######## truth_table_sweeper_flat ########
truth_table_sweeper_flat, cells colored by class:
Scale: 2 px per um.
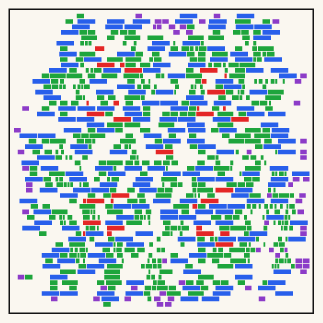

### config.mk
export PLATFORM = sky130hd
export DESIGN_NAME = truth_table_sweeper_flat
export DESIGN_NICKNAME = d
export VERILOG_FILES = /design/src/rtl/truth_table_sweeper_if.sv /design/src/rtl/truth_table_sweeper.sv /design/src/flat_wrapper.sv
export SDC_FILE = /design/constraint.sdc
export NUM_CORES = 1
export LEC_CHECK = 0
export CAP_MARGIN = 15
export CORE_UTILIZATION = 45
export DETAILED_ROUTE_END_ITERATION = 8
export PLACE_DENSITY_LB_ADDON = 0.12
export SLEW_MARGIN = 20
export SYNTH_ARGS = -nofsm -noshare
export SYNTH_HDL_FRONTEND = slang
export SYNTH_SLANG_ARGS = --single-unit
### constraint.sdc
create_clock -name clk -period 8.9 [get_ports clk]
set_input_delay 1.335 -clock clk [delete_from_list [all_inputs] [get_ports clk]]
set_output_delay 1.335 -clock clk [all_outputs]
set_load 0.02 [all_outputs]
### src/rtl/truth_table_sweeper_if.sv
// Config, direct-lookup and row-stream signals of the truth-table sweeper.
// The slave modport is the sweeper's side; master is the driver/sink side.
interface truth_table_sweeper_if #(
  parameter int unsigned N_IN  = 4,
  parameter int unsigned N_OUT = 10
);
   logic             cfg_we;
   logic [N_IN-1:0]  cfg_addr;
   logic [N_OUT-1:0] cfg_data;
   logic [N_IN-1:0]  in_vec;
   logic [N_OUT-1:0] out_vec;
   logic             start;
   logic             row_valid;
   logic             row_ready;
   logic [N_IN-1:0]  row_idx;
   logic [N_OUT-1:0] row_out;
   logic             row_mark;
   logic             row_last;
   logic             busy;
   logic             done;

   modport master (
      output cfg_we, cfg_addr, cfg_data, in_vec, start, row_ready,
      input  out_vec, row_valid, row_idx, row_out, row_mark, row_last, busy, done
   );

   modport slave (
      input  cfg_we, cfg_addr, cfg_data, in_vec, start, row_ready,
      output out_vec, row_valid, row_idx, row_out, row_mark, row_last, busy, done
   );
endinterface

### src/rtl/truth_table_sweeper.sv
// Programmable truth table: registered direct lookup plus an autonomous sweep
// that streams every {index, outputs, group marker} row over valid/ready.
module truth_table_sweeper #(
   parameter int unsigned N_IN  = 4,
   parameter int unsigned N_OUT = 10,
   parameter int unsigned GROUP = 4
) (
   input logic                   clk,
   input logic                   rst,
   truth_table_sweeper_if.slave  bus
);

   localparam int unsigned      Rows      = 2 ** N_IN;
   localparam logic [N_IN-1:0]  GroupMask = N_IN'(GROUP - 1);
   localparam logic [N_IN:0]    LastIdx   = (N_IN + 1)'(Rows - 1);

   typedef enum logic [1:0] {StIdle, StSweep, StDone} state_e;

   state_e           state_q;
   logic [N_OUT-1:0] lut_q [Rows];
   logic [N_OUT-1:0] out_vec_q;
   logic [N_IN:0]    cnt_q;
   logic [N_IN:0]    load_idx;
   logic [N_IN-1:0]  load_row;
   logic             row_valid_q, row_mark_q, row_last_q, busy_q, done_q;
   logic [N_IN-1:0]  row_idx_q;
   logic [N_OUT-1:0] row_out_q;
   logic             lut_we, handshake;

   // Counter is one bit wider than the index so the terminal compare never wraps.
   always_comb begin
      load_idx  = (state_q == StIdle) ? '0 : cnt_q + 1'b1;
      load_row  = load_idx[N_IN-1:0];
      lut_we    = bus.cfg_we && (state_q == StIdle);
      handshake = row_valid_q && bus.row_ready;
   end

   // Nonblocking read of the old row gives read-before-write on a colliding cfg_we.
   always_ff @(posedge clk or posedge rst) begin
      if (rst) begin
         lut_q     <= '{default: '0};
         out_vec_q <= '0;
      end else begin
         out_vec_q <= lut_q[bus.in_vec];
         if (lut_we) lut_q[bus.cfg_addr] <= bus.cfg_data;
      end
   end

   always_ff @(posedge clk or posedge rst) begin
      if (rst) begin
         state_q     <= StIdle;
         cnt_q       <= '0;
         row_valid_q <= 1'b0;
         row_idx_q   <= '0;
         row_out_q   <= '0;
         row_mark_q  <= 1'b0;
         row_last_q  <= 1'b0;
         busy_q      <= 1'b0;
         done_q      <= 1'b0;
      end else begin
         unique case (state_q)
            StIdle: begin
               done_q <= 1'b0;
               if (bus.start) begin
                  state_q     <= StSweep;
                  row_valid_q <= 1'b1;
                  busy_q      <= 1'b1;
                  cnt_q       <= load_idx;
                  row_idx_q   <= load_row;
                  row_out_q   <= lut_q[load_row];
                  row_mark_q  <= (load_row & GroupMask) == GroupMask;
                  row_last_q  <= load_idx == LastIdx;
               end
            end
            StSweep: begin
               if (handshake) begin
                  if (row_last_q) begin
                     state_q     <= StDone;
                     row_valid_q <= 1'b0;
                     busy_q      <= 1'b0;
                     done_q      <= 1'b1;
                  end else begin
                     cnt_q      <= load_idx;
                     row_idx_q  <= load_row;
                     row_out_q  <= lut_q[load_row];
                     row_mark_q <= (load_row & GroupMask) == GroupMask;
                     row_last_q <= load_idx == LastIdx;
                  end
               end
            end
            StDone: begin
               done_q  <= 1'b0;
               state_q <= StIdle;
            end
            default: state_q <= StIdle;
         endcase
      end
   end

   assign bus.out_vec   = out_vec_q;
   assign bus.row_valid = row_valid_q;
   assign bus.row_idx   = row_idx_q;
   assign bus.row_out   = row_out_q;
   assign bus.row_mark  = row_mark_q;
   assign bus.row_last  = row_last_q;
   assign bus.busy      = busy_q;
   assign bus.done      = done_q;

endmodule

### src/flat_wrapper.sv
// flat-port wrapper written by rule: the top's interface ports become plain ports
module truth_table_sweeper_flat 
#(
   parameter int unsigned N_IN  = 4,
   parameter int unsigned N_OUT = 10,
   parameter int unsigned GROUP = 4
)
  (clk, rst, bus_cfg_we, bus_cfg_addr, bus_cfg_data, bus_in_vec, bus_start, bus_row_ready, bus_out_vec, bus_row_valid, bus_row_idx, bus_row_out, bus_row_mark, bus_row_last, bus_busy, bus_done);
  truth_table_sweeper_if #(.N_IN(N_IN), .N_OUT(N_OUT)) bus_i ();
  input logic clk;
  input logic rst;
  input wire logic [$bits(bus_i.cfg_we)-1:0] bus_cfg_we;
  input wire logic [$bits(bus_i.cfg_addr)-1:0] bus_cfg_addr;
  input wire logic [$bits(bus_i.cfg_data)-1:0] bus_cfg_data;
  input wire logic [$bits(bus_i.in_vec)-1:0] bus_in_vec;
  input wire logic [$bits(bus_i.start)-1:0] bus_start;
  input wire logic [$bits(bus_i.row_ready)-1:0] bus_row_ready;
  output wire logic [$bits(bus_i.out_vec)-1:0] bus_out_vec;
  output wire logic [$bits(bus_i.row_valid)-1:0] bus_row_valid;
  output wire logic [$bits(bus_i.row_idx)-1:0] bus_row_idx;
  output wire logic [$bits(bus_i.row_out)-1:0] bus_row_out;
  output wire logic [$bits(bus_i.row_mark)-1:0] bus_row_mark;
  output wire logic [$bits(bus_i.row_last)-1:0] bus_row_last;
  output wire logic [$bits(bus_i.busy)-1:0] bus_busy;
  output wire logic [$bits(bus_i.done)-1:0] bus_done;
  assign bus_i.cfg_we = bus_cfg_we;
  assign bus_i.cfg_addr = bus_cfg_addr;
  assign bus_i.cfg_data = bus_cfg_data;
  assign bus_i.in_vec = bus_in_vec;
  assign bus_i.start = bus_start;
  assign bus_i.row_ready = bus_row_ready;
  assign bus_out_vec = bus_i.out_vec;
  assign bus_row_valid = bus_i.row_valid;
  assign bus_row_idx = bus_i.row_idx;
  assign bus_row_out = bus_i.row_out;
  assign bus_row_mark = bus_i.row_mark;
  assign bus_row_last = bus_i.row_last;
  assign bus_busy = bus_i.busy;
  assign bus_done = bus_i.done;
  truth_table_sweeper #(.N_IN(N_IN), .N_OUT(N_OUT), .GROUP(GROUP)) u_core (.clk(clk), .rst(rst), .bus(bus_i));
endmodule
######## dac1411_tx ########
**src/rtl/dac1411_pkg.sv**
```systemverilog
// Shared definitions for the AD9717 (Zmod DAC1411) transmitter: FSM states,
// SPI word geometry and the register init table sent after power-up.
package dac1411_pkg;

   typedef enum logic [2:0] {
      WAIT_PWR,
      SPI_LOAD,
      SPI_SHIFT,
      SPI_GAP,
      RUN
   } state_e;

   localparam int SPI_WORD_W = 16;
   localparam int INIT_LEN   = 4;
   localparam int IDX_W      = $clog2(INIT_LEN);

   // Write-command word: R/W=0, N=00 (single byte), 5-bit address, 8-bit data.
   function automatic logic [SPI_WORD_W-1:0] spi_write(input logic [4:0] addr,
                                                        input logic [7:0] data);
      return {1'b0, 2'b00, addr, data};
   endfunction

   localparam logic [SPI_WORD_W-1:0] INIT_TABLE [INIT_LEN] = '{
      spi_write(5'h00, 8'h00),   // release soft reset
      spi_write(5'h02, 8'h80),   // two's-complement input data
      spi_write(5'h03, 8'h00),   // I full-scale gain default
      spi_write(5'h06, 8'h00)    // Q full-scale gain default
   };

endpackage

```
**src/rtl/dac1411_spi_tx.sv**
```systemverilog
// Mode-0 SPI write engine: latches one word on load, shifts it MSB first with
// a divided SCLK, and flags the cycle of the final falling edge on done_o.
module dac1411_spi_tx
   import dac1411_pkg::*;
#(
   parameter int CLK_DIV = 4
) (
   input  logic                  clk_i,
   input  logic                  rst_i,
   input  logic                  load_i,
   input  logic [SPI_WORD_W-1:0] word_i,
   output logic                  busy_o,
   output logic                  done_o,
   output logic                  sclk_o,
   output logic                  cs_o,
   output logic                  sdio_o
);

   localparam int BIT_W = $clog2(SPI_WORD_W);

   logic [SPI_WORD_W-1:0] shreg_q, shreg_d;
   logic [7:0]            div_q, div_d;
   logic [BIT_W-1:0]      bit_q, bit_d;
   logic                  busy_q, busy_d;
   logic                  sclk_q, sclk_d;
   logic                  cs_q, cs_d;
   logic                  sdio_q, sdio_d;
   logic                  half_end;

   assign half_end = busy_q && (div_q == 8'(CLK_DIV - 1));
   assign done_o   = half_end && sclk_q && (bit_q == BIT_W'(SPI_WORD_W - 1));

   always_comb begin
      // NOTE: every signal gets its hold value first so no path leaves it unassigned (no latch).
      shreg_d = shreg_q;
      div_d   = div_q;
      bit_d   = bit_q;
      busy_d  = busy_q;
      sclk_d  = sclk_q;
      cs_d    = cs_q;
      sdio_d  = sdio_q;
      if (load_i && !busy_q) begin
         shreg_d = word_i;
         sdio_d  = word_i[SPI_WORD_W-1];
         cs_d    = 1'b0;
         sclk_d  = 1'b0;
         div_d   = '0;
         bit_d   = '0;
         busy_d  = 1'b1;
      end else if (busy_q) begin
         div_d = half_end ? 8'd0 : div_q + 8'd1;
         if (half_end) begin
            if (!sclk_q) begin
               sclk_d = 1'b1;
            end else begin
               // Falling edge: data moves only here, keeping it stable across the rising edge.
               sclk_d = 1'b0;
               if (bit_q == BIT_W'(SPI_WORD_W - 1)) begin
                  busy_d = 1'b0;
                  cs_d   = 1'b1;
                  sdio_d = 1'b0;
               end else begin
                  bit_d   = bit_q + BIT_W'(1);
                  shreg_d = {shreg_q[SPI_WORD_W-2:0], 1'b0};
                  sdio_d  = shreg_q[SPI_WORD_W-2];
               end
            end
         end
      end
   end

   always_ff @(posedge clk_i or posedge rst_i) begin
      if (rst_i) begin
         shreg_q <= '0;
         div_q   <= '0;
         bit_q   <= '0;
         busy_q  <= 1'b0;
         sclk_q  <= 1'b0;
         cs_q    <= 1'b1;
         sdio_q  <= 1'b0;
      end else begin
         shreg_q <= shreg_d;
         div_q   <= div_d;
         bit_q   <= bit_d;
         busy_q  <= busy_d;
         sclk_q  <= sclk_d;
         cs_q    <= cs_d;
         sdio_q  <= sdio_d;
      end
   end

   assign busy_o = busy_q;
   assign sclk_o = sclk_q;
   assign cs_o   = cs_q;
   assign sdio_o = sdio_q;

endmodule

```
**src/rtl/dac1411_tx.sv**
```systemverilog
// Zmod DAC1411 front end: waits for power-up, programs the AD9717 over SPI,
// then interleaves ch1/ch2 sample pairs onto the shared DAC bus.
module dac1411_tx
   import dac1411_pkg::*;
#(
   parameter int ZMOD_DATA_SIZE = 14,
   parameter int SPI_CLK_DIV    = 4,
   parameter int POWERUP_CYCLES = 1000
) (
   input  logic                      i_sys_clock,
   input  logic                      i_reset,
   input  logic [ZMOD_DATA_SIZE-1:0] i_ch1_data,
   input  logic [ZMOD_DATA_SIZE-1:0] i_ch2_data,
   input  logic                      i_valid,
   output logic                      o_ready,
   output logic [ZMOD_DATA_SIZE-1:0] o_dac_data,
   output logic                      o_dac_dclkio,
   output logic                      o_dac_sclk,
   output logic                      o_dac_cs,
   output logic                      o_dac_sdio,
   output logic                      o_dac_ch1_scale,
   output logic                      o_dac_ch2_scale,
   output logic                      o_dac_en,
   output logic                      o_dac_init_done
);

   localparam int PW = (POWERUP_CYCLES > 1) ? $clog2(POWERUP_CYCLES) : 1;

   state_e                    state_q;
   logic [PW-1:0]             pwr_cnt_q;
   logic [8:0]                gap_cnt_q;
   logic [IDX_W-1:0]          idx_q;
   logic                      phase_q;
   logic                      en_q;
   logic                      init_done_q;
   logic [ZMOD_DATA_SIZE-1:0] ch1_q, ch2_q, dac_q;

   logic spi_load, spi_busy, spi_done;

   // The cs-high window includes the SPI_LOAD cycle, hence 2*DIV-1 cycles in SPI_GAP.
   assign spi_load = (state_q == SPI_LOAD) && !spi_busy;

   dac1411_spi_tx #(
      .CLK_DIV(SPI_CLK_DIV)
   ) u_spi (
      .clk_i (i_sys_clock),
      .rst_i (i_reset),
      .load_i(spi_load),
      .word_i(INIT_TABLE[idx_q]),
      .busy_o(spi_busy),
      .done_o(spi_done),
      .sclk_o(o_dac_sclk),
      .cs_o  (o_dac_cs),
      .sdio_o(o_dac_sdio)
   );

   always_ff @(posedge i_sys_clock or posedge i_reset) begin
      if (i_reset) begin
         state_q     <= WAIT_PWR;
         pwr_cnt_q   <= '0;
         gap_cnt_q   <= '0;
         idx_q       <= '0;
         phase_q     <= 1'b0;
         en_q        <= 1'b0;
         init_done_q <= 1'b0;
         ch1_q       <= '0;
         ch2_q       <= '0;
         dac_q       <= '0;
      end else begin
         // NOTE: non-blocking updates so every register samples pre-edge values of the others.
         case (state_q)
            WAIT_PWR: begin
               if (pwr_cnt_q == PW'(POWERUP_CYCLES - 1)) begin
                  pwr_cnt_q <= '0;
                  state_q   <= SPI_LOAD;
               end else begin
                  pwr_cnt_q <= pwr_cnt_q + PW'(1);
               end
            end
            SPI_LOAD: begin
               if (spi_load) state_q <= SPI_SHIFT;
            end
            SPI_SHIFT: begin
               if (spi_done) begin
                  gap_cnt_q <= '0;
                  state_q   <= SPI_GAP;
               end
            end
            SPI_GAP: begin
               if (gap_cnt_q == 9'(2 * SPI_CLK_DIV - 2)) begin
                  gap_cnt_q <= '0;
                  if (idx_q == IDX_W'(INIT_LEN - 1)) begin
                     state_q     <= RUN;
                     en_q        <= 1'b1;
                     init_done_q <= 1'b1;
                  end else begin
                     idx_q   <= idx_q + IDX_W'(1);
                     state_q <= SPI_LOAD;
                  end
               end else begin
                  gap_cnt_q <= gap_cnt_q + 9'd1;
               end
            end
            RUN: begin
               phase_q <= ~phase_q;
               if (phase_q) begin
                  // Pair boundary: take a new pair if offered, else replay the held one.
                  if (i_valid) begin
                     ch1_q <= i_ch1_data;
                     ch2_q <= i_ch2_data;
                     dac_q <= i_ch1_data;
                  end else begin
                     dac_q <= ch1_q;
                  end
               end else begin
                  dac_q <= ch2_q;
               end
            end
            default: state_q <= WAIT_PWR;
         endcase
      end
   end

   assign o_ready         = (state_q == RUN) && phase_q;
   assign o_dac_data      = dac_q;
   assign o_dac_dclkio    = phase_q;
   assign o_dac_en        = en_q;
   assign o_dac_init_done = init_done_q;
   assign o_dac_ch1_scale = 1'b0;
   assign o_dac_ch2_scale = 1'b0;

endmodule
```
**config.mk**
```make
export PLATFORM = sky130hd
export DESIGN_NAME = dac1411_tx
export DESIGN_NICKNAME = d
export VERILOG_FILES = /design/src/rtl/dac1411_pkg.sv /design/src/rtl/dac1411_spi_tx.sv /design/src/rtl/dac1411_tx.sv
export SDC_FILE = /design/constraint.sdc
export NUM_CORES = 1
export LEC_CHECK = 0
export ABC_AREA = 1
export CAP_MARGIN = 20
export CORE_MARGIN = 5
export CORE_UTILIZATION = 62
export DETAILED_ROUTE_END_ITERATION = 10
export HOLD_SLACK_MARGIN = 0.06
export PLACE_DENSITY = 0.95
export SYNTH_ARGS = -nofsm -noshare
export SYNTH_HDL_FRONTEND = slang
export SYNTH_HIERARCHICAL = 1
export SYNTH_SLANG_ARGS = --single-unit
```
**constraint.sdc**
```tcl
create_clock -name i_sys_clock -period 5.2 [get_ports i_sys_clock]
set_input_delay 1.04 -clock i_sys_clock [delete_from_list [all_inputs] [get_ports i_sys_clock]]
set_output_delay 1.04 -clock i_sys_clock [all_outputs]
set_load 0.005 [all_outputs]
```
######## fall_scan_scheduler ########
File: src/rtl/hcs_pkg.sv
// Shared types and default sizing for the fall scan scheduler.
package hcs_pkg;

  typedef enum logic [1:0] {
    IDLE  = 2'd0,
    SCAN  = 2'd1,
    ALARM = 2'd2
  } fall_sched_state_t;

  localparam int FALL_NUM_CH  = 4;
  localparam int FALL_CONFIRM = 3;

endpackage

File: src/rtl/FallingDetector.sv
// Shared fall comparator: a sensor reading above the factory threshold is a hit.
module FallingDetector #(
  parameter int DATA_W = 8
) (
  input  logic [DATA_W-1:0] fdSensorValue,
  input  logic [DATA_W-1:0] fdFactoryValue,
  output logic              fallDetected
);

  assign fallDetected = (fdSensorValue > fdFactoryValue);

endmodule

File: src/rtl/fall_scan_scheduler.sv
// Round-robin scan of NUM_CH sensor channels through one shared FallingDetector,
// with per-channel consecutive-hit counters and a latched, acknowledged alarm.
module fall_scan_scheduler
  import hcs_pkg::*;
#(
  parameter int NUM_CH  = FALL_NUM_CH,
  parameter int CONFIRM = FALL_CONFIRM,
  parameter int DATA_W  = 8
) (
  input  logic                       clk,
  input  logic                       rst,
  input  logic                       enable,
  input  logic [NUM_CH*DATA_W-1:0]   sensor_values,
  input  logic [DATA_W-1:0]          factory_value,
  input  logic                       ack,
  output logic                       alarm,
  output logic [$clog2(NUM_CH)-1:0]  alarm_ch,
  output logic                       busy,
  output logic                       scan_round,
  output logic [1:0]                 state
);

  localparam int PTR_W = $clog2(NUM_CH);
  localparam int CNT_W = $clog2(CONFIRM + 1);

  fall_sched_state_t st;
  logic [PTR_W-1:0]  ptr;
  logic [CNT_W-1:0]  cnt [NUM_CH];
  logic [DATA_W-1:0] sel_value;
  logic              hit;
  logic              confirms;

  function automatic logic [PTR_W-1:0] next_ch(input logic [PTR_W-1:0] c);
    return (c == PTR_W'(NUM_CH - 1)) ? '0 : c + 1'b1;
  endfunction

  assign sel_value = sensor_values[int'(ptr)*DATA_W +: DATA_W];

  FallingDetector #(
    .DATA_W(DATA_W)
  ) u_detector (
    .fdSensorValue (sel_value),
    .fdFactoryValue(factory_value),
    .fallDetected  (hit)
  );

  // This hit brings the channel's run up to CONFIRM.
  assign confirms = hit && (int'(cnt[ptr]) >= CONFIRM - 1);
  assign state    = st;

  always_ff @(posedge clk) begin
    if (rst) begin
      st         <= IDLE;
      ptr        <= '0;
      alarm      <= 1'b0;
      alarm_ch   <= '0;
      busy       <= 1'b0;
      scan_round <= 1'b0;
      for (int k = 0; k < NUM_CH; k++) cnt[k] <= '0;
    end else begin
      scan_round <= 1'b0;
      case (st)
        IDLE: begin
          if (enable) begin
            st   <= SCAN;
            busy <= 1'b1;
          end
        end
        SCAN: begin
          // A confirming hit wins over a simultaneous enable drop.
          if (confirms) begin
            cnt[ptr] <= CNT_W'(CONFIRM);
            st       <= ALARM;
            alarm    <= 1'b1;
            alarm_ch <= ptr;
          end else if (!enable) begin
            st   <= IDLE;
            ptr  <= '0;
            busy <= 1'b0;
            for (int k = 0; k < NUM_CH; k++) cnt[k] <= '0;
          end else begin
            cnt[ptr]   <= hit ? cnt[ptr] + 1'b1 : '0;
            ptr        <= next_ch(ptr);
            scan_round <= (ptr == PTR_W'(NUM_CH - 1));
          end
        end
        ALARM: begin
          if (ack) begin
            alarm         <= 1'b0;
            cnt[alarm_ch] <= '0;
            if (enable) begin
              st  <= SCAN;
              ptr <= next_ch(alarm_ch);
            end else begin
              st   <= IDLE;
              ptr  <= '0;
              busy <= 1'b0;
              for (int k = 0; k < NUM_CH; k++) cnt[k] <= '0;
            end
          end
        end
        default: begin
          st    <= IDLE;
          ptr   <= '0;
          alarm <= 1'b0;
          busy  <= 1'b0;
        end
      endcase
    end
  end

endmodule

File: config.mk
export PLATFORM = sky130hd
export DESIGN_NAME = fall_scan_scheduler
export DESIGN_NICKNAME = d
export VERILOG_FILES = /design/src/rtl/hcs_pkg.sv /design/src/rtl/FallingDetector.sv /design/src/rtl/fall_scan_scheduler.sv
export SDC_FILE = /design/constraint.sdc
export NUM_CORES = 1
export LEC_CHECK = 0
export CORE_UTILIZATION = 34
export CTS_CLUSTER_SIZE = 8
export DETAILED_ROUTE_END_ITERATION = 10
export HOLD_SLACK_MARGIN = 0.12
export PLACE_DENSITY_LB_ADDON = 0.3
export SLEW_MARGIN = 0
export SYNTH_ARGS = -nofsm -noshare
export SYNTH_HDL_FRONTEND = slang
export SYNTH_SLANG_ARGS = --single-unit
File: constraint.sdc
create_clock -name clk -period 7.44 [get_ports clk]
set_input_delay 1.488 -clock clk [delete_from_list [all_inputs] [get_ports clk]]
set_output_delay 1.488 -clock clk [all_outputs]
set_load 0.02 [all_outputs]

==> layout pictures side by side <==
The metal 3 layer.
panel A
Scale: 2 px per um.
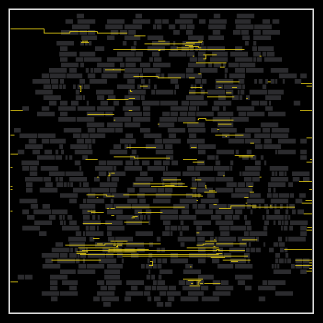
panel B
Scale: 4 px per um.
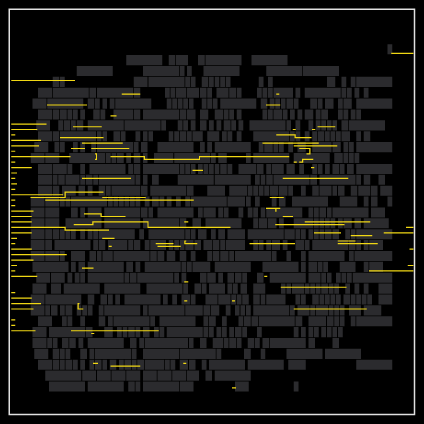
panel C
Scale: 6 px per um.
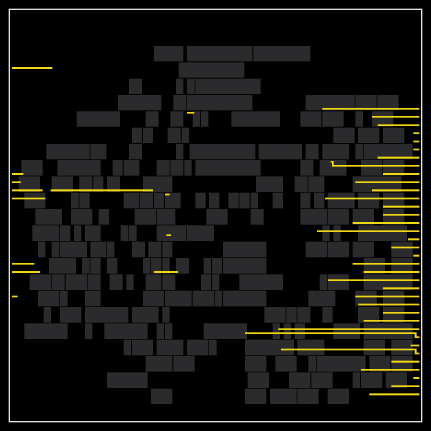
Panel A comes from truth_table_sweeper_flat.
Panel C comes from fall_scan_scheduler.
Panel B comes from dac1411_tx.

truth_table_sweeper_flat, clock wiring as the flow saved it:
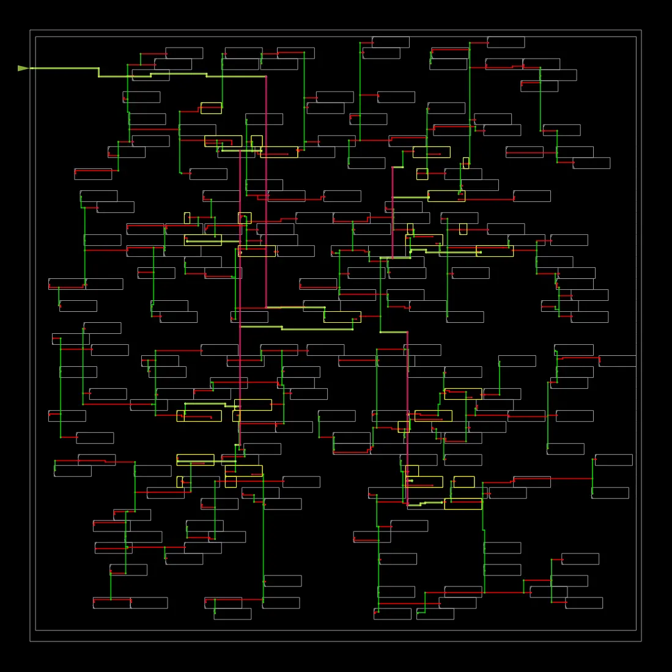
CTS Buf Count: 17
number of clock buffers in the layout: 23
Setup Skew: 0.00818 ns
clk sinks: 191

About 'cells colored by class' of truth_table_sweeper_flat:
flip-flops: in blue, cells 191. other buffers and delay cells: in purple, cells 60. clock drivers and dummy loads: in red, cells 32. all other logic: in green, cells 492.

==> Changelog: implementation, truth_table_sweeper_flat <==
### Physical design

* Post-synthesis cell type with the largest combined area: dfrtp_1
* GR Overflow Total at 0
* Crit start category: flop
* Combinational gate area at 4950 sq um
* Vias in the first global route at 6880
* Most frequent cells in the layout: dfrtp_1 (190), mux2_2 (163), mux4_2 (60)
* Drt wl/cell at 26.4 um
* Max FO, Critical Path at 74
* Syn avg cell area at 13.5 sq um
* Hpwl dp at 16800 um
* Max-cap violation count at 0
* # resized after CTS at 0
* Tot Pwr at 3170 uW
* First-pass GRT wire length at 43200 um
* Top cell class by occupied area: combinational gates
* Port buffer count at 51
* Non-clock buffer share of cell area at 0.0507
* R2r startpoint: u_core.cnt_q[1]$_DFFE_PP0P_
* Hold path startpoint: u_core.bus.done$_DFFE_PP0P_
* Comb/total area at 0.442
* Post-synth seq share at 0.477
* Fin nets at 786
* Fp_density at 0.459
* Worst setup path end: bus_row_idx[0]
* Max Fclk at 0.274 GHz
* Outcome: complete, no violations
* Row Count at 54
* Share of layout cells above drive strength 1 at 0.387
[truth_table_sweeper_flat: critical path, stage by stage, from the launching register on]
cell and delay [ns]:
dfrtp_2 0.36, buf_4 0.75, clkdlybuf4s50_1 0.76
[truth_table_sweeper_flat: registers in the layout (all words and copies together), names as in the netlist]
| register | count |
|---|---|
| u_core.bus.done | 1 |
| u_core.bus.out_vec | 10 |
| u_core.cnt_q | 5 |
| u_core.bus.row_valid | 1 |
| u_core.bus.row_out | 10 |
| u_core.bus.row_mark | 1 |
| u_core.state_q | 2 |
| u_core.bus.row_last | 1 |
| u_core.lut_q | 160 |
[truth_table_sweeper_flat: routing by layer]
metal / vias to the layer above / track usage / share of wire
met4: 0 / 0.101 / 0.033
li1: 2850 / - / -
met1: 3496 / 0.357 / 0.45
met2: 249 / 0.412 / 0.47
met5: - / 0 / 0
met3: 59 / 0.0551 / 0.048
[truth_table_sweeper_flat: report_power, final]
part | switching [uW] | internal (uW)
combinational | 750 | 538
sequential | 136 | 1040
clock | 334 | 372
[truth_table_sweeper_flat: cell families after synthesis]
family	synth area share
buf+inv	0.0311
fa+ha+maj	0.00125
xor+xnor	0.00262
flops	0.477
simple gates	0.0669
mux	0.349
compound gates	0.0725
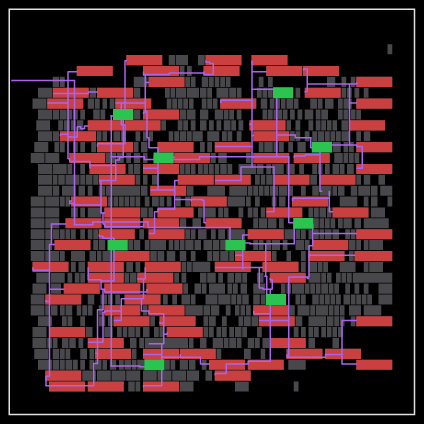
dac1411_tx: clock network drawn from the DEF
Scale: 4 px per um.
flip-flops: in red, count 99. cells driving clock nets: in green, count 9. clock wires: in purple, length 1160 um.
Position of the flops: spread over the die.

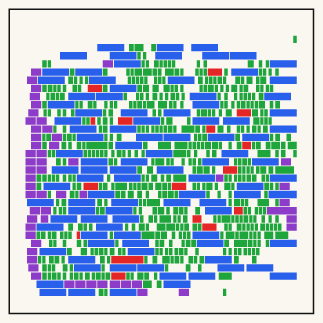
dac1411_tx: cells colored by class
Scale: 3 px per um.
other buffers and delay cells: in purple, cells 55. all other logic: in green, cells 548. clock drivers and dummy loads: in red, cells 16. flip-flops: in blue, cells 99.

==> Changelog: implementation, dac1411_tx <==
### Physical design

* Hold Crit Endpoint: u_spi/cs_o$_DFFE_PP1P_
* Outcome: complete, no violations
* Synth cell types at 32
* Final WL at 11200 um
* Slack of the worst reg-to-reg path at 2.94 ns
* Combinational gate area at 2290 sq um
* Final WS setup at 1.85 ns
* # resized after CTS at 0
* Synth Area in XOR/XNOR at 0.0222
* Max-slew headroom at 0.541
* Flop share of the area at 0.420
* Multiplexer share of the synthesized area at 0
* Net Sw Frac at 0.230
* Non-clock buffer share of cell area at 0.0951
* Dpl cells at 807
* Crit. End Element: primary output
* Max reg flops at 15
* Clk Latency, worst-skew pair at 0.37 ns
* Share of layout cells above drive strength 1 at 0.0599
* Met2 global-route usage at 0.398
* Max-cap violation count at 0
* Largest net degree at the start of global routing at 45
* CP max-delay cell: clkdlybuf4s50_1
[dac1411_tx: cell usage after synthesis]
cell,number
nand3_1,77
clkbuf_1,4
buf_4,10
buf_2,11
xor2_1,11
nor2_1,34
nor3_1,4
nand4_1,20
nor2_2,5
a31o_2,1
nor2_4,2
nor3b_2,1
nand2_2,4
dfstp_2,1
o21bai_1,2
a21oi_1,3
nor2_8,1
xnor2_1,2
buf_6,2
nand3_4,1
inv_2,5
o21ai_1,1
inv_1,58
nand2_1,245
ha_1,10
o21ai_0,40
nand3b_1,1
nand2_4,1
or2_2,1
o22ai_1,4
dfrtp_1,98
conb_1,1
[dac1411_tx: how the worst max path moves through the flow]
stage | from | cells past startpoint | end
2_1_floorplan | i_reset | 1 | ch1_q[0]$_DFFE_PP0P_
3_3_place_gp | state_q[0]$_DFFE_PP0P_ | 4 | o_ready
3_5_place_dp | state_q[0]$_DFFE_PP0P_ | 4 | o_ready
4_1_cts | state_q[0]$_DFFE_PP0P_ | 4 | o_ready
5_1_grt | state_q[1]$_DFFE_PP0P_ | 4 | o_ready
6_report | state_q[0]$_DFFE_PP0P_ | 4 | o_ready
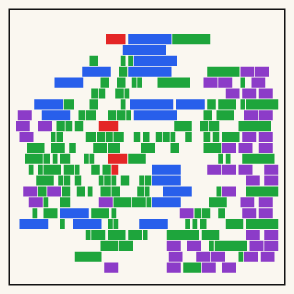
fall_scan_scheduler: cells colored by class
Scale: 4 px per um.
all other logic: in green, cells 132. flip-flops: in blue, cells 19. other buffers and delay cells: in purple, cells 50. clock drivers and dummy loads: in red, cells 4.

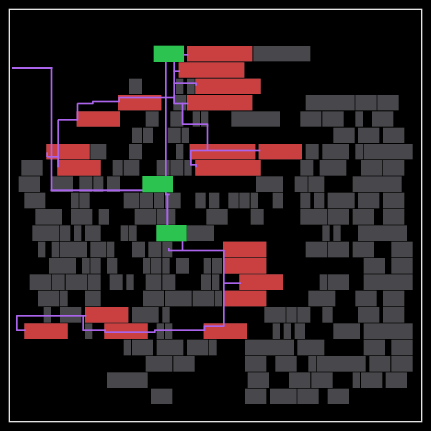
fall_scan_scheduler: clock network drawn from the DEF
Scale: 6 px per um.
cells driving clock nets: in green, count 3. flip-flops: in red, count 19. clock wires: in purple, length 229 um.
There are 4 routed clock nets.

==> Changelog: implementation, fall_scan_scheduler <==
### Physical design

* Worst setup path end: cnt[3][0]$_SDFFE_PP0P_
* Clk sinks at 19
* Max Fclk at 0.243 GHz
* Int Power at 198 uW
* Routability congestion estimate at 0.790
* Area Overhead vs Synth at 38.7%
* Drt wl/cell at 14.5 um
* Ys flop type: dfxtp_1
* Crit start category: primary input
* Largest net degree at the start of global routing at 18
* Hold path startpoint: cnt[3][1]$_SDFFE_PP0P_
* Max H-tree Level at 1
* Number of DRC markers in iteration 0 at 46
* Min Hold Slack at 0.510 ns
* Setup Fix Bufs, Post-CTS at 0
* Setup Skew at 0.00260 ns
* Outcome: complete, no violations
* Slack of the worst reg-to-reg path at 4.01 ns
* Total track usage at 0.170
* Post-layout period usage at 0.553
* Hpwl dp at 2940 um
* GR Overflow Total at 0
* Max-slew headroom at 0.494
* Seq. pwr at 117 uW
* Ant. Diodes at 0
* Crit path buffers/inverters at 1
* Unrepaired setup endpoints after global routing: false
* Vias at 1353
* CTS Buf Count at 3
* Sequential Power Share at 0.431
[fall_scan_scheduler: layer usage]
layer  wire length, um  vias to the layer above  global-route usage  share of wire
li1                  -                      673                   -              -
met1              1540                      626               0.182           0.42
met2              1750                       50               0.327           0.48
met3               368                        4              0.0350           0.10
met4                27                        0              0.0547         0.0073
met5                 0                        -                   0              0
[fall_scan_scheduler: layout make-up]
class / instances / area (sq um) / share of cell area
clock buffers: 3 / 41.3 / 0.0198
clock inverters: 1 / 5.00 / 0.00240
inverters: 15 / 56.3 / 0.0270
multi-input cells: 117 / 978 / 0.469
flip-flops and latches: 19 / 440 / 0.211
well taps: 50 / 62.6 / 0.0300
repair buffers: 50 / 500 / 0.240
[fall_scan_scheduler: worst register-to-register path: cells and delay by family, from the launching register on]
kind	cells	cell delay, ns
AOI/OAI and AO/OA	5	1.12
adders and majority gates	1	0.30
DFF	1	0.81
muxes	1	0.61
and+or+nand+nor	2	0.51
[fall_scan_scheduler: logic make-up after synthesis]
kind of cell	after synthesis	share of synthesized area
AND-OR/OR-AND	37	0.160
buffers and inverters	21	0.0558
flip-flops	19	0.293
AND/OR/NAND/NOR	48	0.164
multiplexers	15	0.186
adder cells (fa/ha/maj)	17	0.142

######## player_motion_ctrl ########
===== src/rtl/game_pkg.sv =====
// Shared types and widths for the player motion controller.
package game_pkg;

  typedef enum logic [1:0] {
    MENU = 2'd0,
    PLAY = 2'd1,
    WON  = 2'd2,
    LOST = 2'd3
  } game_state_t;

  localparam int DIST_W = 10;
  localparam int VEL_W  = 8;
  localparam int SUM_W  = 12;

endpackage


===== src/rtl/btn_sync_edge.sv =====
// Two-flop synchronizer for a raw pushbutton followed by a rising-edge detector.
// The pulse is one clk wide and is seen by the consumer on the third edge after the press.
module btn_sync_edge (
  input  logic clk,
  input  logic rst,
  input  logic btn,
  output logic pulse
);

  logic meta;
  logic sync;
  logic prev;

  always_ff @(posedge clk or posedge rst) begin
    if (rst) begin
      meta <= 1'b0;
      sync <= 1'b0;
      prev <= 1'b0;
    end else begin
      meta <= btn;
      sync <= meta;
      prev <= sync;
    end
  end

  assign pulse = sync & ~prev;

endmodule


===== src/rtl/player_motion_ctrl.sv =====
// Game state machine (menu/play/won/lost) and vertical jump physics for the player.
// Physics step once per game_tick while playing; state changes on any clk.
module player_motion_ctrl
  import game_pkg::*;
#(
  parameter int JUMP_VEL   = 12,
  parameter int GRAVITY    = 1,
  parameter int MAX_HEIGHT = 300
) (
  input  logic              clk,
  input  logic              reset,
  input  logic              game_tick,
  input  logic              start_btn,
  input  logic              jump_btn,
  input  logic              win,
  input  logic              dead,
  output logic [DIST_W-1:0] distance,
  output logic              menuScreen,
  output logic              playerWon,
  output logic              playerLost,
  output logic              airborne
);

  localparam logic signed [SUM_W-1:0] MAX_S = SUM_W'(MAX_HEIGHT);
  localparam logic signed [VEL_W-1:0] JUMP_V = VEL_W'(JUMP_VEL);
  localparam logic signed [VEL_W-1:0] GRAV_V = VEL_W'(GRAVITY);

  game_state_t state;
  game_state_t next_state;

  logic start_edge;
  logic jump_edge;

  logic signed [VEL_W-1:0] velocity;
  logic                    jump_pending;
  logic signed [SUM_W-1:0] sum;
  logic                    enter_play;
  logic                    enter_menu;
  logic                    takeoff;

  btn_sync_edge u_start (
    .clk   (clk),
    .rst   (reset),
    .btn   (start_btn),
    .pulse (start_edge)
  );

  btn_sync_edge u_jump (
    .clk   (clk),
    .rst   (reset),
    .btn   (jump_btn),
    .pulse (jump_edge)
  );

  always_comb begin
    next_state = state;
    case (state)
      MENU: if (start_edge) next_state = PLAY;
      PLAY: begin
        if (dead)     next_state = LOST;
        else if (win) next_state = WON;
      end
      WON:  if (start_edge) next_state = MENU;
      LOST: if (start_edge) next_state = MENU;
      default: next_state = MENU;
    endcase
  end

  // Flags decode next_state so they switch on the same edge as the state.
  always_ff @(posedge clk or posedge reset) begin
    if (reset) begin
      state      <= MENU;
      menuScreen <= 1'b1;
      playerWon  <= 1'b0;
      playerLost <= 1'b0;
    end else begin
      state      <= next_state;
      menuScreen <= (next_state == MENU);
      playerWon  <= (next_state == WON);
      playerLost <= (next_state == LOST);
    end
  end

  assign enter_play = (state == MENU) && start_edge;
  assign enter_menu = ((state == WON) || (state == LOST)) && start_edge;
  assign takeoff    = game_tick && !airborne && jump_pending;

  assign sum = $signed({{(SUM_W-DIST_W){1'b0}}, distance})
             + {{(SUM_W-VEL_W){velocity[VEL_W-1]}}, velocity};

  // The apex clamp only applies while rising, so once velocity is zero the
  // player is free to fall away from the ceiling on the following tick.
  always_ff @(posedge clk or posedge reset) begin
    if (reset) begin
      distance     <= '0;
      velocity     <= '0;
      airborne     <= 1'b0;
      jump_pending <= 1'b0;
    end else if (enter_play || enter_menu) begin
      distance     <= '0;
      velocity     <= '0;
      airborne     <= 1'b0;
      jump_pending <= 1'b0;
    end else if (state == PLAY) begin
      if (takeoff) begin
        velocity     <= JUMP_V;
        airborne     <= 1'b1;
        jump_pending <= 1'b0;
      end else begin
        if (jump_edge && !airborne) jump_pending <= 1'b1;
        if (game_tick && airborne) begin
          if (sum <= $signed(SUM_W'(0))) begin
            distance <= '0;
            velocity <= '0;
            airborne <= 1'b0;
          end else if ((velocity > $signed(VEL_W'(0))) && (sum >= MAX_S)) begin
            distance <= DIST_W'(MAX_HEIGHT);
            velocity <= '0;
          end else begin
            distance <= sum[DIST_W-1:0];
            velocity <= velocity - GRAV_V;
          end
        end
      end
    end
  end

endmodule

===== config.mk =====
export PLATFORM = sky130hd
export DESIGN_NAME = player_motion_ctrl
export DESIGN_NICKNAME = d
export VERILOG_FILES = /design/src/rtl/game_pkg.sv /design/src/rtl/btn_sync_edge.sv /design/src/rtl/player_motion_ctrl.sv
export SDC_FILE = /design/constraint.sdc
export NUM_CORES = 1
export LEC_CHECK = 0
export CORE_UTILIZATION = 40
export CTS_BUF_LIST = sky130_fd_sc_hd__clkbuf_4
export CTS_CLUSTER_DIAMETER = 150
export CTS_CLUSTER_SIZE = 30
export DETAILED_ROUTE_END_ITERATION = 10
export PLACE_DENSITY_LB_ADDON = 0.08
export SETUP_SLACK_MARGIN = 0.15
export SYNTH_ARGS = -nofsm -noshare
export SYNTH_HDL_FRONTEND = slang
export SYNTH_SLANG_ARGS = --single-unit

===== constraint.sdc =====
create_clock -name clk -period 4.7 [get_ports clk]
set_clock_uncertainty 0.2 [all_clocks]
set_input_delay 1.41 -clock clk [delete_from_list [all_inputs] [get_ports clk]]
set_output_delay 1.41 -clock clk [all_outputs]
set_load 0.02 [all_outputs]

######## eriscv_boot_loader ########
[config.mk]
export PLATFORM = sky130hd
export DESIGN_NAME = eriscv_boot_loader
export DESIGN_NICKNAME = d
export VERILOG_FILES = /design/src/rtl/eriscv_boot_loader.sv
export SDC_FILE = /design/constraint.sdc
export NUM_CORES = 1
export LEC_CHECK = 0
export ABC_AREA = 1
export CORE_UTILIZATION = 30
export CTS_BUF_LIST = sky130_fd_sc_hd__clkbuf_16
export CTS_CLUSTER_SIZE = 10
export DETAILED_ROUTE_END_ITERATION = 8
export GPL_TIMING_DRIVEN = 1
export HOLD_SLACK_MARGIN = 0.06
export PLACE_DENSITY_LB_ADDON = 0.1
export SLEW_MARGIN = 5
export SYNTH_ARGS = -nofsm -noshare
export SYNTH_HDL_FRONTEND = slang
export SYNTH_SLANG_ARGS = --single-unit
[constraint.sdc]
create_clock -name clk -period 2.3 [get_ports clk]
set_clock_uncertainty 0.15 [all_clocks]
set_input_delay 0.575 -clock clk [delete_from_list [all_inputs] [get_ports clk]]
set_output_delay 0.575 -clock clk [all_outputs]
set_load 0.05 [all_outputs]
[src/rtl/eriscv_boot_loader.sv]
// Boot loader: takes a byte stream (4-byte LE word count N, N*4 payload bytes,
// 1 XOR checksum byte), writes words to instruction memory, then releases the core.
// Latency: memory write registered one cycle after the 4th byte of a word; release/error one edge after the deciding byte.
// Backpressure: rx_ready is registered and high only while collecting the header, the payload or the checksum.
//
// Ports:
//   clk, rst        - clock, asynchronous active-low reset
//   rx_valid/ready  - byte stream handshake, rx_data carries the byte
//   mem_we/addr/wdata - registered instruction-memory write port (word addressed)
//   core_rst        - 1 holds the downstream core in reset
//   boot_done       - image loaded and checksum matched
//   boot_err        - sticky: oversize length or checksum mismatch
module eriscv_boot_loader #(
  parameter int ADDR_WIDTH = 10,
  parameter int RST_HOLD   = 16
) (
  input  logic                  clk,
  input  logic                  rst,
  input  logic                  rx_valid,
  input  logic [7:0]            rx_data,
  output logic                  rx_ready,
  output logic                  mem_we,
  output logic [ADDR_WIDTH-1:0] mem_addr,
  output logic [31:0]           mem_wdata,
  output logic                  core_rst,
  output logic                  boot_done,
  output logic                  boot_err
);

  typedef enum logic [2:0] {
    S_HOLD  = 3'd0,
    S_LEN   = 3'd1,
    S_DATA  = 3'd2,
    S_CHECK = 3'd3,
    S_RUN   = 3'd4,
    S_ERROR = 3'd5
  } state_t;

  // Largest legal word count, widened so 2^ADDR_WIDTH itself is representable.
  localparam logic [32:0] MAX_WORDS = 33'd1 << ADDR_WIDTH;

  state_t                state, state_nxt;
  logic [7:0]            hold_cnt;
  logic [1:0]            byte_cnt;
  logic [ADDR_WIDTH:0]   word_cnt;
  logic [31:0]           len;
  logic [7:0]            csum;
  logic [23:0]           word_sh;

  logic                  accept;
  logic [31:0]           len_full;
  logic [31:0]           word_next;

  assign accept    = rx_valid && rx_ready;
  // Bytes shift in from the top, so after four bytes byte 0 sits in [7:0].
  assign len_full  = {rx_data, len[31:8]};
  assign word_next = 32'(word_cnt) + 32'd1;

  always_ff @(posedge clk or negedge rst) begin
    if (!rst) state <= S_HOLD;
    else      state <= state_nxt;
  end

  always_comb begin
    state_nxt = state;
    case (state)
      S_HOLD: begin
        if (hold_cnt == 8'(RST_HOLD - 1)) state_nxt = S_LEN;
      end
      S_LEN: begin
        if (accept && byte_cnt == 2'd3) begin
          if ({1'b0, len_full} > MAX_WORDS) state_nxt = S_ERROR;
          else if (len_full == 32'd0)       state_nxt = S_CHECK;
          else                              state_nxt = S_DATA;
        end
      end
      S_DATA: begin
        if (accept && byte_cnt == 2'd3 && word_next == len) state_nxt = S_CHECK;
      end
      S_CHECK: begin
        if (accept) state_nxt = (rx_data == csum) ? S_RUN : S_ERROR;
      end
      default: state_nxt = state;
    endcase
  end

  always_ff @(posedge clk or negedge rst) begin
    if (!rst) begin
      hold_cnt  <= '0;
      byte_cnt  <= '0;
      word_cnt  <= '0;
      len       <= '0;
      csum      <= '0;
      word_sh   <= '0;
      rx_ready  <= 1'b0;
      mem_we    <= 1'b0;
      mem_addr  <= '0;
      mem_wdata <= '0;
      core_rst  <= 1'b1;
      boot_done <= 1'b0;
      boot_err  <= 1'b0;
    end else begin
      mem_we    <= 1'b0;
      // Status outputs follow the next state so they change on the deciding edge.
      rx_ready  <= (state_nxt == S_LEN) || (state_nxt == S_DATA) || (state_nxt == S_CHECK);
      core_rst  <= (state_nxt != S_RUN);
      boot_done <= (state_nxt == S_RUN);
      boot_err  <= (state_nxt == S_ERROR);
      case (state)
        S_HOLD: begin
          hold_cnt <= hold_cnt + 8'd1;
          byte_cnt <= '0;
          word_cnt <= '0;
          len      <= '0;
          csum     <= '0;
        end
        S_LEN: begin
          if (accept) begin
            len      <= len_full;
            byte_cnt <= byte_cnt + 2'd1;
          end
        end
        S_DATA: begin
          if (accept) begin
            csum     <= csum ^ rx_data;
            word_sh  <= {rx_data, word_sh[23:8]};
            byte_cnt <= byte_cnt + 2'd1;
            if (byte_cnt == 2'd3) begin
              mem_we    <= 1'b1;
              mem_addr  <= word_cnt[ADDR_WIDTH-1:0];
              mem_wdata <= {rx_data, word_sh};
              word_cnt  <= word_cnt + 1'b1;
            end
          end
        end
        default: ;
      endcase
    end
  end

endmodule
player_motion_ctrl, port wiring:
Scale: 6 px per um.
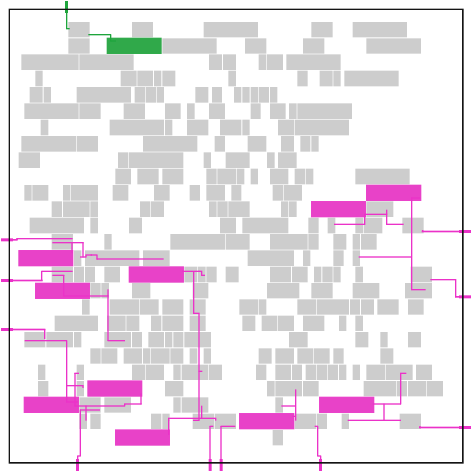
start_btn: in green, direction input, edge top, end cells 1, buffers 1, wire 8.90 um. distance: in magenta, direction output, edge 4 bottom, 3 left, 3 right, end cells 10, buffers 10, wire 291 um.

==> Changelog: implementation, player_motion_ctrl <==
### Physical design

* Max H-tree Level at 2
* Top Consumer: combinational logic
* Drt wl/cell at 15.3 um
* Crit. End Element: flop
* Total tool warning count at 28
* Number of clock buffers in the layout at 5
* Main logic family after synthesis: simple AND/OR/NAND/NOR gates
* Post-synthesis cell type with the largest combined area: dfrtp_1
* Main area contributors: dfrtp_1 (35%), ha_1 (7.6%), nand2_1 (4.5%)
* Non-clock buffer share of cell area at 0.0895
* Signal inverters at 17
* Multi-input gates at 183
* Outcome: complete, no violations
* Crit path buffers/inverters at 1
* Synth Area in Simple Gates at 0.262
* Row Count at 26
* Worst slack, placed at 1.07 ns
* Antenna Nets Post-Route at 0
* Clk Latency, worst-skew pair at 0.35 ns
* Sequential Power Share at 0.263
* Critical path, cell by cell: ha_1 -> inv_1 -> fa_1 -> nor2b_1 -> o21ai_1 -> and2_1 -> xnor2_1 -> o211ai_1 -> a221oi_2 -> and3_4 -> a32o_1
* Tot Pwr at 1630 uW
==> player_motion_ctrl: layer usage <==
layer  share of wire  wire length (um)  track usage  up-vias
li1                -                 -            -      925
met1            0.54              2750        0.307      838
met2            0.40              2050        0.273       43
met3           0.044               222       0.0529        8
met4           0.013                66       0.0556        0
met5               0                 0            0        -
==> player_motion_ctrl: worst min-delay path by stage <==
stage | from | to | slack, ns | cells after the start
after floorplan | u_jump.meta$_DFF_PP0_ | u_jump.sync$_DFF_PP0_ | 0.13 | 0
after global placement | u_jump.meta$_DFF_PP0_ | u_jump.sync$_DFF_PP0_ | 0.13 | 0
after detailed placement | u_start.meta$_DFF_PP0_ | u_start.sync$_DFF_PP0_ | 0.13 | 0
after CTS | u_start.meta$_DFF_PP0_ | u_start.sync$_DFF_PP0_ | 0.16 | 0
after global routing | u_start.meta$_DFF_PP0_ | u_start.sync$_DFF_PP0_ | 0.17 | 0
final | u_start.meta$_DFF_PP0_ | u_start.sync$_DFF_PP0_ | 0.16 | 0
==> player_motion_ctrl: logic make-up after synthesis <==
kind of cell / Yosys count
adders and majority gates: 14
DFF: 31
xor gates and xnor gates: 5
buffers and inverters: 22
and+or+nand+nor: 96
AOI/OAI and AO/OA: 68
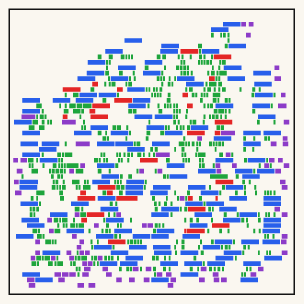
eriscv_boot_loader: cells colored by class
Scale: 2 px per um.
other buffers and delay cells: in purple, cells 92. all other logic: in green, cells 506. clock drivers and dummy loads: in red, cells 32. flip-flops: in blue, cells 135.

==> Changelog: implementation, eriscv_boot_loader <==
### Physical design

* Outcome: complete, no violations
* Tightest Pin Transition at 0.552 ns
* Drt wl/cell at 13.6 um
* Crit. End Element: primary output
* Max-slew headroom at 0.628
* 1st-pass router iterations at 4
* Avg Vias per Cell at 4.43
* Clk sinks at 135
* FF-to-FF End: boot_done$_DFF_PN0_
* Final Hold Violation Tally at 0
* Adder Area Share at 0.00641
* Slack of the worst reg-to-reg path at 0.21 ns
* Synthesis area per yosys at 5860 sq um
* Synth Area in XOR/XNOR at 0.0239
* # DRC at 0
* Critical path origin: boot_done$_DFF_PN0_
* Worst EP required at 1.57 ns
* Max Fclk at 0.441 GHz
* Number of DRC markers in iteration 0 at 294
* Highest metal layer with signal wires: met4
* Yosys Warn Count at 0
* Hold buffers post-CTS at 1
* Hpwl dp at 10100 um
* Share of layout cells above drive strength 1 at 0.133
[eriscv_boot_loader: flip-flops by register name, indices dropped and copies added (netlist names)]
name,count
csum,8
word_cnt,11
boot_err,1
hold_cnt,8
mem_wdata,32
word_sh,24
core_rst,1
mem_we,1
boot_done,1
len,32
state,3
byte_cnt,2
rx_ready,1
mem_addr,10
[eriscv_boot_loader: cell usage after synthesis (all sizes together)]
master  number  area share
xor2         4      0.0060
buf         10      0.0081
a21oi        2      0.0023
ha           3      0.0064
nand3       36       0.035
nand2      189        0.12
clkbuf      13      0.0083
inv         91       0.058
nor2        50       0.042
nor3b        1      0.0013
o21ai       64       0.055
dfrtp      134        0.57
o22ai       38       0.041
nor3         2      0.0017
dfstp        1      0.0045
xnor2       12       0.018
o31ai        8       0.010
a31oi        2      0.0021
nand4        4      0.0043
[eriscv_boot_loader: area by class of cell]
class | count | area (sq um)
Clock buffer | 17 | 425
Clock inverter | 15 | 140
Fill cell | 1953 | 11400
Inverter | 91 | 342
Multi-Input combinational cell | 415 | 2060
Sequential cell | 135 | 3380
Tap cell | 260 | 325
Timing Repair Buffer | 92 | 833

######## elapsed_time_tracker_flat ########
File: config.mk
export PLATFORM = sky130hd
export DESIGN_NAME = elapsed_time_tracker_flat
export DESIGN_NICKNAME = d
export VERILOG_FILES = /design/src/rtl/elapsed_time_tracker_if.sv /design/src/rtl/elapsed_time_tracker.sv /design/src/flat_wrapper.sv
export SDC_FILE = /design/constraint.sdc
export NUM_CORES = 1
export LEC_CHECK = 0
export CAP_MARGIN = 5
export CORE_UTILIZATION = 45
export CTS_BUF_LIST = sky130_fd_sc_hd__clkbuf_4 sky130_fd_sc_hd__clkbuf_8 sky130_fd_sc_hd__clkbuf_16
export DETAILED_ROUTE_END_ITERATION = 7
export PLACE_DENSITY = 0.77
export SYNTH_ARGS = -nofsm -noshare
export SYNTH_HDL_FRONTEND = slang
export SYNTH_SLANG_ARGS = --single-unit
File: constraint.sdc
create_clock -name clk -period 1.85 [get_ports clk]
set_input_delay 0.185 -clock clk [delete_from_list [all_inputs] [get_ports clk]]
set_output_delay 0.185 -clock clk [all_outputs]
set_load 0.01 [all_outputs]
File: src/rtl/elapsed_time_tracker_if.sv
// Control and display bundle between the game FSM / 100 ms timer and the
// elapsed-time tracker; the tracker owns the slave side.
interface elapsed_time_tracker_if;
    logic       tick_100ms;
    logic       start;
    logic       stop;
    logic       clear;
    logic [3:0] tenths;
    logic [3:0] sec_ones;
    logic [2:0] sec_tens;
    logic [3:0] min_ones;
    logic [3:0] min_tens;
    logic       running;
    logic       overflow;
    logic       second_pulse;
    logic       led_blink;

    modport master (
        output tick_100ms, start, stop, clear,
        input  tenths, sec_ones, sec_tens, min_ones, min_tens,
        input  running, overflow, second_pulse, led_blink
    );

    modport slave (
        input  tick_100ms, start, stop, clear,
        output tenths, sec_ones, sec_tens, min_ones, min_tens,
        output running, overflow, second_pulse, led_blink
    );
endinterface

File: src/rtl/elapsed_time_tracker.sv
// Accumulates play time in BCD (MM:SS.t) from a 100 ms tick, with run/pause/clear
// control, saturation at MAX_MINUTES:59.9, a per-second pulse and a status blink.
module elapsed_time_tracker #(
    parameter int unsigned MAX_MINUTES = 32'd59,
    parameter int unsigned BLINK_TICKS = 32'd5
) (
    input  logic                   clk,
    input  logic                   rst,
    elapsed_time_tracker_if.slave  bus
);

    typedef enum logic [1:0] {
        ST_IDLE  = 2'd0,
        ST_RUN   = 2'd1,
        ST_PAUSE = 2'd2,
        ST_SAT   = 2'd3
    } state_t;

    localparam logic [3:0] MAX_MT     = 4'(MAX_MINUTES / 32'd10);
    localparam logic [3:0] MAX_MO     = 4'(MAX_MINUTES % 32'd10);
    localparam logic [3:0] BLINK_LAST = 4'(BLINK_TICKS - 32'd1);

    state_t     state_q, state_d;
    logic [3:0] tenths_q, tenths_d;
    logic [3:0] sec_ones_q, sec_ones_d;
    logic [2:0] sec_tens_q, sec_tens_d;
    logic [3:0] min_ones_q, min_ones_d;
    logic [3:0] min_tens_q, min_tens_d;
    logic       overflow_q, overflow_d;
    logic       pulse_q, pulse_d;
    logic [3:0] blink_cnt_q, blink_cnt_d;
    logic       phase_q, phase_d;
    logic       led_q, led_d;
    logic       running_q, running_d;
    logic       at_max_s;

    // Next-state, digit arithmetic and blink control.
    always_comb begin
        state_d     = state_q;
        tenths_d    = tenths_q;
        sec_ones_d  = sec_ones_q;
        sec_tens_d  = sec_tens_q;
        min_ones_d  = min_ones_q;
        min_tens_d  = min_tens_q;
        overflow_d  = overflow_q;
        pulse_d     = 1'b0;
        blink_cnt_d = blink_cnt_q;
        phase_d     = phase_q;
        at_max_s    = (min_tens_q == MAX_MT) && (min_ones_q == MAX_MO) &&
                      (sec_tens_q == 3'd5) && (sec_ones_q == 4'd9) && (tenths_q == 4'd9);

        if (bus.clear) begin
            state_d     = ST_IDLE;
            tenths_d    = 4'd0;
            sec_ones_d  = 4'd0;
            sec_tens_d  = 3'd0;
            min_ones_d  = 4'd0;
            min_tens_d  = 4'd0;
            overflow_d  = 1'b0;
            blink_cnt_d = 4'd0;
            phase_d     = 1'b0;
        end else begin
            case (state_q)
                ST_IDLE, ST_PAUSE: begin
                    if (!bus.stop && bus.start) begin
                        state_d = ST_RUN;
                    end else begin
                        state_d = state_q;
                    end
                end
                ST_RUN: begin
                    if (bus.stop) begin
                        state_d = ST_PAUSE;
                    end else if (bus.tick_100ms) begin
                        if (blink_cnt_q >= BLINK_LAST) begin
                            blink_cnt_d = 4'd0;
                            phase_d     = ~phase_q;
                        end else begin
                            blink_cnt_d = blink_cnt_q + 4'd1;
                        end
                        if (at_max_s) begin
                            state_d    = ST_SAT;
                            overflow_d = 1'b1;
                        end else if (tenths_q != 4'd9) begin
                            tenths_d = tenths_q + 4'd1;
                        end else begin
                            // Ripple the BCD carry up through the digit chain.
                            tenths_d = 4'd0;
                            pulse_d  = 1'b1;
                            if (sec_ones_q != 4'd9) begin
                                sec_ones_d = sec_ones_q + 4'd1;
                            end else begin
                                sec_ones_d = 4'd0;
                                if (sec_tens_q != 3'd5) begin
                                    sec_tens_d = sec_tens_q + 3'd1;
                                end else begin
                                    sec_tens_d = 3'd0;
                                    if (min_ones_q != 4'd9) begin
                                        min_ones_d = min_ones_q + 4'd1;
                                    end else begin
                                        min_ones_d = 4'd0;
                                        min_tens_d = min_tens_q + 4'd1;
                                    end
                                end
                            end
                        end
                    end else begin
                        state_d = ST_RUN;
                    end
                end
                ST_SAT: begin
                    if (bus.tick_100ms) begin
                        phase_d = ~phase_q;
                    end else begin
                        phase_d = phase_q;
                    end
                end
                default: begin
                    state_d = ST_IDLE;
                end
            endcase
        end

        running_d = (state_d == ST_RUN);
        case (state_d)
            ST_IDLE:         led_d = 1'b0;
            ST_PAUSE:        led_d = 1'b1;
            ST_RUN, ST_SAT:  led_d = phase_d;
            default:         led_d = 1'b0;
        endcase
    end

    // State and output registers with synchronous reset.
    always_ff @(posedge clk) begin
        if (rst) begin
            state_q     <= ST_IDLE;
            tenths_q    <= 4'd0;
            sec_ones_q  <= 4'd0;
            sec_tens_q  <= 3'd0;
            min_ones_q  <= 4'd0;
            min_tens_q  <= 4'd0;
            overflow_q  <= 1'b0;
            pulse_q     <= 1'b0;
            blink_cnt_q <= 4'd0;
            phase_q     <= 1'b0;
            led_q       <= 1'b0;
            running_q   <= 1'b0;
        end else begin
            state_q     <= state_d;
            tenths_q    <= tenths_d;
            sec_ones_q  <= sec_ones_d;
            sec_tens_q  <= sec_tens_d;
            min_ones_q  <= min_ones_d;
            min_tens_q  <= min_tens_d;
            overflow_q  <= overflow_d;
            pulse_q     <= pulse_d;
            blink_cnt_q <= blink_cnt_d;
            phase_q     <= phase_d;
            led_q       <= led_d;
            running_q   <= running_d;
        end
    end

    assign bus.tenths       = tenths_q;
    assign bus.sec_ones     = sec_ones_q;
    assign bus.sec_tens     = sec_tens_q;
    assign bus.min_ones     = min_ones_q;
    assign bus.min_tens     = min_tens_q;
    assign bus.running      = running_q;
    assign bus.overflow     = overflow_q;
    assign bus.second_pulse = pulse_q;
    assign bus.led_blink    = led_q;

endmodule
File: src/flat_wrapper.sv
// flat-port wrapper written by rule: the top's interface ports become plain ports
module elapsed_time_tracker_flat 
#(
    parameter int unsigned MAX_MINUTES = 32'd59,
    parameter int unsigned BLINK_TICKS = 32'd5
)
  (clk, rst, bus_tick_100ms, bus_start, bus_stop, bus_clear, bus_tenths, bus_sec_ones, bus_sec_tens, bus_min_ones, bus_min_tens, bus_running, bus_overflow, bus_second_pulse, bus_led_blink);
  elapsed_time_tracker_if bus_i ();
  input  logic clk;
  input  logic rst;
  input wire logic [$bits(bus_i.tick_100ms)-1:0] bus_tick_100ms;
  input wire logic [$bits(bus_i.start)-1:0] bus_start;
  input wire logic [$bits(bus_i.stop)-1:0] bus_stop;
  input wire logic [$bits(bus_i.clear)-1:0] bus_clear;
  output wire logic [$bits(bus_i.tenths)-1:0] bus_tenths;
  output wire logic [$bits(bus_i.sec_ones)-1:0] bus_sec_ones;
  output wire logic [$bits(bus_i.sec_tens)-1:0] bus_sec_tens;
  output wire logic [$bits(bus_i.min_ones)-1:0] bus_min_ones;
  output wire logic [$bits(bus_i.min_tens)-1:0] bus_min_tens;
  output wire logic [$bits(bus_i.running)-1:0] bus_running;
  output wire logic [$bits(bus_i.overflow)-1:0] bus_overflow;
  output wire logic [$bits(bus_i.second_pulse)-1:0] bus_second_pulse;
  output wire logic [$bits(bus_i.led_blink)-1:0] bus_led_blink;
  assign bus_i.tick_100ms = bus_tick_100ms;
  assign bus_i.start = bus_start;
  assign bus_i.stop = bus_stop;
  assign bus_i.clear = bus_clear;
  assign bus_tenths = bus_i.tenths;
  assign bus_sec_ones = bus_i.sec_ones;
  assign bus_sec_tens = bus_i.sec_tens;
  assign bus_min_ones = bus_i.min_ones;
  assign bus_min_tens = bus_i.min_tens;
  assign bus_running = bus_i.running;
  assign bus_overflow = bus_i.overflow;
  assign bus_second_pulse = bus_i.second_pulse;
  assign bus_led_blink = bus_i.led_blink;
  elapsed_time_tracker #(.MAX_MINUTES(MAX_MINUTES), .BLINK_TICKS(BLINK_TICKS)) u_core (.clk(clk), .rst(rst), .bus(bus_i));
endmodule
######## melody_seq ########
`config.mk`:
```
export PLATFORM = sky130hd
export DESIGN_NAME = melody_seq
export DESIGN_NICKNAME = d
export VERILOG_FILES = /design/src/rtl/melody_pkg.sv /design/src/rtl/melody_tone_gen.sv /design/src/rtl/melody_seq.sv
export SDC_FILE = /design/constraint.sdc
export NUM_CORES = 1
export LEC_CHECK = 0
export CELL_PAD_IN_SITES_DETAIL_PLACEMENT = 0
export CELL_PAD_IN_SITES_GLOBAL_PLACEMENT = 1
export CORE_MARGIN = 2
export CORE_UTILIZATION = 48
export CTS_BUF_LIST = sky130_fd_sc_hd__clkbuf_8
export DETAILED_ROUTE_END_ITERATION = 8
export GPL_TIMING_DRIVEN = 0
export PLACE_DENSITY = 0.92
export SLEW_MARGIN = 0
export SYNTH_ARGS = -nofsm -noshare
export SYNTH_HDL_FRONTEND = slang
export SYNTH_SLANG_ARGS = --single-unit
export TNS_END_PERCENT = 100
```
`constraint.sdc`:
```
create_clock -name i_clk -period 7.2 [get_ports i_clk]
set_input_delay 1.08 -clock i_clk [delete_from_list [all_inputs] [get_ports i_clk]]
set_output_delay 1.08 -clock i_clk [all_outputs]
set_load 0.02 [all_outputs]
```
`src/rtl/melody_pkg.sv`:
```
// Shared types, constants and pitch decode for the melody sequencer.
package melody_pkg;

  typedef enum logic [2:0] {
    StIdle,
    StFetch,
    StLoad,
    StPlay,
    StGap,
    StDone
  } state_e;

  localparam logic [5:0] END_NOTE  = 6'd63;
  localparam logic [5:0] REST_NOTE = 6'd0;

  localparam int unsigned HALF_PER_W = 18;

  // ROM entry layout: note in the low bits, duration above it
  localparam int unsigned NOTE_LSB = 0;
  localparam int unsigned NOTE_W   = 6;
  localparam int unsigned DUR_LSB  = 6;

  // Octave-8 half-period divisors, C..B (stored minus one)
  localparam logic [8:0] DIV_TABLE [12] = '{
    9'd511, 9'd482, 9'd455, 9'd430, 9'd405, 9'd383,
    9'd361, 9'd341, 9'd322, 9'd303, 9'd286, 9'd270
  };

  // Half period in clocks for a pitch code; higher octaves shift less
  function automatic logic [HALF_PER_W-1:0] half_per(input logic [5:0] note);
    logic [2:0]            octave;
    logic [3:0]            semi;
    logic [HALF_PER_W-1:0] base;
    octave = 3'(note / 6'd12);
    semi   = 4'(note % 6'd12);
    base   = HALF_PER_W'(DIV_TABLE[semi]) + HALF_PER_W'(1);
    return base << (4'd8 - {1'b0, octave});
  endfunction

endpackage

```
`src/rtl/melody_tone_gen.sv`:
```
// Square-wave generator: toggles the buzzer every loaded half period.
module melody_tone_gen
  import melody_pkg::*;
(
  input  logic                  i_clk,
  input  logic                  i_rst,
  input  logic                  i_load,
  input  logic                  i_en,
  input  logic                  i_mute,
  input  logic                  i_clr,
  input  logic [HALF_PER_W-1:0] i_half_per,
  output logic                  o_buz
);

  logic [HALF_PER_W-1:0] r_half;
  logic [HALF_PER_W-1:0] r_cnt;
  logic                  r_buz;

  // Half-period countdown; mute forces silence without losing the count
  always_ff @(posedge i_clk) begin
    if (i_rst) begin
      r_half <= '0;
      r_cnt  <= '0;
      r_buz  <= 1'b0;
    end else if (i_clr) begin
      r_cnt <= '0;
      r_buz <= 1'b0;
    end else if (i_load) begin
      r_half <= i_half_per;
      r_cnt  <= i_half_per;
      r_buz  <= 1'b0;
    end else if (i_mute) begin
      r_buz <= 1'b0;
    end else if (i_en) begin
      if (r_cnt == HALF_PER_W'(1)) begin
        r_buz <= ~r_buz;
        r_cnt <= r_half;
      end else begin
        r_cnt <= r_cnt - HALF_PER_W'(1);
      end
    end
  end

  assign o_buz = r_buz;

endmodule

```
`src/rtl/melody_seq.sv`:
```
// ROM-driven melody sequencer for the buzzer.
// Optional pause input is enabled by defining MELODY_PAUSE_EN.
module melody_seq
  import melody_pkg::*;
#(
  parameter int unsigned ADDR_W   = 8,
  parameter int unsigned DUR_W    = 4,
  parameter int unsigned TICK_DIV = 3125000,
  parameter int unsigned GAP_CYC  = 312500
) (
  input  logic              i_clk,
  input  logic              i_rst,
  input  logic              i_start,
  input  logic              i_stop,
  input  logic              i_loop_en,
`ifdef MELODY_PAUSE_EN
  input  logic              i_pause,
`endif
  output logic [ADDR_W-1:0] o_rom_addr,
  input  logic [6+DUR_W-1:0] i_rom_data,
  output logic              o_buz,
  output logic              o_busy,
  output logic [5:0]        o_cur_note,
  output logic              o_done
);

  localparam int unsigned PLAY_W = $clog2((2**DUR_W) * TICK_DIV + 1);

  state_e                r_state;
  logic [ADDR_W-1:0]     r_addr;
  logic                  r_busy;
  logic [5:0]            r_cur_note;
  logic                  r_done;
  logic [PLAY_W-1:0]     r_play_cnt;
  logic [PLAY_W-1:0]     r_gap_cnt;

  logic [5:0]            w_note;
  logic [DUR_W-1:0]      w_dur;
  logic [PLAY_W-1:0]     w_play_len;
  logic [HALF_PER_W-1:0] w_half_per;
  logic                  w_pause;
  logic                  w_play_end;
  logic                  w_gap_end;
  state_e                w_adv_state;
  logic [ADDR_W-1:0]     w_adv_addr;
  logic                  w_adv_done;
  logic                  w_tone_load;
  logic                  w_tone_en;
  logic                  w_tone_mute;
  logic                  w_tone_clr;

`ifdef MELODY_PAUSE_EN
  assign w_pause = i_pause;
`else
  assign w_pause = 1'b0;
`endif

  assign w_note     = i_rom_data[NOTE_LSB +: NOTE_W];
  assign w_dur      = i_rom_data[DUR_LSB +: DUR_W];
  // Audible part of the note; the gap takes the remainder of the last tick
  assign w_play_len = PLAY_W'((32'(w_dur) + 32'd1) * TICK_DIV - GAP_CYC);
  assign w_half_per = half_per(w_note);

  assign w_play_end = (r_state == StPlay) && !w_pause && (r_play_cnt == PLAY_W'(1));
  assign w_gap_end  = (r_state == StGap) && !w_pause && (r_gap_cnt == PLAY_W'(1));

  // Advance step: next entry, or treat the last address as an end marker
  always_comb begin
    w_adv_state = StFetch;
    w_adv_addr  = r_addr + ADDR_W'(1);
    w_adv_done  = 1'b0;
    if (&r_addr) begin
      w_adv_addr = '0;
      if (!i_loop_en) begin
        w_adv_state = StDone;
        w_adv_addr  = r_addr;
        w_adv_done  = 1'b1;
      end
    end
  end

  // Tone generator control derived from the sequencing state
  always_comb begin
    w_tone_load = (r_state == StLoad) && (w_note != END_NOTE);
    w_tone_en   = (r_state == StPlay) && (r_cur_note != REST_NOTE) && !w_pause;
    w_tone_mute = (r_state == StPlay) && w_pause;
    w_tone_clr  = i_stop || w_play_end;
  end

  // Sequencing FSM with note/gap duration counters and registered outputs
  always_ff @(posedge i_clk) begin
    if (i_rst) begin
      r_state    <= StIdle;
      r_addr     <= '0;
      r_busy     <= 1'b0;
      r_cur_note <= '0;
      r_done     <= 1'b0;
      r_play_cnt <= '0;
      r_gap_cnt  <= '0;
    end else if (i_stop) begin
      r_state    <= StIdle;
      r_busy     <= 1'b0;
      r_cur_note <= '0;
      r_done     <= 1'b0;
      r_play_cnt <= '0;
      r_gap_cnt  <= '0;
    end else begin
      r_done <= 1'b0;
      unique case (r_state)
        StIdle: begin
          if (i_start) begin
            r_addr  <= '0;
            r_busy  <= 1'b1;
            r_state <= StFetch;
          end
        end
        StFetch: r_state <= StLoad;
        StLoad: begin
          if (w_note == END_NOTE) begin
            if (i_loop_en) begin
              r_addr  <= '0;
              r_state <= StFetch;
            end else begin
              r_done  <= 1'b1;
              r_state <= StDone;
            end
          end else begin
            r_play_cnt <= w_play_len;
            r_cur_note <= w_note;
            r_state    <= StPlay;
          end
        end
        StPlay: begin
          if (w_play_end) begin
            r_cur_note <= '0;
            if (GAP_CYC == 0) begin
              r_state <= w_adv_state;
              r_addr  <= w_adv_addr;
              r_done  <= w_adv_done;
            end else begin
              r_gap_cnt <= PLAY_W'(GAP_CYC);
              r_state   <= StGap;
            end
          end else if (!w_pause) begin
            r_play_cnt <= r_play_cnt - PLAY_W'(1);
          end
        end
        StGap: begin
          if (w_gap_end) begin
            r_state <= w_adv_state;
            r_addr  <= w_adv_addr;
            r_done  <= w_adv_done;
          end else if (!w_pause) begin
            r_gap_cnt <= r_gap_cnt - PLAY_W'(1);
          end
        end
        StDone: begin
          r_busy  <= 1'b0;
          r_state <= StIdle;
        end
        default: begin
          r_busy  <= 1'b0;
          r_state <= StIdle;
        end
      endcase
    end
  end

  melody_tone_gen u_tone_gen (
    .i_clk      (i_clk),
    .i_rst      (i_rst),
    .i_load     (w_tone_load),
    .i_en       (w_tone_en),
    .i_mute     (w_tone_mute),
    .i_clr      (w_tone_clr),
    .i_half_per (w_half_per),
    .o_buz      (o_buz)
  );

  assign o_rom_addr = r_addr;
  assign o_busy     = r_busy;
  assign o_cur_note = r_cur_note;
  assign o_done     = r_done;

endmodule

```
######## alu_seq ########
File: config.mk
export PLATFORM = sky130hd
export DESIGN_NAME = alu_seq
export DESIGN_NICKNAME = d
export VERILOG_FILES = /design/src/rtl/alu_seq.sv
export SDC_FILE = /design/constraint.sdc
export NUM_CORES = 1
export LEC_CHECK = 0
export CORE_MARGIN = 8
export CORE_UTILIZATION = 63
export DETAILED_ROUTE_END_ITERATION = 10
export PLACE_DENSITY_LB_ADDON = 0.15
export RECOVER_POWER = 50
export SETUP_SLACK_MARGIN = 0.02
export SYNTH_ARGS = -nofsm -noshare
export SYNTH_HDL_FRONTEND = slang
export SYNTH_SLANG_ARGS = --single-unit
export TNS_END_PERCENT = 50
File: constraint.sdc
create_clock -name clk -period 9.2 [get_ports clk]
set_input_delay 1.38 -clock clk [delete_from_list [all_inputs] [get_ports clk]]
set_output_delay 1.38 -clock clk [all_outputs]
set_load 0.01 [all_outputs]
File: src/rtl/alu_seq.sv
// Sequenced ALU: single-cycle 6502-style ops plus multi-cycle shift-add MUL and
// restoring DIV, with start/busy/done handshaking and an updated status byte.
module alu_seq #(
  parameter int WIDTH = 8
) (
  input  logic             clk,
  input  logic             rst,
  input  logic             start,
  input  logic [3:0]       op,
  input  logic [WIDTH-1:0] accumulator,
  input  logic [WIDTH-1:0] operand_2,
  input  logic [7:0]       status,
  output logic             busy,
  output logic             done,
  output logic [WIDTH-1:0] result,
  output logic [WIDTH-1:0] result_hi,
  output logic [7:0]       status_out
);
  localparam int CW = $clog2(WIDTH + 1);
  localparam int MSB = WIDTH - 1;
  localparam logic [WIDTH-1:0] ONE = WIDTH'(1);

  typedef enum logic [1:0] {IDLE, ITER, FINISH} state_t;
  state_t state, state_nx;

  logic [3:0]       op_q;
  logic [WIDTH-1:0] a_q, b_q, hi_q, lo_q;
  logic [7:0]       st_q;
  logic [CW-1:0]    cnt;

  logic [WIDTH:0]   mul_sum, div_trial, add_sum;
  logic [WIDTH-1:0] div_diff, add_b;
  logic             div_ge, add_c, upd_nz;
  logic [WIDTH-1:0] r, rh;
  logic [7:0]       s;

  assign busy = (state == ITER);

  always_comb begin
    state_nx = state;
    case (state)
      IDLE:    if (start) state_nx = (op == 4'd12 || op == 4'd13) ? ITER : FINISH;
      ITER:    if (cnt == CW'(1)) state_nx = FINISH;
      FINISH:  state_nx = IDLE;
      default: state_nx = IDLE;
    endcase
  end

  // hi_q/lo_q hold {partial product, multiplier} for MUL and {remainder, quotient} for DIV
  always_comb begin
    mul_sum   = {1'b0, hi_q} + (lo_q[0] ? {1'b0, a_q} : '0);
    div_trial = {hi_q, lo_q[MSB]};
    div_ge    = div_trial >= {1'b0, b_q};
    div_diff  = div_trial[WIDTH-1:0] - b_q;
  end

  always_comb begin
    add_b   = (op_q == 4'd1 || op_q == 4'd11) ? ~b_q : b_q;
    add_c   = (op_q == 4'd11) ? 1'b1 : st_q[0];
    add_sum = {1'b0, a_q} + {1'b0, add_b} + {{WIDTH{1'b0}}, add_c};
    r       = '0;
    rh      = '0;
    s       = st_q;
    upd_nz  = 1'b1;
    case (op_q)
      4'd0: begin
        r    = add_sum[WIDTH-1:0];
        s[0] = add_sum[WIDTH];
        s[6] = (a_q[MSB] == b_q[MSB]) && (r[MSB] != a_q[MSB]);
      end
      4'd1: begin
        r    = add_sum[WIDTH-1:0];
        s[0] = add_sum[WIDTH];
        s[6] = (a_q[MSB] != b_q[MSB]) && (r[MSB] != a_q[MSB]);
      end
      4'd2: r = a_q & b_q;
      4'd3: r = a_q | b_q;
      4'd4: r = a_q ^ b_q;
      4'd5: begin r = a_q << 1; s[0] = a_q[MSB]; end
      4'd6: begin r = a_q >> 1; s[0] = a_q[0]; end
      4'd7: begin r = {a_q[MSB-1:0], st_q[0]}; s[0] = a_q[MSB]; end
      4'd8: begin r = {st_q[0], a_q[MSB:1]}; s[0] = a_q[0]; end
      4'd9:  r = a_q + ONE;
      4'd10: r = a_q - ONE;
      4'd11: begin
        r      = a_q;
        upd_nz = 1'b0;
        s[0]   = add_sum[WIDTH];
        s[1]   = (a_q == b_q);
        s[7]   = add_sum[MSB];
      end
      4'd12: begin
        r      = lo_q;
        rh     = hi_q;
        upd_nz = 1'b0;
        s[0]   = |hi_q;
        s[1]   = ({hi_q, lo_q} == '0);
        s[6]   = 1'b0;
        s[7]   = hi_q[MSB];
      end
      4'd13: begin
        upd_nz = 1'b0;
        s[0]   = 1'b0;
        if (b_q == '0) begin
          r    = '1;
          rh   = a_q;
          s[1] = 1'b0;
          s[6] = 1'b1;
          s[7] = 1'b1;
        end else begin
          r    = lo_q;
          rh   = hi_q;
          s[1] = (lo_q == '0);
          s[6] = 1'b0;
        end
      end
      default: upd_nz = 1'b0;
    endcase
    if (upd_nz) begin
      s[7] = r[MSB];
      s[1] = (r == '0);
    end
  end

  always_ff @(posedge clk or posedge rst) begin
    if (rst) begin
      state      <= IDLE;
      done       <= 1'b0;
      result     <= '0;
      result_hi  <= '0;
      status_out <= '0;
      op_q       <= '0;
      a_q        <= '0;
      b_q        <= '0;
      st_q       <= '0;
      hi_q       <= '0;
      lo_q       <= '0;
      cnt        <= '0;
    end else begin
      state <= state_nx;
      done  <= 1'b0;
      case (state)
        IDLE: if (start) begin
          op_q <= op;
          a_q  <= accumulator;
          b_q  <= operand_2;
          st_q <= status;
          hi_q <= '0;
          lo_q <= (op == 4'd12) ? operand_2 : accumulator;
          cnt  <= CW'(WIDTH);
        end
        ITER: begin
          cnt <= cnt - CW'(1);
          if (op_q == 4'd12) begin
            hi_q <= mul_sum[WIDTH:1];
            lo_q <= {mul_sum[0], lo_q[MSB:1]};
          end else begin
            hi_q <= div_ge ? div_diff : div_trial[WIDTH-1:0];
            lo_q <= {lo_q[MSB-1:0], div_ge};
          end
        end
        FINISH: begin
          result     <= r;
          result_hi  <= rh;
          status_out <= s;
          done       <= 1'b1;
        end
        default: ;
      endcase
    end
  end
endmodule
######## io_bank_ctrl ########
### config.mk
export PLATFORM = sky130hd
export DESIGN_NAME = io_bank_ctrl
export DESIGN_NICKNAME = d
export VERILOG_FILES = /design/src/rtl/io_bank_ctrl.sv
export SDC_FILE = /design/constraint.sdc
export NUM_CORES = 1
export LEC_CHECK = 0
export CORE_MARGIN = 1
export CORE_UTILIZATION = 44
export DETAILED_ROUTE_END_ITERATION = 10
export PLACE_DENSITY = 0.79
export SYNTH_ARGS = -nofsm -noshare
export SYNTH_HDL_FRONTEND = slang
export SYNTH_SLANG_ARGS = --single-unit
### constraint.sdc
create_clock -name clk -period 1.8 [get_ports clk]
set_input_delay 0.45 -clock clk [delete_from_list [all_inputs] [get_ports clk]]
set_output_delay 0.45 -clock clk [all_outputs]
set_load 0.03 [all_outputs]
### src/rtl/io_bank_ctrl.sv
// Banked GPIO controller: masked writes, synchronized reads, timed pulses.
// Define IO_PULSE_EN to build the pulse engine; otherwise opcode 10 errors.
module io_bank_ctrl #(
  parameter int N_BANK     = 3,
  parameter int IO_NBIT    = 8,
  parameter int BANK_NBIT  = 2,
  parameter int PULSE_NBIT = 16
) (
  input  logic                      clk,
  input  logic                      rst,
  input  logic                      cmd_vd,
  output logic                      cmd_rdy,
  input  logic [1:0]                cmd_op,
  input  logic [BANK_NBIT-1:0]      cmd_bank,
  input  logic [IO_NBIT-1:0]        cmd_mask,
  input  logic [IO_NBIT-1:0]        cmd_dir,
  input  logic [IO_NBIT-1:0]        cmd_db,
  input  logic [PULSE_NBIT-1:0]     cmd_len,
  input  logic [N_BANK*IO_NBIT-1:0] io_i,
  output logic [N_BANK*IO_NBIT-1:0] io_o,
  output logic [N_BANK*IO_NBIT-1:0] io_oe,
  output logic                      rd_vd,
  output logic [IO_NBIT-1:0]        rd_data,
  output logic                      err
);

  localparam int W = N_BANK * IO_NBIT;
  localparam logic [1:0] OP_WR = 2'b00;
  localparam logic [1:0] OP_RD = 2'b01;
  localparam logic [1:0] OP_PL = 2'b10;

  logic [W-1:0] sync1, sync2;
  logic [W-1:0] dir_q, db_q;
  logic [IO_NBIT-1:0] rd_sel;
  logic acc, bank_ok, is_wr, is_rd, bad, idle;

  assign io_o    = db_q;
  assign io_oe   = dir_q;
  assign cmd_rdy = ~rst & idle;
  assign acc     = cmd_vd & cmd_rdy;
  assign bank_ok = int'(cmd_bank) < N_BANK;
  assign is_wr   = acc & bank_ok & (cmd_op == OP_WR);
  assign is_rd   = acc & (cmd_op == OP_RD);

  always_comb begin
    rd_sel = '0;
    for (int b = 0; b < N_BANK; b++)
      if (int'(cmd_bank) == b)
        rd_sel = sync2[b*IO_NBIT +: IO_NBIT];
  end

`ifdef IO_PULSE_EN
  typedef enum logic {IDLE, PULSE} state_t;

  state_t state_q, state_d;
  logic [PULSE_NBIT-1:0] cnt_q, cnt_d;
  logic [IO_NBIT-1:0] sv_dir, sv_db, cur_dir, cur_db;
  logic [BANK_NBIT-1:0] sv_bank;
  logic go, restore;

  assign idle = (state_q == IDLE);
  assign go   = acc & bank_ok & (cmd_op == OP_PL);
  assign bad  = acc & (~bank_ok | (cmd_op == 2'b11));

  always_comb begin
    cur_dir = '0;
    cur_db  = '0;
    for (int b = 0; b < N_BANK; b++)
      if (int'(cmd_bank) == b) begin
        cur_dir = dir_q[b*IO_NBIT +: IO_NBIT];
        cur_db  = db_q[b*IO_NBIT +: IO_NBIT];
      end
  end

  always_comb begin
    state_d = state_q;
    cnt_d   = cnt_q;
    restore = 1'b0;
    unique case (state_q)
      IDLE:
        if (go) begin
          state_d = PULSE;
          cnt_d   = (cmd_len == '0) ? PULSE_NBIT'(1) : cmd_len;
        end
      PULSE:
        if (cnt_q <= PULSE_NBIT'(1)) begin
          state_d = IDLE;
          cnt_d   = '0;
          restore = 1'b1;
        end else begin
          cnt_d = cnt_q - PULSE_NBIT'(1);
        end
      default: state_d = IDLE;
    endcase
  end

  always_ff @(posedge clk) begin
    if (rst) begin
      state_q <= IDLE;
      cnt_q   <= '0;
      sv_dir  <= '0;
      sv_db   <= '0;
      sv_bank <= '0;
    end else begin
      state_q <= state_d;
      cnt_q   <= cnt_d;
      if (go) begin
        sv_dir  <= cur_dir;
        sv_db   <= cur_db;
        sv_bank <= cmd_bank;
      end
    end
  end
`else
  logic unused_len;

  assign unused_len = ^cmd_len;
  assign idle       = 1'b1;
  assign bad        = acc & (~bank_ok | (cmd_op == 2'b11) |
                             (cmd_op == OP_PL));
`endif

  always_ff @(posedge clk) begin
    if (rst) begin
      sync1 <= '0;
      sync2 <= '0;
      dir_q <= '0;
      db_q  <= '0;
    end else begin
      sync1 <= io_i;
      sync2 <= sync1;
      for (int b = 0; b < N_BANK; b++) begin
        if (is_wr && int'(cmd_bank) == b) begin
          dir_q[b*IO_NBIT +: IO_NBIT] <=
            (dir_q[b*IO_NBIT +: IO_NBIT] & ~cmd_mask) | (cmd_dir & cmd_mask);
          db_q[b*IO_NBIT +: IO_NBIT] <=
            (db_q[b*IO_NBIT +: IO_NBIT] & ~cmd_mask) | (cmd_db & cmd_mask);
        end
`ifdef IO_PULSE_EN
        // Masked pins are forced to drive for the pulse; whole bank is restored.
        if (go && int'(cmd_bank) == b) begin
          dir_q[b*IO_NBIT +: IO_NBIT] <= cur_dir | cmd_mask;
          db_q[b*IO_NBIT +: IO_NBIT]  <=
            (cur_db & ~cmd_mask) | (cmd_db & cmd_mask);
        end
        if (restore && int'(sv_bank) == b) begin
          dir_q[b*IO_NBIT +: IO_NBIT] <= sv_dir;
          db_q[b*IO_NBIT +: IO_NBIT]  <= sv_db;
        end
`endif
      end
    end
  end

  always_ff @(posedge clk) begin
    if (rst) begin
      rd_vd   <= 1'b0;
      rd_data <= '0;
      err     <= 1'b0;
    end else begin
      rd_vd   <= is_rd;
      rd_data <= (is_rd && bank_ok) ? rd_sel : '0;
      err     <= bad;
    end
  end

endmodule


==> screenshots <==
The metal 3 layer.
picture 1
Scale: 6 px per um.
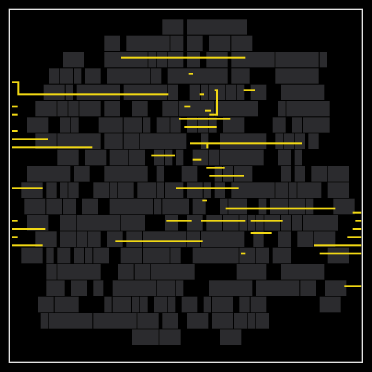
picture 2
Scale: 3 px per um.
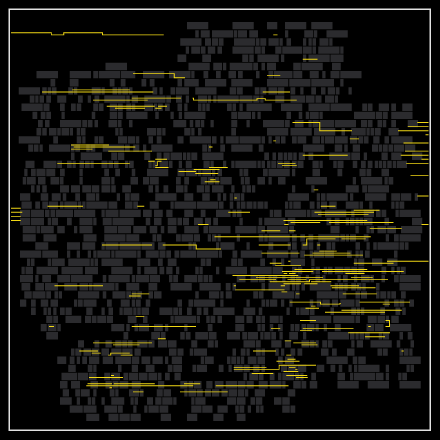
picture 3
Scale: 3 px per um.
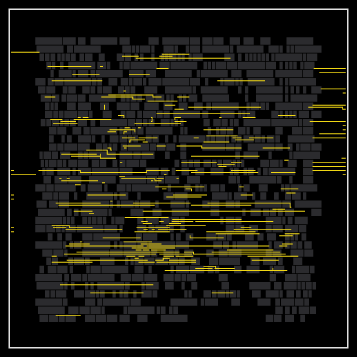
picture 4
Scale: 4 px per um.
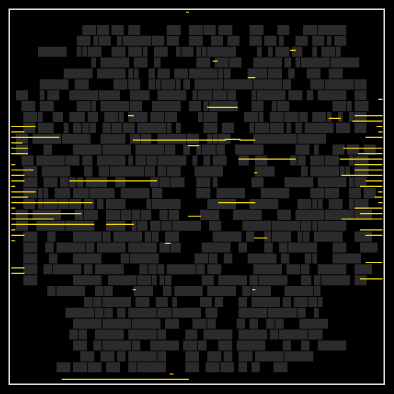
- smallest die: picture 1
| picture | from |
|---|---|
| picture 2 | melody_seq |
| picture 1 | elapsed_time_tracker_flat |
| picture 3 | alu_seq |
| picture 4 | io_bank_ctrl |

Key to picture 2:
124 nets have wire on it. The wires run mostly horizontal. The layer carries 1550 um of wire. The layer holds 6.2% of the routed length. The longest straight run is 51.8 um.

alu_seq, cells colored by class:
Scale: 2 px per um.
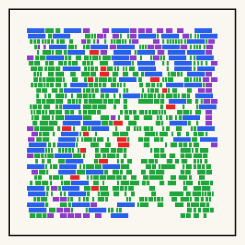
flip-flops: in blue, cells 75. clock drivers and dummy loads: in red, cells 16. other buffers and delay cells: in purple, cells 62. all other logic: in green, cells 575.

==> Changelog: implementation, alu_seq <==
### Physical design

* Final WS setup at 3.93 ns
* Synth cell types at 67
* Non-clock buffer share of cell area at 0.0896
* Yosys cell count at 687
* Max-cap violation count at 3
* Final Max Slew Viols at 159
* Setup Fix Bufs, Post-CTS at 0
* Clk slew on worst S/H paths at 0.10 ns
* Max-slew headroom at -1.68
* Clk root buf: clkbuf_8
* Finished layout cell area at 6590 sq um
* Worst EP arrival at 4.82 ns
* Hold Path Class: flop to flop
* 1st-pass router iterations at 6
* Worst vdd ir at 0.227 mV
* Outcome: complete, but fails checks
* Tot Pwr at 2220 uW
* Largest net degree at the start of global routing at 76
* CTS Buffer Depth at 2
* Clk Latency, worst-skew pair at 0.37 ns
* Synthesis area per yosys at 5850 sq um
* Max FO, Critical Path at 75
* Failing checks: max-capacitance violations, max-slew violations
* Tightest Pin Transition at 4.02 ns
* Fin nets at 806
-- alu_seq: sequential cells by signal (all words and copies together) (netlist names) --
signal	cells
a_q	8
b_q	8
cnt	4
done	1
hi_q	8
lo_q	8
op_q	4
result	8
result_hi	8
st_q	8
state	2
status_out	8
-- alu_seq: path summary, 6_finish.rpt --
path                            slack, ns                   endpoint  cells after the start
min in group asynchronous            3.04        hi_q[7]$_DFFE_PP0P_                      3
worst max register to register       4.27  status_out[1]$_DFFE_PP0P_                     13
worst min-delay path                 0.48  status_out[5]$_DFFE_PP0P_                      2
worst max-delay path                 3.93        lo_q[3]$_DFFE_PP0P_                      3
max in group clk                     4.27  status_out[1]$_DFFE_PP0P_                     13
worst min register to register       0.48  status_out[5]$_DFFE_PP0P_                      2
-- alu_seq: where the power goes --
group | switching (uW) | internal [uW]
Sequential | 205 | 454
Combinational | 727 | 574
Clock | 154 | 106
-- alu_seq: layer usage --
layer	share of wire	global-route usage	wire, um
met5	0	0	0
met4	0.027	0.0989	488
met1	0.40	0.370	7210
met2	0.48	0.485	8710
met3	0.097	0.0633	1760
-- alu_seq: critical path, cell delays in order --
cell           delay (ns)
dlygate4sd3_1        0.54
clkinv_1             0.05
clkbuf_1             2.82
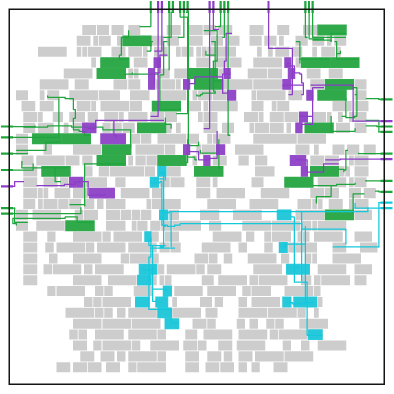
io_bank_ctrl: port wiring
Scale: 4 px per um.
cmd_bank: in cyan, direction input, edge right, end cells 20, buffers 8, wire 338 um. cmd_mask: in purple, direction input, edge 5 top, 2 right, 1 left, end cells 24, buffers 8, wire 309 um. io_oe: in green, direction output, edge 12 top, 6 right, 6 left, end cells 24, buffers 24, wire 624 um.

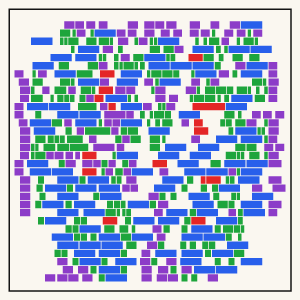
io_bank_ctrl: cells colored by class
Scale: 3 px per um.
other buffers and delay cells: in purple, cells 140. flip-flops: in blue, cells 106. clock drivers and dummy loads: in red, cells 15. all other logic: in green, cells 223.

==> Changelog: implementation, io_bank_ctrl <==
### Physical design

* Core area at 7890 sq um
* Critical path origin: cmd_bank[0]
* Routability congestion estimate at 0.795
* DIE WIDTH at 93.4 um
* Outcome: complete, no violations
* Fin nets at 551
* Ys flop type: dfxtp_1
* Setup Fix Bufs, Post-CTS at 0
* Dominant cell area share at 0.577
* Largest net degree at the start of global routing at 56
* # resized after CTS at 54
* Hpwl dp at 5790 um
* Syn avg cell area at 10.6 sq um
* Antenna Nets Post-Route at 0
* Endpoints failing setup at 0
* Tot Pwr at 4220 uW
* Worst EP arrival at 1.96 ns
* Share of layout cells above drive strength 1 at 0.126
* Row Count at 32
* Vias at 2741
* Tmin final at 1.67 ns
* Hold Path Class: flop to flop
* Sequential cell area at 2120 sq um
* # DRC at 0
* Max-cap violation count at 0
* Ys flops at 106
* Hold path startpoint: sync1[3]$_SDFF_PP0_
* Die Span Y at 93.4 um
* Hold Crit Endpoint: sync2[3]$_SDFF_PP0_
* Leak at 0.00254 uW
[io_bank_ctrl: layer usage]
| metal | global-route usage | wire, um | up-vias | part of all wire |
|---|---|---|---|---|
| met5 | 0 | 0 | - | 0 |
| met4 | 0.0987 | 230 | 0 | 0.029 |
| met3 | 0.0407 | 394 | 18 | 0.050 |
| met2 | 0.329 | 3810 | 72 | 0.49 |
| met1 | 0.224 | 3390 | 1258 | 0.43 |
| li1 | - | - | 1393 | - |
[io_bank_ctrl: metrics by stage]
stage | area, sq um | hold slack [ns] | util | setup slack, ns
6_report | 5210 | 0.441 | 0.660 | 0.128
5_1_grt | 5210 | 0.461 | 0.660 | 0.0685
3_5_place_dp | 5070 | 0.421 | 0.642 | -0.224
2_1_floorplan | 3670 | 0.414 | - | 0.171
4_1_cts | 5200 | 0.445 | 0.659 | 0.00539
3_3_place_gp | 5070 | 0.422 | 0.642 | -0.161
[io_bank_ctrl: cell families (layout without fill, tap and decap cells)]
group                  after synthesis  in the layout  share of synthesized area
DFF                                106            106                      0.577
and+or+nand+nor                    155            155                      0.226
AOI/OAI and AO/OA                    9              9                     0.0133
muxes                               56             56                      0.157
buffers and inverters               22            158                     0.0269
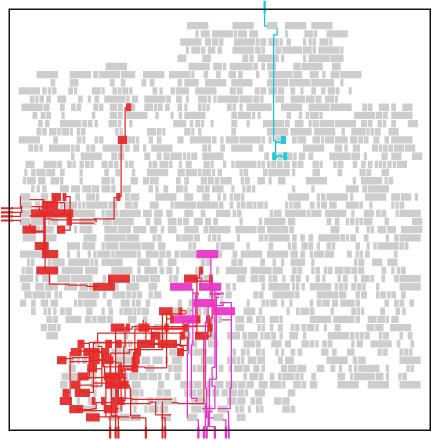
melody_seq: port wiring
Scale: 3 px per um.
o_cur_note: in magenta, direction output, edge bottom, end cells 6, buffers 6, wire 338 um. i_rom_data: in red, direction input, edge 6 bottom, 4 left, end cells 76, buffers 15, wire 1050 um. i_start: in cyan, direction input, edge top, end cells 3, buffers 1, wire 59.0 um.

==> Changelog: implementation, melody_seq <==
### Physical design

* Adder Area Share at 0.115
* Main logic family after synthesis: simple AND/OR/NAND/NOR gates
* Synthesis area per yosys at 8860 sq um
* Mapped Area at 8860 sq um
* Core area at 18000 sq um
* Clock share of power at 0.186
* Ys flop type: dfxtp_1
* Die Span Y at 140 um
* Number of DRC markers in iteration 0 at 898
* Busiest grt layer: met2
* Clk root buf: clkbuf_8
* Pwr/cell area at 211 nW/um^2
* Vias at 8955
* Hold path startpoint: u_tone_gen.r_half[7]$_SDFFE_PP0P_
* Post-Synthesis Cells at 1193
* Worst vdd ir at 0.266 mV
* Main area contributors: dfxtp_1 (24%), ha_1 (7.6%), a21oi_1 (6.2%)
* Row Count at 49
* Outcome: complete, no violations
* Largest registers: r_gap_cnt (26), r_play_cnt (26)
* Max FO, Critical Path at 10
* Min Hold Slack at 0.456 ns
* Worst path max stage delay at 0.70 ns
melody_seq: worst reg2reg max path, cell delays in order (launching register included):
cell and delay, ns:
dfxtp_1 0.37, nor4_1 0.91, nand2_1 0.28, nor3_1 0.46
nand2_1 0.30, nand2_1 0.38, clkbuf_1 0.53, nor2_1 0.12
melody_seq: worst paths after layout:
kind                                             to  slack [ns]  depth (start not counted)
hold reg to reg   u_tone_gen.r_half[7]$_SDFFE_PP0P_        0.46                          2
setup reg to reg         r_gap_cnt[25]$_SDFFE_PP0P_        3.73                          7
setup / recovery        r_play_cnt[22]$_SDFFE_PP0P_        0.57                         19
hold / removal    u_tone_gen.r_half[7]$_SDFFE_PP0P_        0.46                          2
melody_seq: final cells by class:
cell class	count	area [sq um]	share of cell area
Buffer	66	259	0.0268
Clock buffer	10	138	0.0143
Sequential cell	108	2160	0.224
Multi-Input combinational cell	961	6250	0.647
Clock inverter	6	55.1	0.00570
Tap cell	229	287	0.0297
Inverter	58	218	0.0225
Timing Repair Buffer	29	290	0.0301
melody_seq: power by group through the flow:
stage	combinational [uW]	sequential, uW	clock [uW]
finish	1050	603	378
global route	1180	604	404
CTS	1030	603	388
detailed placement	1020	617	0
global placement	1010	617	0
floorplan	800	617	0
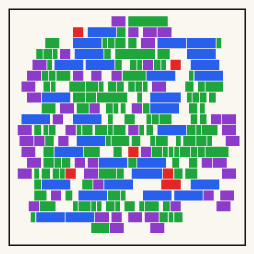
elapsed_time_tracker_flat: cells colored by class
Scale: 4 px per um.
all other logic: in green, cells 131. clock drivers and dummy loads: in red, cells 6. other buffers and delay cells: in purple, cells 52. flip-flops: in blue, cells 30.

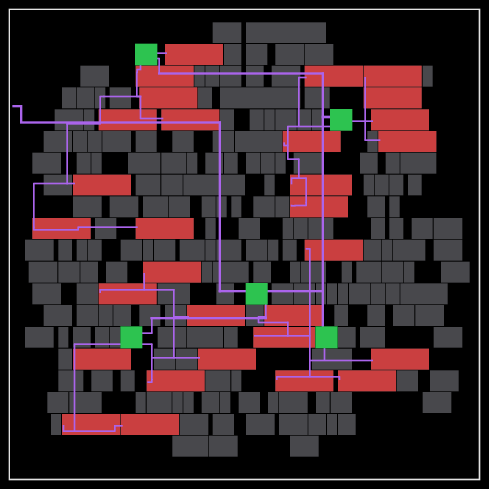
elapsed_time_tracker_flat: clock network drawn from the DEF
Scale: 8 px per um.
cells driving clock nets: in green, count 5. clock wires: in purple, length 355 um. flip-flops: in red, count 30.
There are 6 routed clock nets. Position of the flops: spread over the die.

==> Changelog: implementation, elapsed_time_tracker_flat <==
### Physical design

* # DRC at 0
* Max-slew headroom at 0.691
* Max FO, Critical Path at 5
* Hold Path Class: flop to flop
* Post-layout util at 0.666
* Ys flop type: dfxtp_1
* Highest metal layer with signal wires: met4
* GR Layer Usage met3 at 0.0791
* Final WL at 3670 um
* Clk slew on worst S/H paths at 0.09 ns
* Worst r2r path cells at 5
* Pwr/cell area at 528 nW/um^2
* Worst EP required at 2.10 ns
* Syn_nets at 175
* Area Overhead vs Synth at 41.1%
* DIE WIDTH at 58.6 um
* Post-Synthesis Cells at 166
* Synth cell types at 42
* Ant. Diodes at 0
* Worst vdd ir at 0.402 mV
* Row Count at 20
* Hpwl dp at 2440 um
* Die area at 3430 sq um
* Max Fclk at 0.555 GHz
* Unrepaired setup endpoints after global routing: true
* Die Span Y at 58.6 um
* Outcome: complete, no violations
## elapsed_time_tracker_flat: cell usage after synthesis (2+ instances only)
library cell	number	area share
and3_1	2	0.0087
nand4b_1	2	0.012
nand3_1	7	0.024
o31ai_1	2	0.010
nor4_1	2	0.0087
a31o_2	2	0.012
xor2_1	3	0.018
mux2i_1	3	0.021
a21oi_1	15	0.052
nor3_1	5	0.017
nor4bb_1	2	0.014
ha_1	3	0.026
a211oi_1	5	0.026
xnor2_1	4	0.024
or3_1	2	0.0087
o21ai_0	7	0.024
and2_1	2	0.0087
dfxtp_1	30	0.42
nor2_1	24	0.063
clkbuf_1	4	0.010
nor2b_1	5	0.022
inv_1	4	0.010
nand2_1	11	0.029
nand2b_1	2	0.0087
## elapsed_time_tracker_flat: power by group through the flow
stage	clock (uW)	sequential, uW	combinational [uW]
3_3_place_gp	0	664	46.0
6_report	377	649	48.7
4_1_cts	383	649	48.0
2_1_floorplan	0	664	20.1
5_1_grt	406	650	53.5
3_5_place_dp	0	664	47.3
## elapsed_time_tracker_flat: layout make-up
class	count	area, sq um
tap	44	55.1
multi-input combinational	127	850
inverter	4	15.0
fill	259	1020
timing repair buffer	52	460
sequential	30	603
clock buffer	6	51.3

######## var_reg_delay_flat ########
var_reg_delay_flat, clock wiring as the flow saved it:
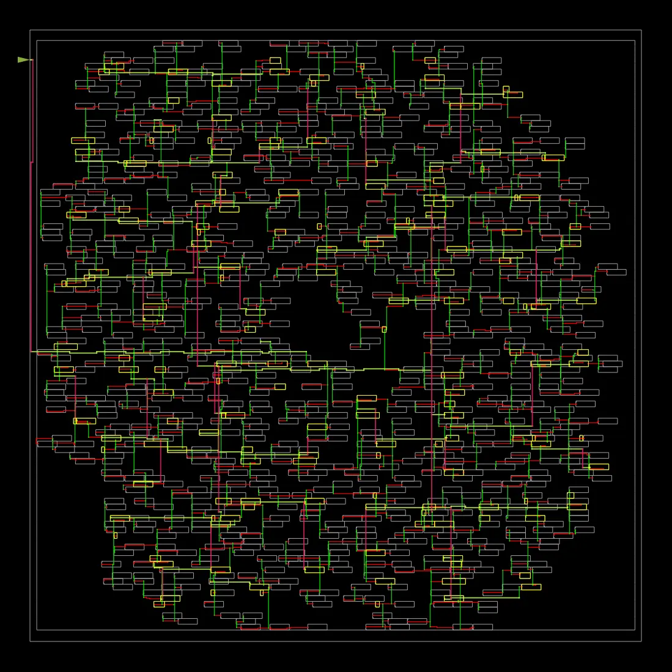

--- src/rtl/dsp_dly_pkg.sv ---
// ---------------------------------------------------------------------------
// dsp_dly_pkg
// Shared definitions for the runtime-programmable register delay line.
//   - default sizing constants for the delay line
//   - ch_lsb(): bit offset of channel k inside a packed multi-channel word
//   - wrap_sub(): modular read-index subtraction (one conditional add)
//   - lw_fits(): sizing rule for the length / pointer width
// ---------------------------------------------------------------------------
package dsp_dly_pkg;

  localparam int DW_DEF      = 36;
  localparam int NCH_DEF     = 2;
  localparam int MAX_LEN_DEF = 12;
  localparam int LW_DEF      = 4;

  // Channel k occupies bits [ch_lsb(k, dw) +: dw] of a packed sample word.
  function automatic int ch_lsb(input int k, input int dw);
    return k * dw;
  endfunction

  // (a - b) wrapped into 0..m-1, valid for 0 <= a < m and 0 <= b <= m.
  // A single conditional add of m replaces a modulo operator.
  function automatic int wrap_sub(input int a, input int b, input int m);
    int d;
    d = a - b;
    if (d < 0) d = d + m;
    return d;
  endfunction

  // The len port, write pointer and fill counter share a width that must
  // be able to represent max_len itself.
  function automatic bit lw_fits(input int lw, input int max_len);
    return (2 ** lw) > max_len;
  endfunction

endpackage

--- src/rtl/var_reg_delay_if.sv ---
// ---------------------------------------------------------------------------
// var_reg_delay_if
// Sample / control bundle of the delay line.
//   gate       : sample strobe (buffer advances only when high)
//   len        : requested delay in gate strobes
//   din        : nch packed samples, channel k at [k*dw +: dw]
//   dout       : delayed samples, same packing
//   dout_valid : dout holds real data for the current effective length
//   len_err    : len exceeds max_len
// Modports: master drives gate/len/din, slave (the delay line) drives the
// outputs.
// ---------------------------------------------------------------------------
interface var_reg_delay_if
  import dsp_dly_pkg::*;
#(
  parameter int dw  = DW_DEF,
  parameter int nch = NCH_DEF,
  parameter int lw  = LW_DEF
);
  logic                gate;
  logic [lw-1:0]       len;
  logic [nch*dw-1:0]   din;
  logic [nch*dw-1:0]   dout;
  logic                dout_valid;
  logic                len_err;

  modport master (
    output gate, len, din,
    input  dout, dout_valid, len_err
  );

  modport slave (
    input  gate, len, din,
    output dout, dout_valid, len_err
  );
endinterface

--- src/rtl/dly_ring_mem.sv ---
// ---------------------------------------------------------------------------
// dly_ring_mem
// Circular register buffer: depth entries of width bits, async-reset to 0,
// with an explicitly wrapping write pointer and a combinational read port.
// Ports:
//   clk, reset_n : clock, asynchronous active-low reset
//   we_i         : write strobe; writes wdata_i at the write pointer and
//                  advances the pointer
//   wdata_i      : write data
//   rd_idx_i     : read index (0..depth-1)
//   wp_o         : current write pointer
//   rdata_o      : entry at rd_idx_i
// ---------------------------------------------------------------------------
module dly_ring_mem
  import dsp_dly_pkg::*;
#(
  parameter int width = NCH_DEF * DW_DEF,
  parameter int depth = MAX_LEN_DEF,
  parameter int pw    = LW_DEF
) (
  input  logic             clk,
  input  logic             reset_n,
  input  logic             we_i,
  input  logic [width-1:0] wdata_i,
  input  logic [pw-1:0]    rd_idx_i,
  output logic [pw-1:0]    wp_o,
  output logic [width-1:0] rdata_o
);

  localparam logic [pw-1:0] LAST = pw'(depth - 1);

  logic [width-1:0] mem_q [depth];
  logic [pw-1:0]    wp_q;
  logic [pw-1:0]    wp_d;

  // Explicit wrap: depth need not be a power of two.
  assign wp_d = (wp_q == LAST) ? '0 : wp_q + pw'(1);

  always_ff @(posedge clk or negedge reset_n) begin
    if (!reset_n) begin
      wp_q <= '0;
      for (int i = 0; i < depth; i++) mem_q[i] <= '0;
    end else if (we_i) begin
      wp_q        <= wp_d;
      mem_q[wp_q] <= wdata_i;
    end
  end

  assign wp_o    = wp_q;
  assign rdata_o = mem_q[rd_idx_i];

endmodule

--- src/rtl/var_reg_delay.sv ---
// ---------------------------------------------------------------------------
// var_reg_delay
// Multi-channel gated delay line with runtime length 0..max_len.
// Ports:
//   clk     : sole clock, rising edge
//   reset_n : asynchronous active-low reset (release synchronised outside)
//   bus     : var_reg_delay_if.slave (gate, len, din -> dout, dout_valid,
//             len_err)
// Optional build macro VAR_REG_DELAY_OUT_REG_EN: dout/dout_valid go through
// one ungated output register (adds 1 clk of latency, including the len=0
// passthrough). len_err is always combinational.
// ---------------------------------------------------------------------------
module var_reg_delay
  import dsp_dly_pkg::*;
#(
  parameter int dw      = DW_DEF,
  parameter int nch     = NCH_DEF,
  parameter int max_len = MAX_LEN_DEF,
  parameter int lw      = LW_DEF
) (
  input  logic           clk,
  input  logic           reset_n,
  var_reg_delay_if.slave bus
);

  localparam int            W         = nch * dw;
  localparam logic [lw-1:0] MAX_LEN_L = lw'(max_len);

  generate
    if (!lw_fits(lw, max_len)) begin : g_lw_chk
      $fatal(1, "var_reg_delay: lw too small, 2**lw must exceed max_len");
    end
    if (max_len < 1) begin : g_len_chk
      $fatal(1, "var_reg_delay: max_len must be at least 1");
    end
  endgenerate

  logic [lw-1:0] wp;
  logic [lw-1:0] rd_idx;
  logic [lw-1:0] eff_len;
  logic [lw-1:0] fill_q;
  logic [lw-1:0] fill_d;
  logic [W-1:0]  rdata;
  logic [W-1:0]  dout_d;
  logic          valid_d;
  logic          len_err;

  assign len_err = (bus.len > MAX_LEN_L);
  assign eff_len = len_err ? MAX_LEN_L : bus.len;
  assign rd_idx  = lw'(wrap_sub(int'(wp), int'(eff_len), max_len));

  dly_ring_mem #(
    .width (W),
    .depth (max_len),
    .pw    (lw)
  ) u_mem (
    .clk      (clk),
    .reset_n  (reset_n),
    .we_i     (bus.gate),
    .wdata_i  (bus.din),
    .rd_idx_i (rd_idx),
    .wp_o     (wp),
    .rdata_o  (rdata)
  );

  // Fill count saturates at max_len; it is what makes dout_valid honest
  // after reset and after the length is increased.
  assign fill_d = (bus.gate && (fill_q != MAX_LEN_L)) ? fill_q + lw'(1) : fill_q;

  always_ff @(posedge clk or negedge reset_n) begin
    if (!reset_n) fill_q <= '0;
    else          fill_q <= fill_d;
  end

  assign valid_d = (fill_q >= eff_len);

  // Zero length bypasses the buffer entirely, per channel.
  generate
    for (genvar gi = 0; gi < nch; gi++) begin : g_ch
      assign dout_d[ch_lsb(gi, dw) +: dw] = (eff_len == '0) ? bus.din[ch_lsb(gi, dw) +: dw]
                                                            : rdata[ch_lsb(gi, dw) +: dw];
    end
  endgenerate

`ifdef VAR_REG_DELAY_OUT_REG_EN
  logic [W-1:0] dout_q;
  logic         valid_q;

  // Clocked every cycle, not gated, so a length change still shows up
  // one clk later even without a strobe.
  always_ff @(posedge clk or negedge reset_n) begin
    if (!reset_n) begin
      dout_q  <= '0;
      valid_q <= 1'b0;
    end else begin
      dout_q  <= dout_d;
      valid_q <= valid_d;
    end
  end

  assign bus.dout       = dout_q;
  assign bus.dout_valid = valid_q;
`else
  // The buffer is already cleared while in reset, but the len=0 passthrough
  // is not, so the outputs are forced explicitly.
  assign bus.dout       = reset_n ? dout_d : '0;
  assign bus.dout_valid = reset_n & valid_d;
`endif

  assign bus.len_err = len_err;

endmodule

--- src/flat_wrapper.sv ---
// flat-port wrapper written by rule: the top's interface ports become plain ports
module var_reg_delay_flat import dsp_dly_pkg::*;
#(
  parameter int dw      = DW_DEF,
  parameter int nch     = NCH_DEF,
  parameter int max_len = MAX_LEN_DEF,
  parameter int lw      = LW_DEF
)
  (clk, reset_n, bus_gate, bus_len, bus_din, bus_dout, bus_dout_valid, bus_len_err);
  var_reg_delay_if #(.dw(dw), .nch(nch), .lw(lw)) bus_i ();
  input  logic clk;
  input  logic reset_n;
  input wire logic [$bits(bus_i.gate)-1:0] bus_gate;
  input wire logic [$bits(bus_i.len)-1:0] bus_len;
  input wire logic [$bits(bus_i.din)-1:0] bus_din;
  output wire logic [$bits(bus_i.dout)-1:0] bus_dout;
  output wire logic [$bits(bus_i.dout_valid)-1:0] bus_dout_valid;
  output wire logic [$bits(bus_i.len_err)-1:0] bus_len_err;
  assign bus_i.gate = bus_gate;
  assign bus_i.len = bus_len;
  assign bus_i.din = bus_din;
  assign bus_dout = bus_i.dout;
  assign bus_dout_valid = bus_i.dout_valid;
  assign bus_len_err = bus_i.len_err;
  var_reg_delay #(.dw(dw), .nch(nch), .max_len(max_len), .lw(lw)) u_core (.clk(clk), .reset_n(reset_n), .bus(bus_i));
endmodule
--- config.mk ---
export PLATFORM = sky130hd
export DESIGN_NAME = var_reg_delay_flat
export DESIGN_NICKNAME = d
export VERILOG_FILES = /design/src/rtl/dsp_dly_pkg.sv /design/src/rtl/var_reg_delay_if.sv /design/src/rtl/dly_ring_mem.sv /design/src/rtl/var_reg_delay.sv /design/src/flat_wrapper.sv
export SDC_FILE = /design/constraint.sdc
export NUM_CORES = 1
export LEC_CHECK = 0
export CAP_MARGIN = 10
export CORE_MARGIN = 3
export CORE_UTILIZATION = 50
export DETAILED_ROUTE_END_ITERATION = 12
export PLACE_DENSITY = 0.7
export RECOVER_POWER = 100
export SKIP_CTS_REPAIR_TIMING = 1
export SYNTH_ARGS = -nofsm -noshare
export SYNTH_HDL_FRONTEND = slang
export SYNTH_SLANG_ARGS = --single-unit
--- constraint.sdc ---
create_clock -name clk -period 3.85 [get_ports clk]
set_clock_uncertainty 0.1 [all_clocks]
set_input_delay 0.77 -clock clk [delete_from_list [all_inputs] [get_ports clk]]
set_output_delay 0.77 -clock clk [all_outputs]
set_load 0.02 [all_outputs]
######## mem_port_arbiter ########
File: config.mk
export PLATFORM = sky130hd
export DESIGN_NAME = mem_port_arbiter
export DESIGN_NICKNAME = d
export VERILOG_FILES = /design/src/rtl/mem_port_arbiter.sv
export SDC_FILE = /design/constraint.sdc
export NUM_CORES = 1
export LEC_CHECK = 0
export CAP_MARGIN = 40
export CORE_AREA = 2 2 124 126
export CTS_CLUSTER_SIZE = 40
export DETAILED_ROUTE_END_ITERATION = 7
export DIE_AREA = 0 0 126 128
export PLACE_DENSITY = 0.57
export SETUP_SLACK_MARGIN = 0.05
export SYNTH_ARGS = -nofsm -noshare
export SYNTH_HDL_FRONTEND = slang
export SYNTH_SLANG_ARGS = --single-unit
File: constraint.sdc
create_clock -name clk -period 1.41 [get_ports clk]
set_input_delay 0.282 -clock clk [delete_from_list [all_inputs] [get_ports clk]]
set_output_delay 0.282 -clock clk [all_outputs]
set_load 0.1 [all_outputs]
File: src/rtl/mem_port_arbiter.sv
// -----------------------------------------------------------------------------
// mem_port_arbiter
//
// Shares the core's single memory port between instruction fetch (imem) and
// load/store (dmem). One request is granted per cycle; the owner of every
// accepted request is pushed into an in-order tag FIFO, and each in-order
// memory response is steered back to the requester at the FIFO head.
//
// Optional feature macro:
//   MEM_ARB_ROUND_ROBIN_EN  - defined: round-robin arbitration with a 1-bit
//                             preferred-requester pointer.
//                             undefined: fixed priority, dmem over imem.
//
// Bundle layouts (packed, MSB first):
//   Bundle::MemoryIn  [69:0] = { req[68:0], req_valid }
//   Bundle::MemoryOut [33:0] = { res[31:0], req_ready, res_valid }
//
// Ports:
//   clk       in   1  rising-edge clock
//   rst_n     in   1  asynchronous active-low reset
//   imem_in   in  70  MemoryIn from fetch
//   imem_out  out 34  MemoryOut to fetch
//   dmem_in   in  70  MemoryIn from load/store
//   dmem_out  out 34  MemoryOut to load/store
//   mem_in    out 70  MemoryIn to memory
//   mem_out   in  34  MemoryOut from memory
//   busy      out  1  tag FIFO non-empty
//   err       out  1  sticky: response arrived with nothing outstanding
//
// Parameter:
//   OUTSTANDING  maximum accepted-but-unanswered requests (1..4, default 2)
// -----------------------------------------------------------------------------
module mem_port_arbiter #(
    parameter int OUTSTANDING = 2
) (
    input  logic        clk,
    input  logic        rst_n,
    input  logic [69:0] imem_in,
    output logic [33:0] imem_out,
    input  logic [69:0] dmem_in,
    output logic [33:0] dmem_out,
    output logic [69:0] mem_in,
    input  logic [33:0] mem_out,
    output logic        busy,
    output logic        err
);

    localparam int PTR_W = (OUTSTANDING > 1) ? $clog2(OUTSTANDING) : 1;
    localparam int CNT_W = $clog2(OUTSTANDING + 1);

    localparam logic [CNT_W-1:0] CNT_FULL = CNT_W'(OUTSTANDING);
    localparam logic [PTR_W-1:0] PTR_LAST = PTR_W'(OUTSTANDING - 1);

    // Owner tag encoding.
    localparam logic OWN_IMEM = 1'b0;
    localparam logic OWN_DMEM = 1'b1;

    typedef enum logic {
        ST_OPEN   = 1'b0,
        ST_LOCKED = 1'b1
    } state_e;

    // -------------------------------------------------------------------------
    // Bundle unpacking
    // -------------------------------------------------------------------------
    logic [68:0] i_req;
    logic        i_vld;
    logic [68:0] d_req;
    logic        d_vld;
    logic [31:0] m_res;
    logic        m_ready;
    logic        m_res_vld;

    assign i_req     = imem_in[69:1];
    assign i_vld     = imem_in[0];
    assign d_req     = dmem_in[69:1];
    assign d_vld     = dmem_in[0];
    assign m_res     = mem_out[33:2];
    assign m_ready   = mem_out[1];
    assign m_res_vld = mem_out[0];

    // -------------------------------------------------------------------------
    // State
    // -------------------------------------------------------------------------
    state_e                 state_q, state_d;
    logic                   lock_owner_q, lock_owner_d;
    logic [OUTSTANDING-1:0] tags_q, tags_d;
    logic [PTR_W-1:0]       wr_ptr_q, wr_ptr_d;
    logic [PTR_W-1:0]       rd_ptr_q, rd_ptr_d;
    logic [CNT_W-1:0]       cnt_q, cnt_d;
    logic                   err_q, err_d;

    // Preferred requester under contention.
    logic pref;
`ifdef MEM_ARB_ROUND_ROBIN_EN
    logic rr_q, rr_d;
    assign pref = rr_q;
`else
    assign pref = OWN_DMEM;
`endif

    function automatic logic [PTR_W-1:0] ptr_inc(input logic [PTR_W-1:0] p);
        return (p == PTR_LAST) ? '0 : p + 1'b1;
    endfunction

    // -------------------------------------------------------------------------
    // Grant selection
    // -------------------------------------------------------------------------
    logic full;
    logic lock_hold;
    logic gnt_valid;
    logic gnt_owner;
    logic accept;

    assign full = (cnt_q == CNT_FULL);

    // The lock only binds while its owner keeps requesting; if the owner
    // drops req_valid the arbiter falls back to open arbitration this cycle.
    assign lock_hold = (state_q == ST_LOCKED) &&
                       ((lock_owner_q == OWN_DMEM) ? d_vld : i_vld);

    always_comb begin
        gnt_valid = 1'b0;
        gnt_owner = pref;
        if (lock_hold) begin
            gnt_valid = 1'b1;
            gnt_owner = lock_owner_q;
        end else if (i_vld && d_vld) begin
            gnt_valid = 1'b1;
            gnt_owner = pref;
        end else if (d_vld) begin
            gnt_valid = 1'b1;
            gnt_owner = OWN_DMEM;
        end else if (i_vld) begin
            gnt_valid = 1'b1;
            gnt_owner = OWN_IMEM;
        end
        // A full FIFO blocks every grant, even when a response is popping
        // this cycle; the freed slot is only usable next cycle.
        if (full || !rst_n) begin
            gnt_valid = 1'b0;
        end
    end

    assign accept = gnt_valid && m_ready;

    // -------------------------------------------------------------------------
    // Response routing
    // -------------------------------------------------------------------------
    logic pop;
    logic resp_owner;
    logic stray_resp;

    assign resp_owner = tags_q[rd_ptr_q];
    assign pop        = rst_n && m_res_vld && (cnt_q != '0);
    assign stray_resp = rst_n && m_res_vld && (cnt_q == '0);

    // -------------------------------------------------------------------------
    // Outputs
    // -------------------------------------------------------------------------
    assign mem_in = {(gnt_owner == OWN_DMEM) ? d_req : i_req, gnt_valid};

    assign imem_out = {m_res,
                       accept && (gnt_owner == OWN_IMEM),
                       pop && (resp_owner == OWN_IMEM)};

    assign dmem_out = {m_res,
                       accept && (gnt_owner == OWN_DMEM),
                       pop && (resp_owner == OWN_DMEM)};

    assign busy = (cnt_q != '0);
    assign err  = err_q;

    // -------------------------------------------------------------------------
    // Next-state logic
    // -------------------------------------------------------------------------
    always_comb begin
        state_d      = state_q;
        lock_owner_d = lock_owner_q;
        if (gnt_valid && !m_ready) begin
            state_d      = ST_LOCKED;
            lock_owner_d = gnt_owner;
        end else if (gnt_valid) begin
            state_d = ST_OPEN;
        end else if (!lock_hold) begin
            state_d = ST_OPEN;
        end
    end

    always_comb begin
        tags_d   = tags_q;
        wr_ptr_d = wr_ptr_q;
        rd_ptr_d = rd_ptr_q;
        cnt_d    = cnt_q;
        if (accept) begin
            tags_d[wr_ptr_q] = gnt_owner;
            wr_ptr_d         = ptr_inc(wr_ptr_q);
        end
        if (pop) begin
            rd_ptr_d = ptr_inc(rd_ptr_q);
        end
        // Simultaneous push and pop leaves the count unchanged.
        case ({accept, pop})
            2'b10:   cnt_d = cnt_q + 1'b1;
            2'b01:   cnt_d = cnt_q - 1'b1;
            default: cnt_d = cnt_q;
        endcase
    end

    assign err_d = err_q || stray_resp;

`ifdef MEM_ARB_ROUND_ROBIN_EN
    // After an acceptance the other requester becomes preferred.
    assign rr_d = accept ? ~gnt_owner : rr_q;
`endif

    // -------------------------------------------------------------------------
    // Registers
    // -------------------------------------------------------------------------
    always_ff @(posedge clk or negedge rst_n) begin
        if (!rst_n) begin
            state_q      <= ST_OPEN;
            lock_owner_q <= OWN_IMEM;
            wr_ptr_q     <= '0;
            rd_ptr_q     <= '0;
            cnt_q        <= '0;
            err_q        <= 1'b0;
`ifdef MEM_ARB_ROUND_ROBIN_EN
            rr_q         <= OWN_DMEM;
`endif
        end else begin
            state_q      <= state_d;
            lock_owner_q <= lock_owner_d;
            wr_ptr_q     <= wr_ptr_d;
            rd_ptr_q     <= rd_ptr_d;
            cnt_q        <= cnt_d;
            err_q        <= err_d;
`ifdef MEM_ARB_ROUND_ROBIN_EN
            rr_q         <= rr_d;
`endif
        end
    end

    // Tag storage is qualified by the count, so it needs no reset.
    always_ff @(posedge clk) begin
        tags_q <= tags_d;
    end

endmodule

var_reg_delay_flat, port wiring:
Scale: 1.5 px per um.
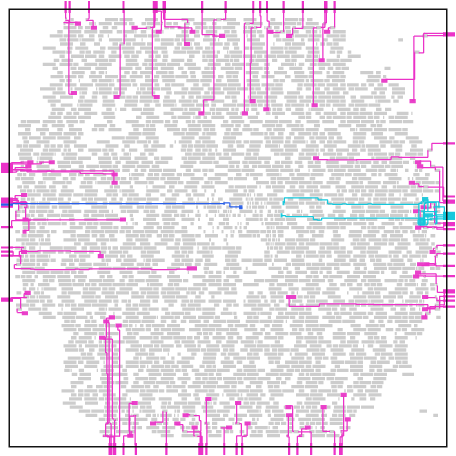
bus_dout_valid: in blue, direction output, edge left, end cells 1, buffers 1, wire 159 um. bus_dout: in magenta, direction output, edge 20 bottom, 19 top, 18 right, 15 left, end cells 72, buffers 72, wire 2910 um. bus_len: in cyan, direction input, edge right, end cells 7, buffers 8, wire 373 um.

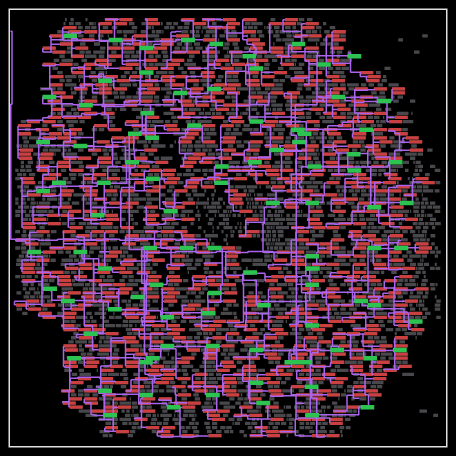
var_reg_delay_flat: clock network drawn from the DEF
Scale: 1.5 px per um.
clock wires: in purple, length 10500 um. flip-flops: in red, count 872. cells driving clock nets: in green, count 95.
Position of the flops: spread over the die.

## Picture notes: 'clock wiring as the flow saved it' of var_reg_delay_flat
clk sinks: 872
Clk. pwr: 9380 uW
number of clock buffers in the layout: 149
Clk Latency, worst-skew pair: 0.64 ns

==> Changelog: implementation, var_reg_delay_flat <==
### Physical design

* Crit. End Element: primary output
* Hpwl dp at 62600 um
* Final WS setup at -0.714 ns
* Slack of the worst reg-to-reg path at 0.49 ns
* Endpoints failing setup at 124
* Vias in the first global route at 26800
* Max-cap violation count at 4
* Fp_density at 0.508
* Ant. Diodes at 7
* Adder Area Share at 0.00482
* Fin nets at 3016
* Pwr/cell area at 1010 nW/um^2
* # fillers at 5742
* Unrepaired setup endpoints after global routing: true
* Mapped Area at 40500 sq um
* Failing checks: max-capacitance violations, max-slew violations, negative setup slack
* Outcome: complete, but fails checks
* Post-layout util at 0.625
* Crit path buffers/inverters at 7
* Port buffer count at 152
* Total track usage at 0.240
* Most frequent cell after synthesis: mux2_2
* Final Max Slew Viols at 69
* Post-synthesis cell type with the largest combined area: dfrtp_1
var_reg_delay_flat: per-layer routing:
metal  wire [um]  vias to the layer above  global-route usage
met2       51200                      545               0.396
met3        4950                      126              0.0410
li1            -                    10300                   -
met4        2070                        0              0.0665
met1       45300                    13100               0.331
met5           0                        -                   0
var_reg_delay_flat: worst max-delay path by stage:
stage,startpoint,endpoint,depth (start not counted)
after floorplan,bus_len[3],bus_dout[1],11
after global placement,bus_len[3],bus_dout[29],13
after detailed placement,bus_len[3],bus_dout[57],15
after CTS,bus_len[3],bus_dout[57],15
after global routing,bus_len[2],bus_dout[70],15
final,bus_len[2],bus_dout[70],15
var_reg_delay_flat: cell families (layout without fill, tap and decap cells):
family                     count (synthesis)  count (layout)
muxes                                   1153            1153
DFF                                      872             872
buffers and inverters                    257             670
AOI/OAI and AO/OA                        167             167
and+or+nand+nor                          120             120
adders and majority gates                 15              15
xor gates and xnor gates                   2               2
other                                      0               7
var_reg_delay_flat: per-stage QoR:
step,hold slack (ns),setup slack (ns),std cells
after floorplan,0.374,-0.105,2586
after global placement,0.381,-1.44,3810
after detailed placement,0.388,-1.46,3810
after CTS,-0.0984,-1.49,3984
after global routing,0.403,-0.771,4052
final,0.396,-0.714,4056
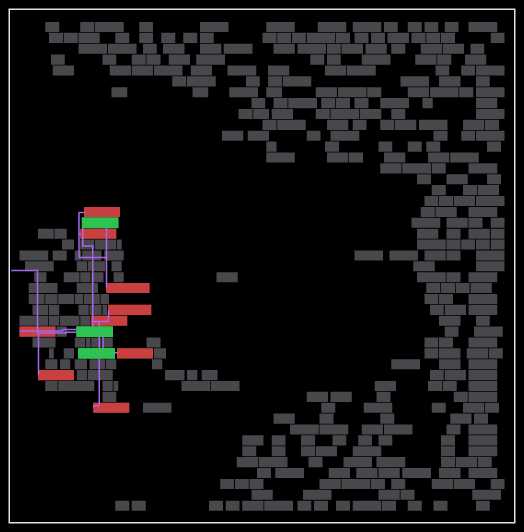
mem_port_arbiter: clock network drawn from the DEF
Scale: 4 px per um.
clock wires: in purple, length 174 um. cells driving clock nets: in green, count 3. flip-flops: in red, count 9.
There are 4 routed clock nets.

==> Changelog: implementation, mem_port_arbiter <==
### Physical design

* Leak at 0.00226 uW
* Clock-cell share at 0.0153
* Most frequent cell after synthesis: mux2_4
* Failing checks: negative setup slack
* Outcome: complete, but fails checks
* Drt wl/cell at 15.6 um
* Post-synth top cells: mux2_4 (67), buf_4 (65), dfrtp_1 (7)
* Final WS setup at -0.640 ns
* Top cell class by occupied area: non-clock buffers
* Final WL at 8670 um
* CTS Buf Count at 3
* Comb/total area at 0.258
* Worst vdd ir at 1.78 mV
* Setup Skew at 0.00336 ns
* Critical path, cell by cell: nor2b_4 -> o21a_4 -> buf_12 -> buf_12 -> mux2_4 -> buf_12
* Endpoints failing setup at 78
* Worst path max stage delay at 0.37 ns
* Post-layout util at 0.352
* Core area at 14900 sq um
* Worst r2r path cells at 8
* CTS tree: built
* Busiest grt layer: met2
* Tightest Pin Transition at 0.198 ns
* Critical path origin: state_q$_DFFE_PN0P_
-- mem_port_arbiter: worst min-delay path by stage --
stage	end	slack, ns	depth (start not counted)
floorplan	cnt_q[0]$_DFFE_PN0P_	-0.01	0
global placement	wr_ptr_q$_DFFE_PN0N_	0.48	1
detailed placement	wr_ptr_q$_DFFE_PN0N_	0.48	1
CTS	wr_ptr_q$_DFFE_PN0N_	0.13	2
global route	wr_ptr_q$_DFFE_PN0N_	0.13	2
finish	wr_ptr_q$_DFFE_PN0N_	0.13	2
-- mem_port_arbiter: per-stage QoR --
step           std cells  hold WS (ns)  total power, uW  setup WS [ns]
5_1_grt              557         0.130             6070         -0.700
3_5_place_dp         541         0.483             5090         -0.731
2_1_floorplan        184       -0.0136             4130         -0.340
4_1_cts              555         0.127             5890         -0.665
6_report             557         0.128             5880         -0.640
3_3_place_gp         541         0.478             5060         -0.726
-- mem_port_arbiter: power breakdown --
group | total [uW] | leakage [uW] | switching [uW] | internal (uW)
sequential | 450 | 0.0000967 | 81.6 | 368
combinational | 4920 | 0.00212 | 2680 | 2250
clock | 507 | 0.0000409 | 132 | 374
total | 5880 | 0.00226 | 2890 | 2990

==> layout pictures side by side <==
Cells colored by class.
shot_01.png
Scale: 1 px per um.
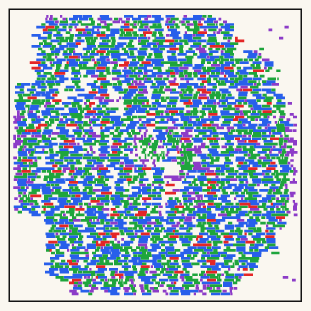
shot_02.png
Scale: 2 px per um.
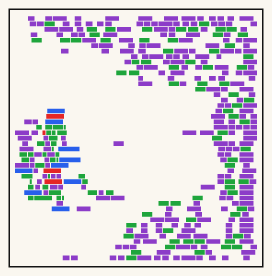
- mem_port_arbiter = shot_02.png
- var_reg_delay_flat = shot_01.png

Key to shot_01.png:
flip-flops: in blue, cells 872. clock drivers and dummy loads: in red, cells 174. other buffers and delay cells: in purple, cells 487. all other logic: in green, cells 1466.



==> layout pictures side by side <==
The metal 3 layer.
(a)
Scale: 3 px per um.
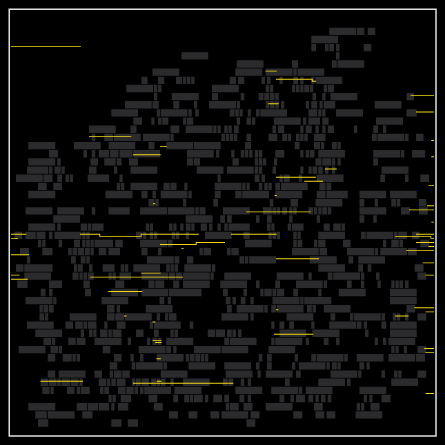
(b)
Scale: 3 px per um.
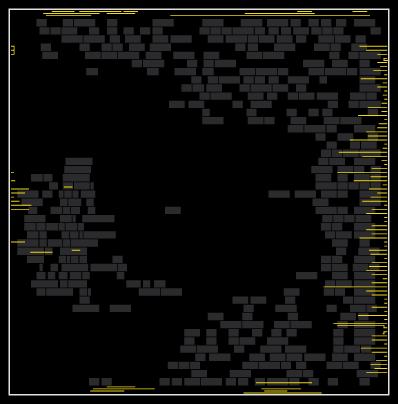
(c)
Scale: 4 px per um.
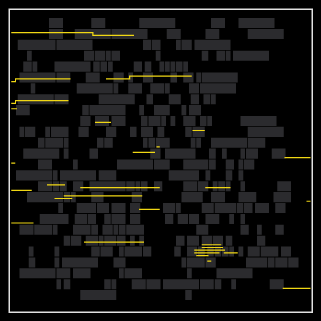
(d)
Scale: 1 px per um.
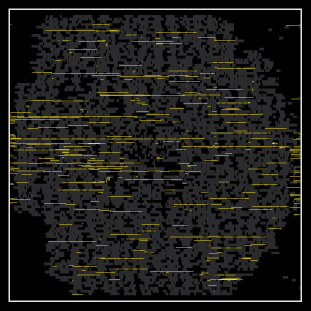
For player_motion_ctrl, see (c).
For var_reg_delay_flat, see (d).
For eriscv_boot_loader, see (a).
For mem_port_arbiter, see (b).
Of these, smallest die: (c)

Key to (b):
The wires run mostly horizontal. 109 nets have wire on it. The layer carries 716 um of wire. The longest straight run is 66.2 um.


==> gallery <==
Port wiring.
image #1
Scale: 3 px per um.
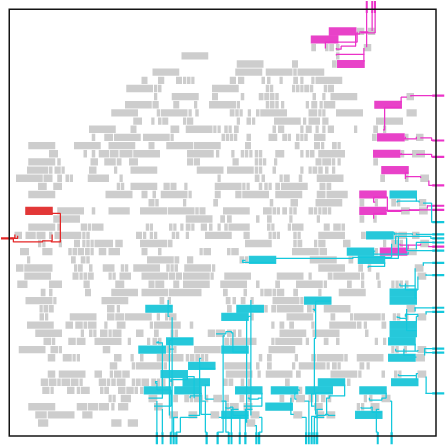
image #2
Scale: 4 px per um.
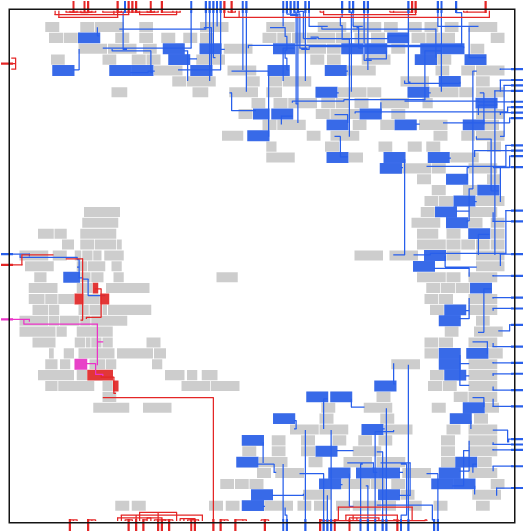
image #3
Scale: 4 px per um.
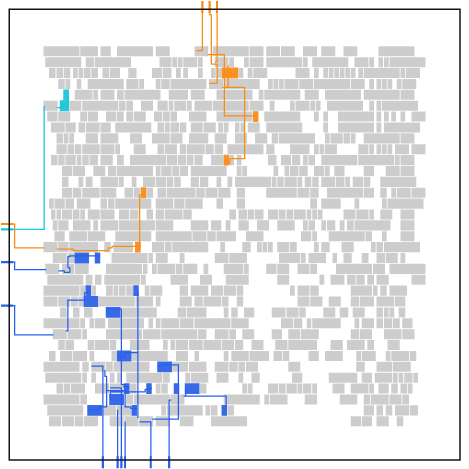
image #4
Scale: 4 px per um.
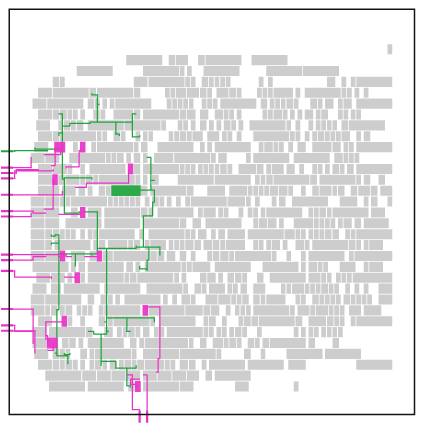
image #5
Scale: 8 px per um.
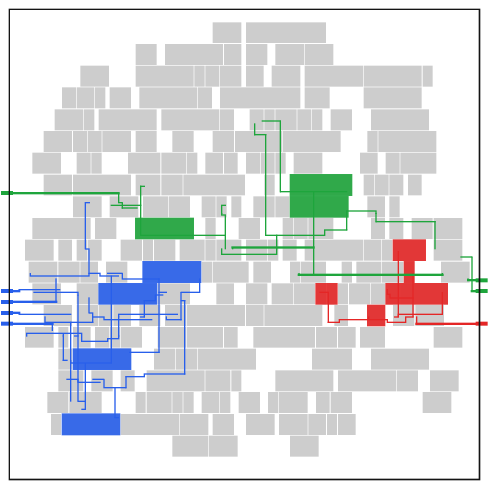
image #6
Scale: 3 px per um.
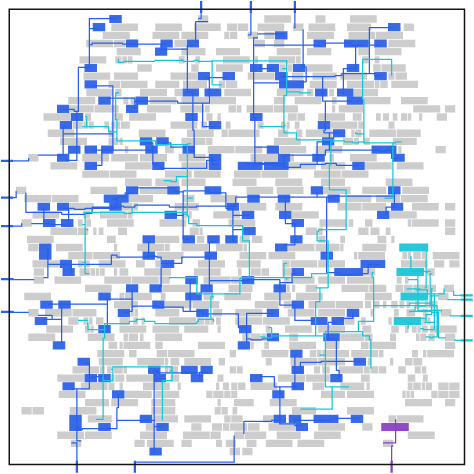
image #2: mem_port_arbiter
image #3: alu_seq
image #1: eriscv_boot_loader
image #5: elapsed_time_tracker_flat
image #4: dac1411_tx
image #6: truth_table_sweeper_flat

Power and IR drop assume default switching activity.
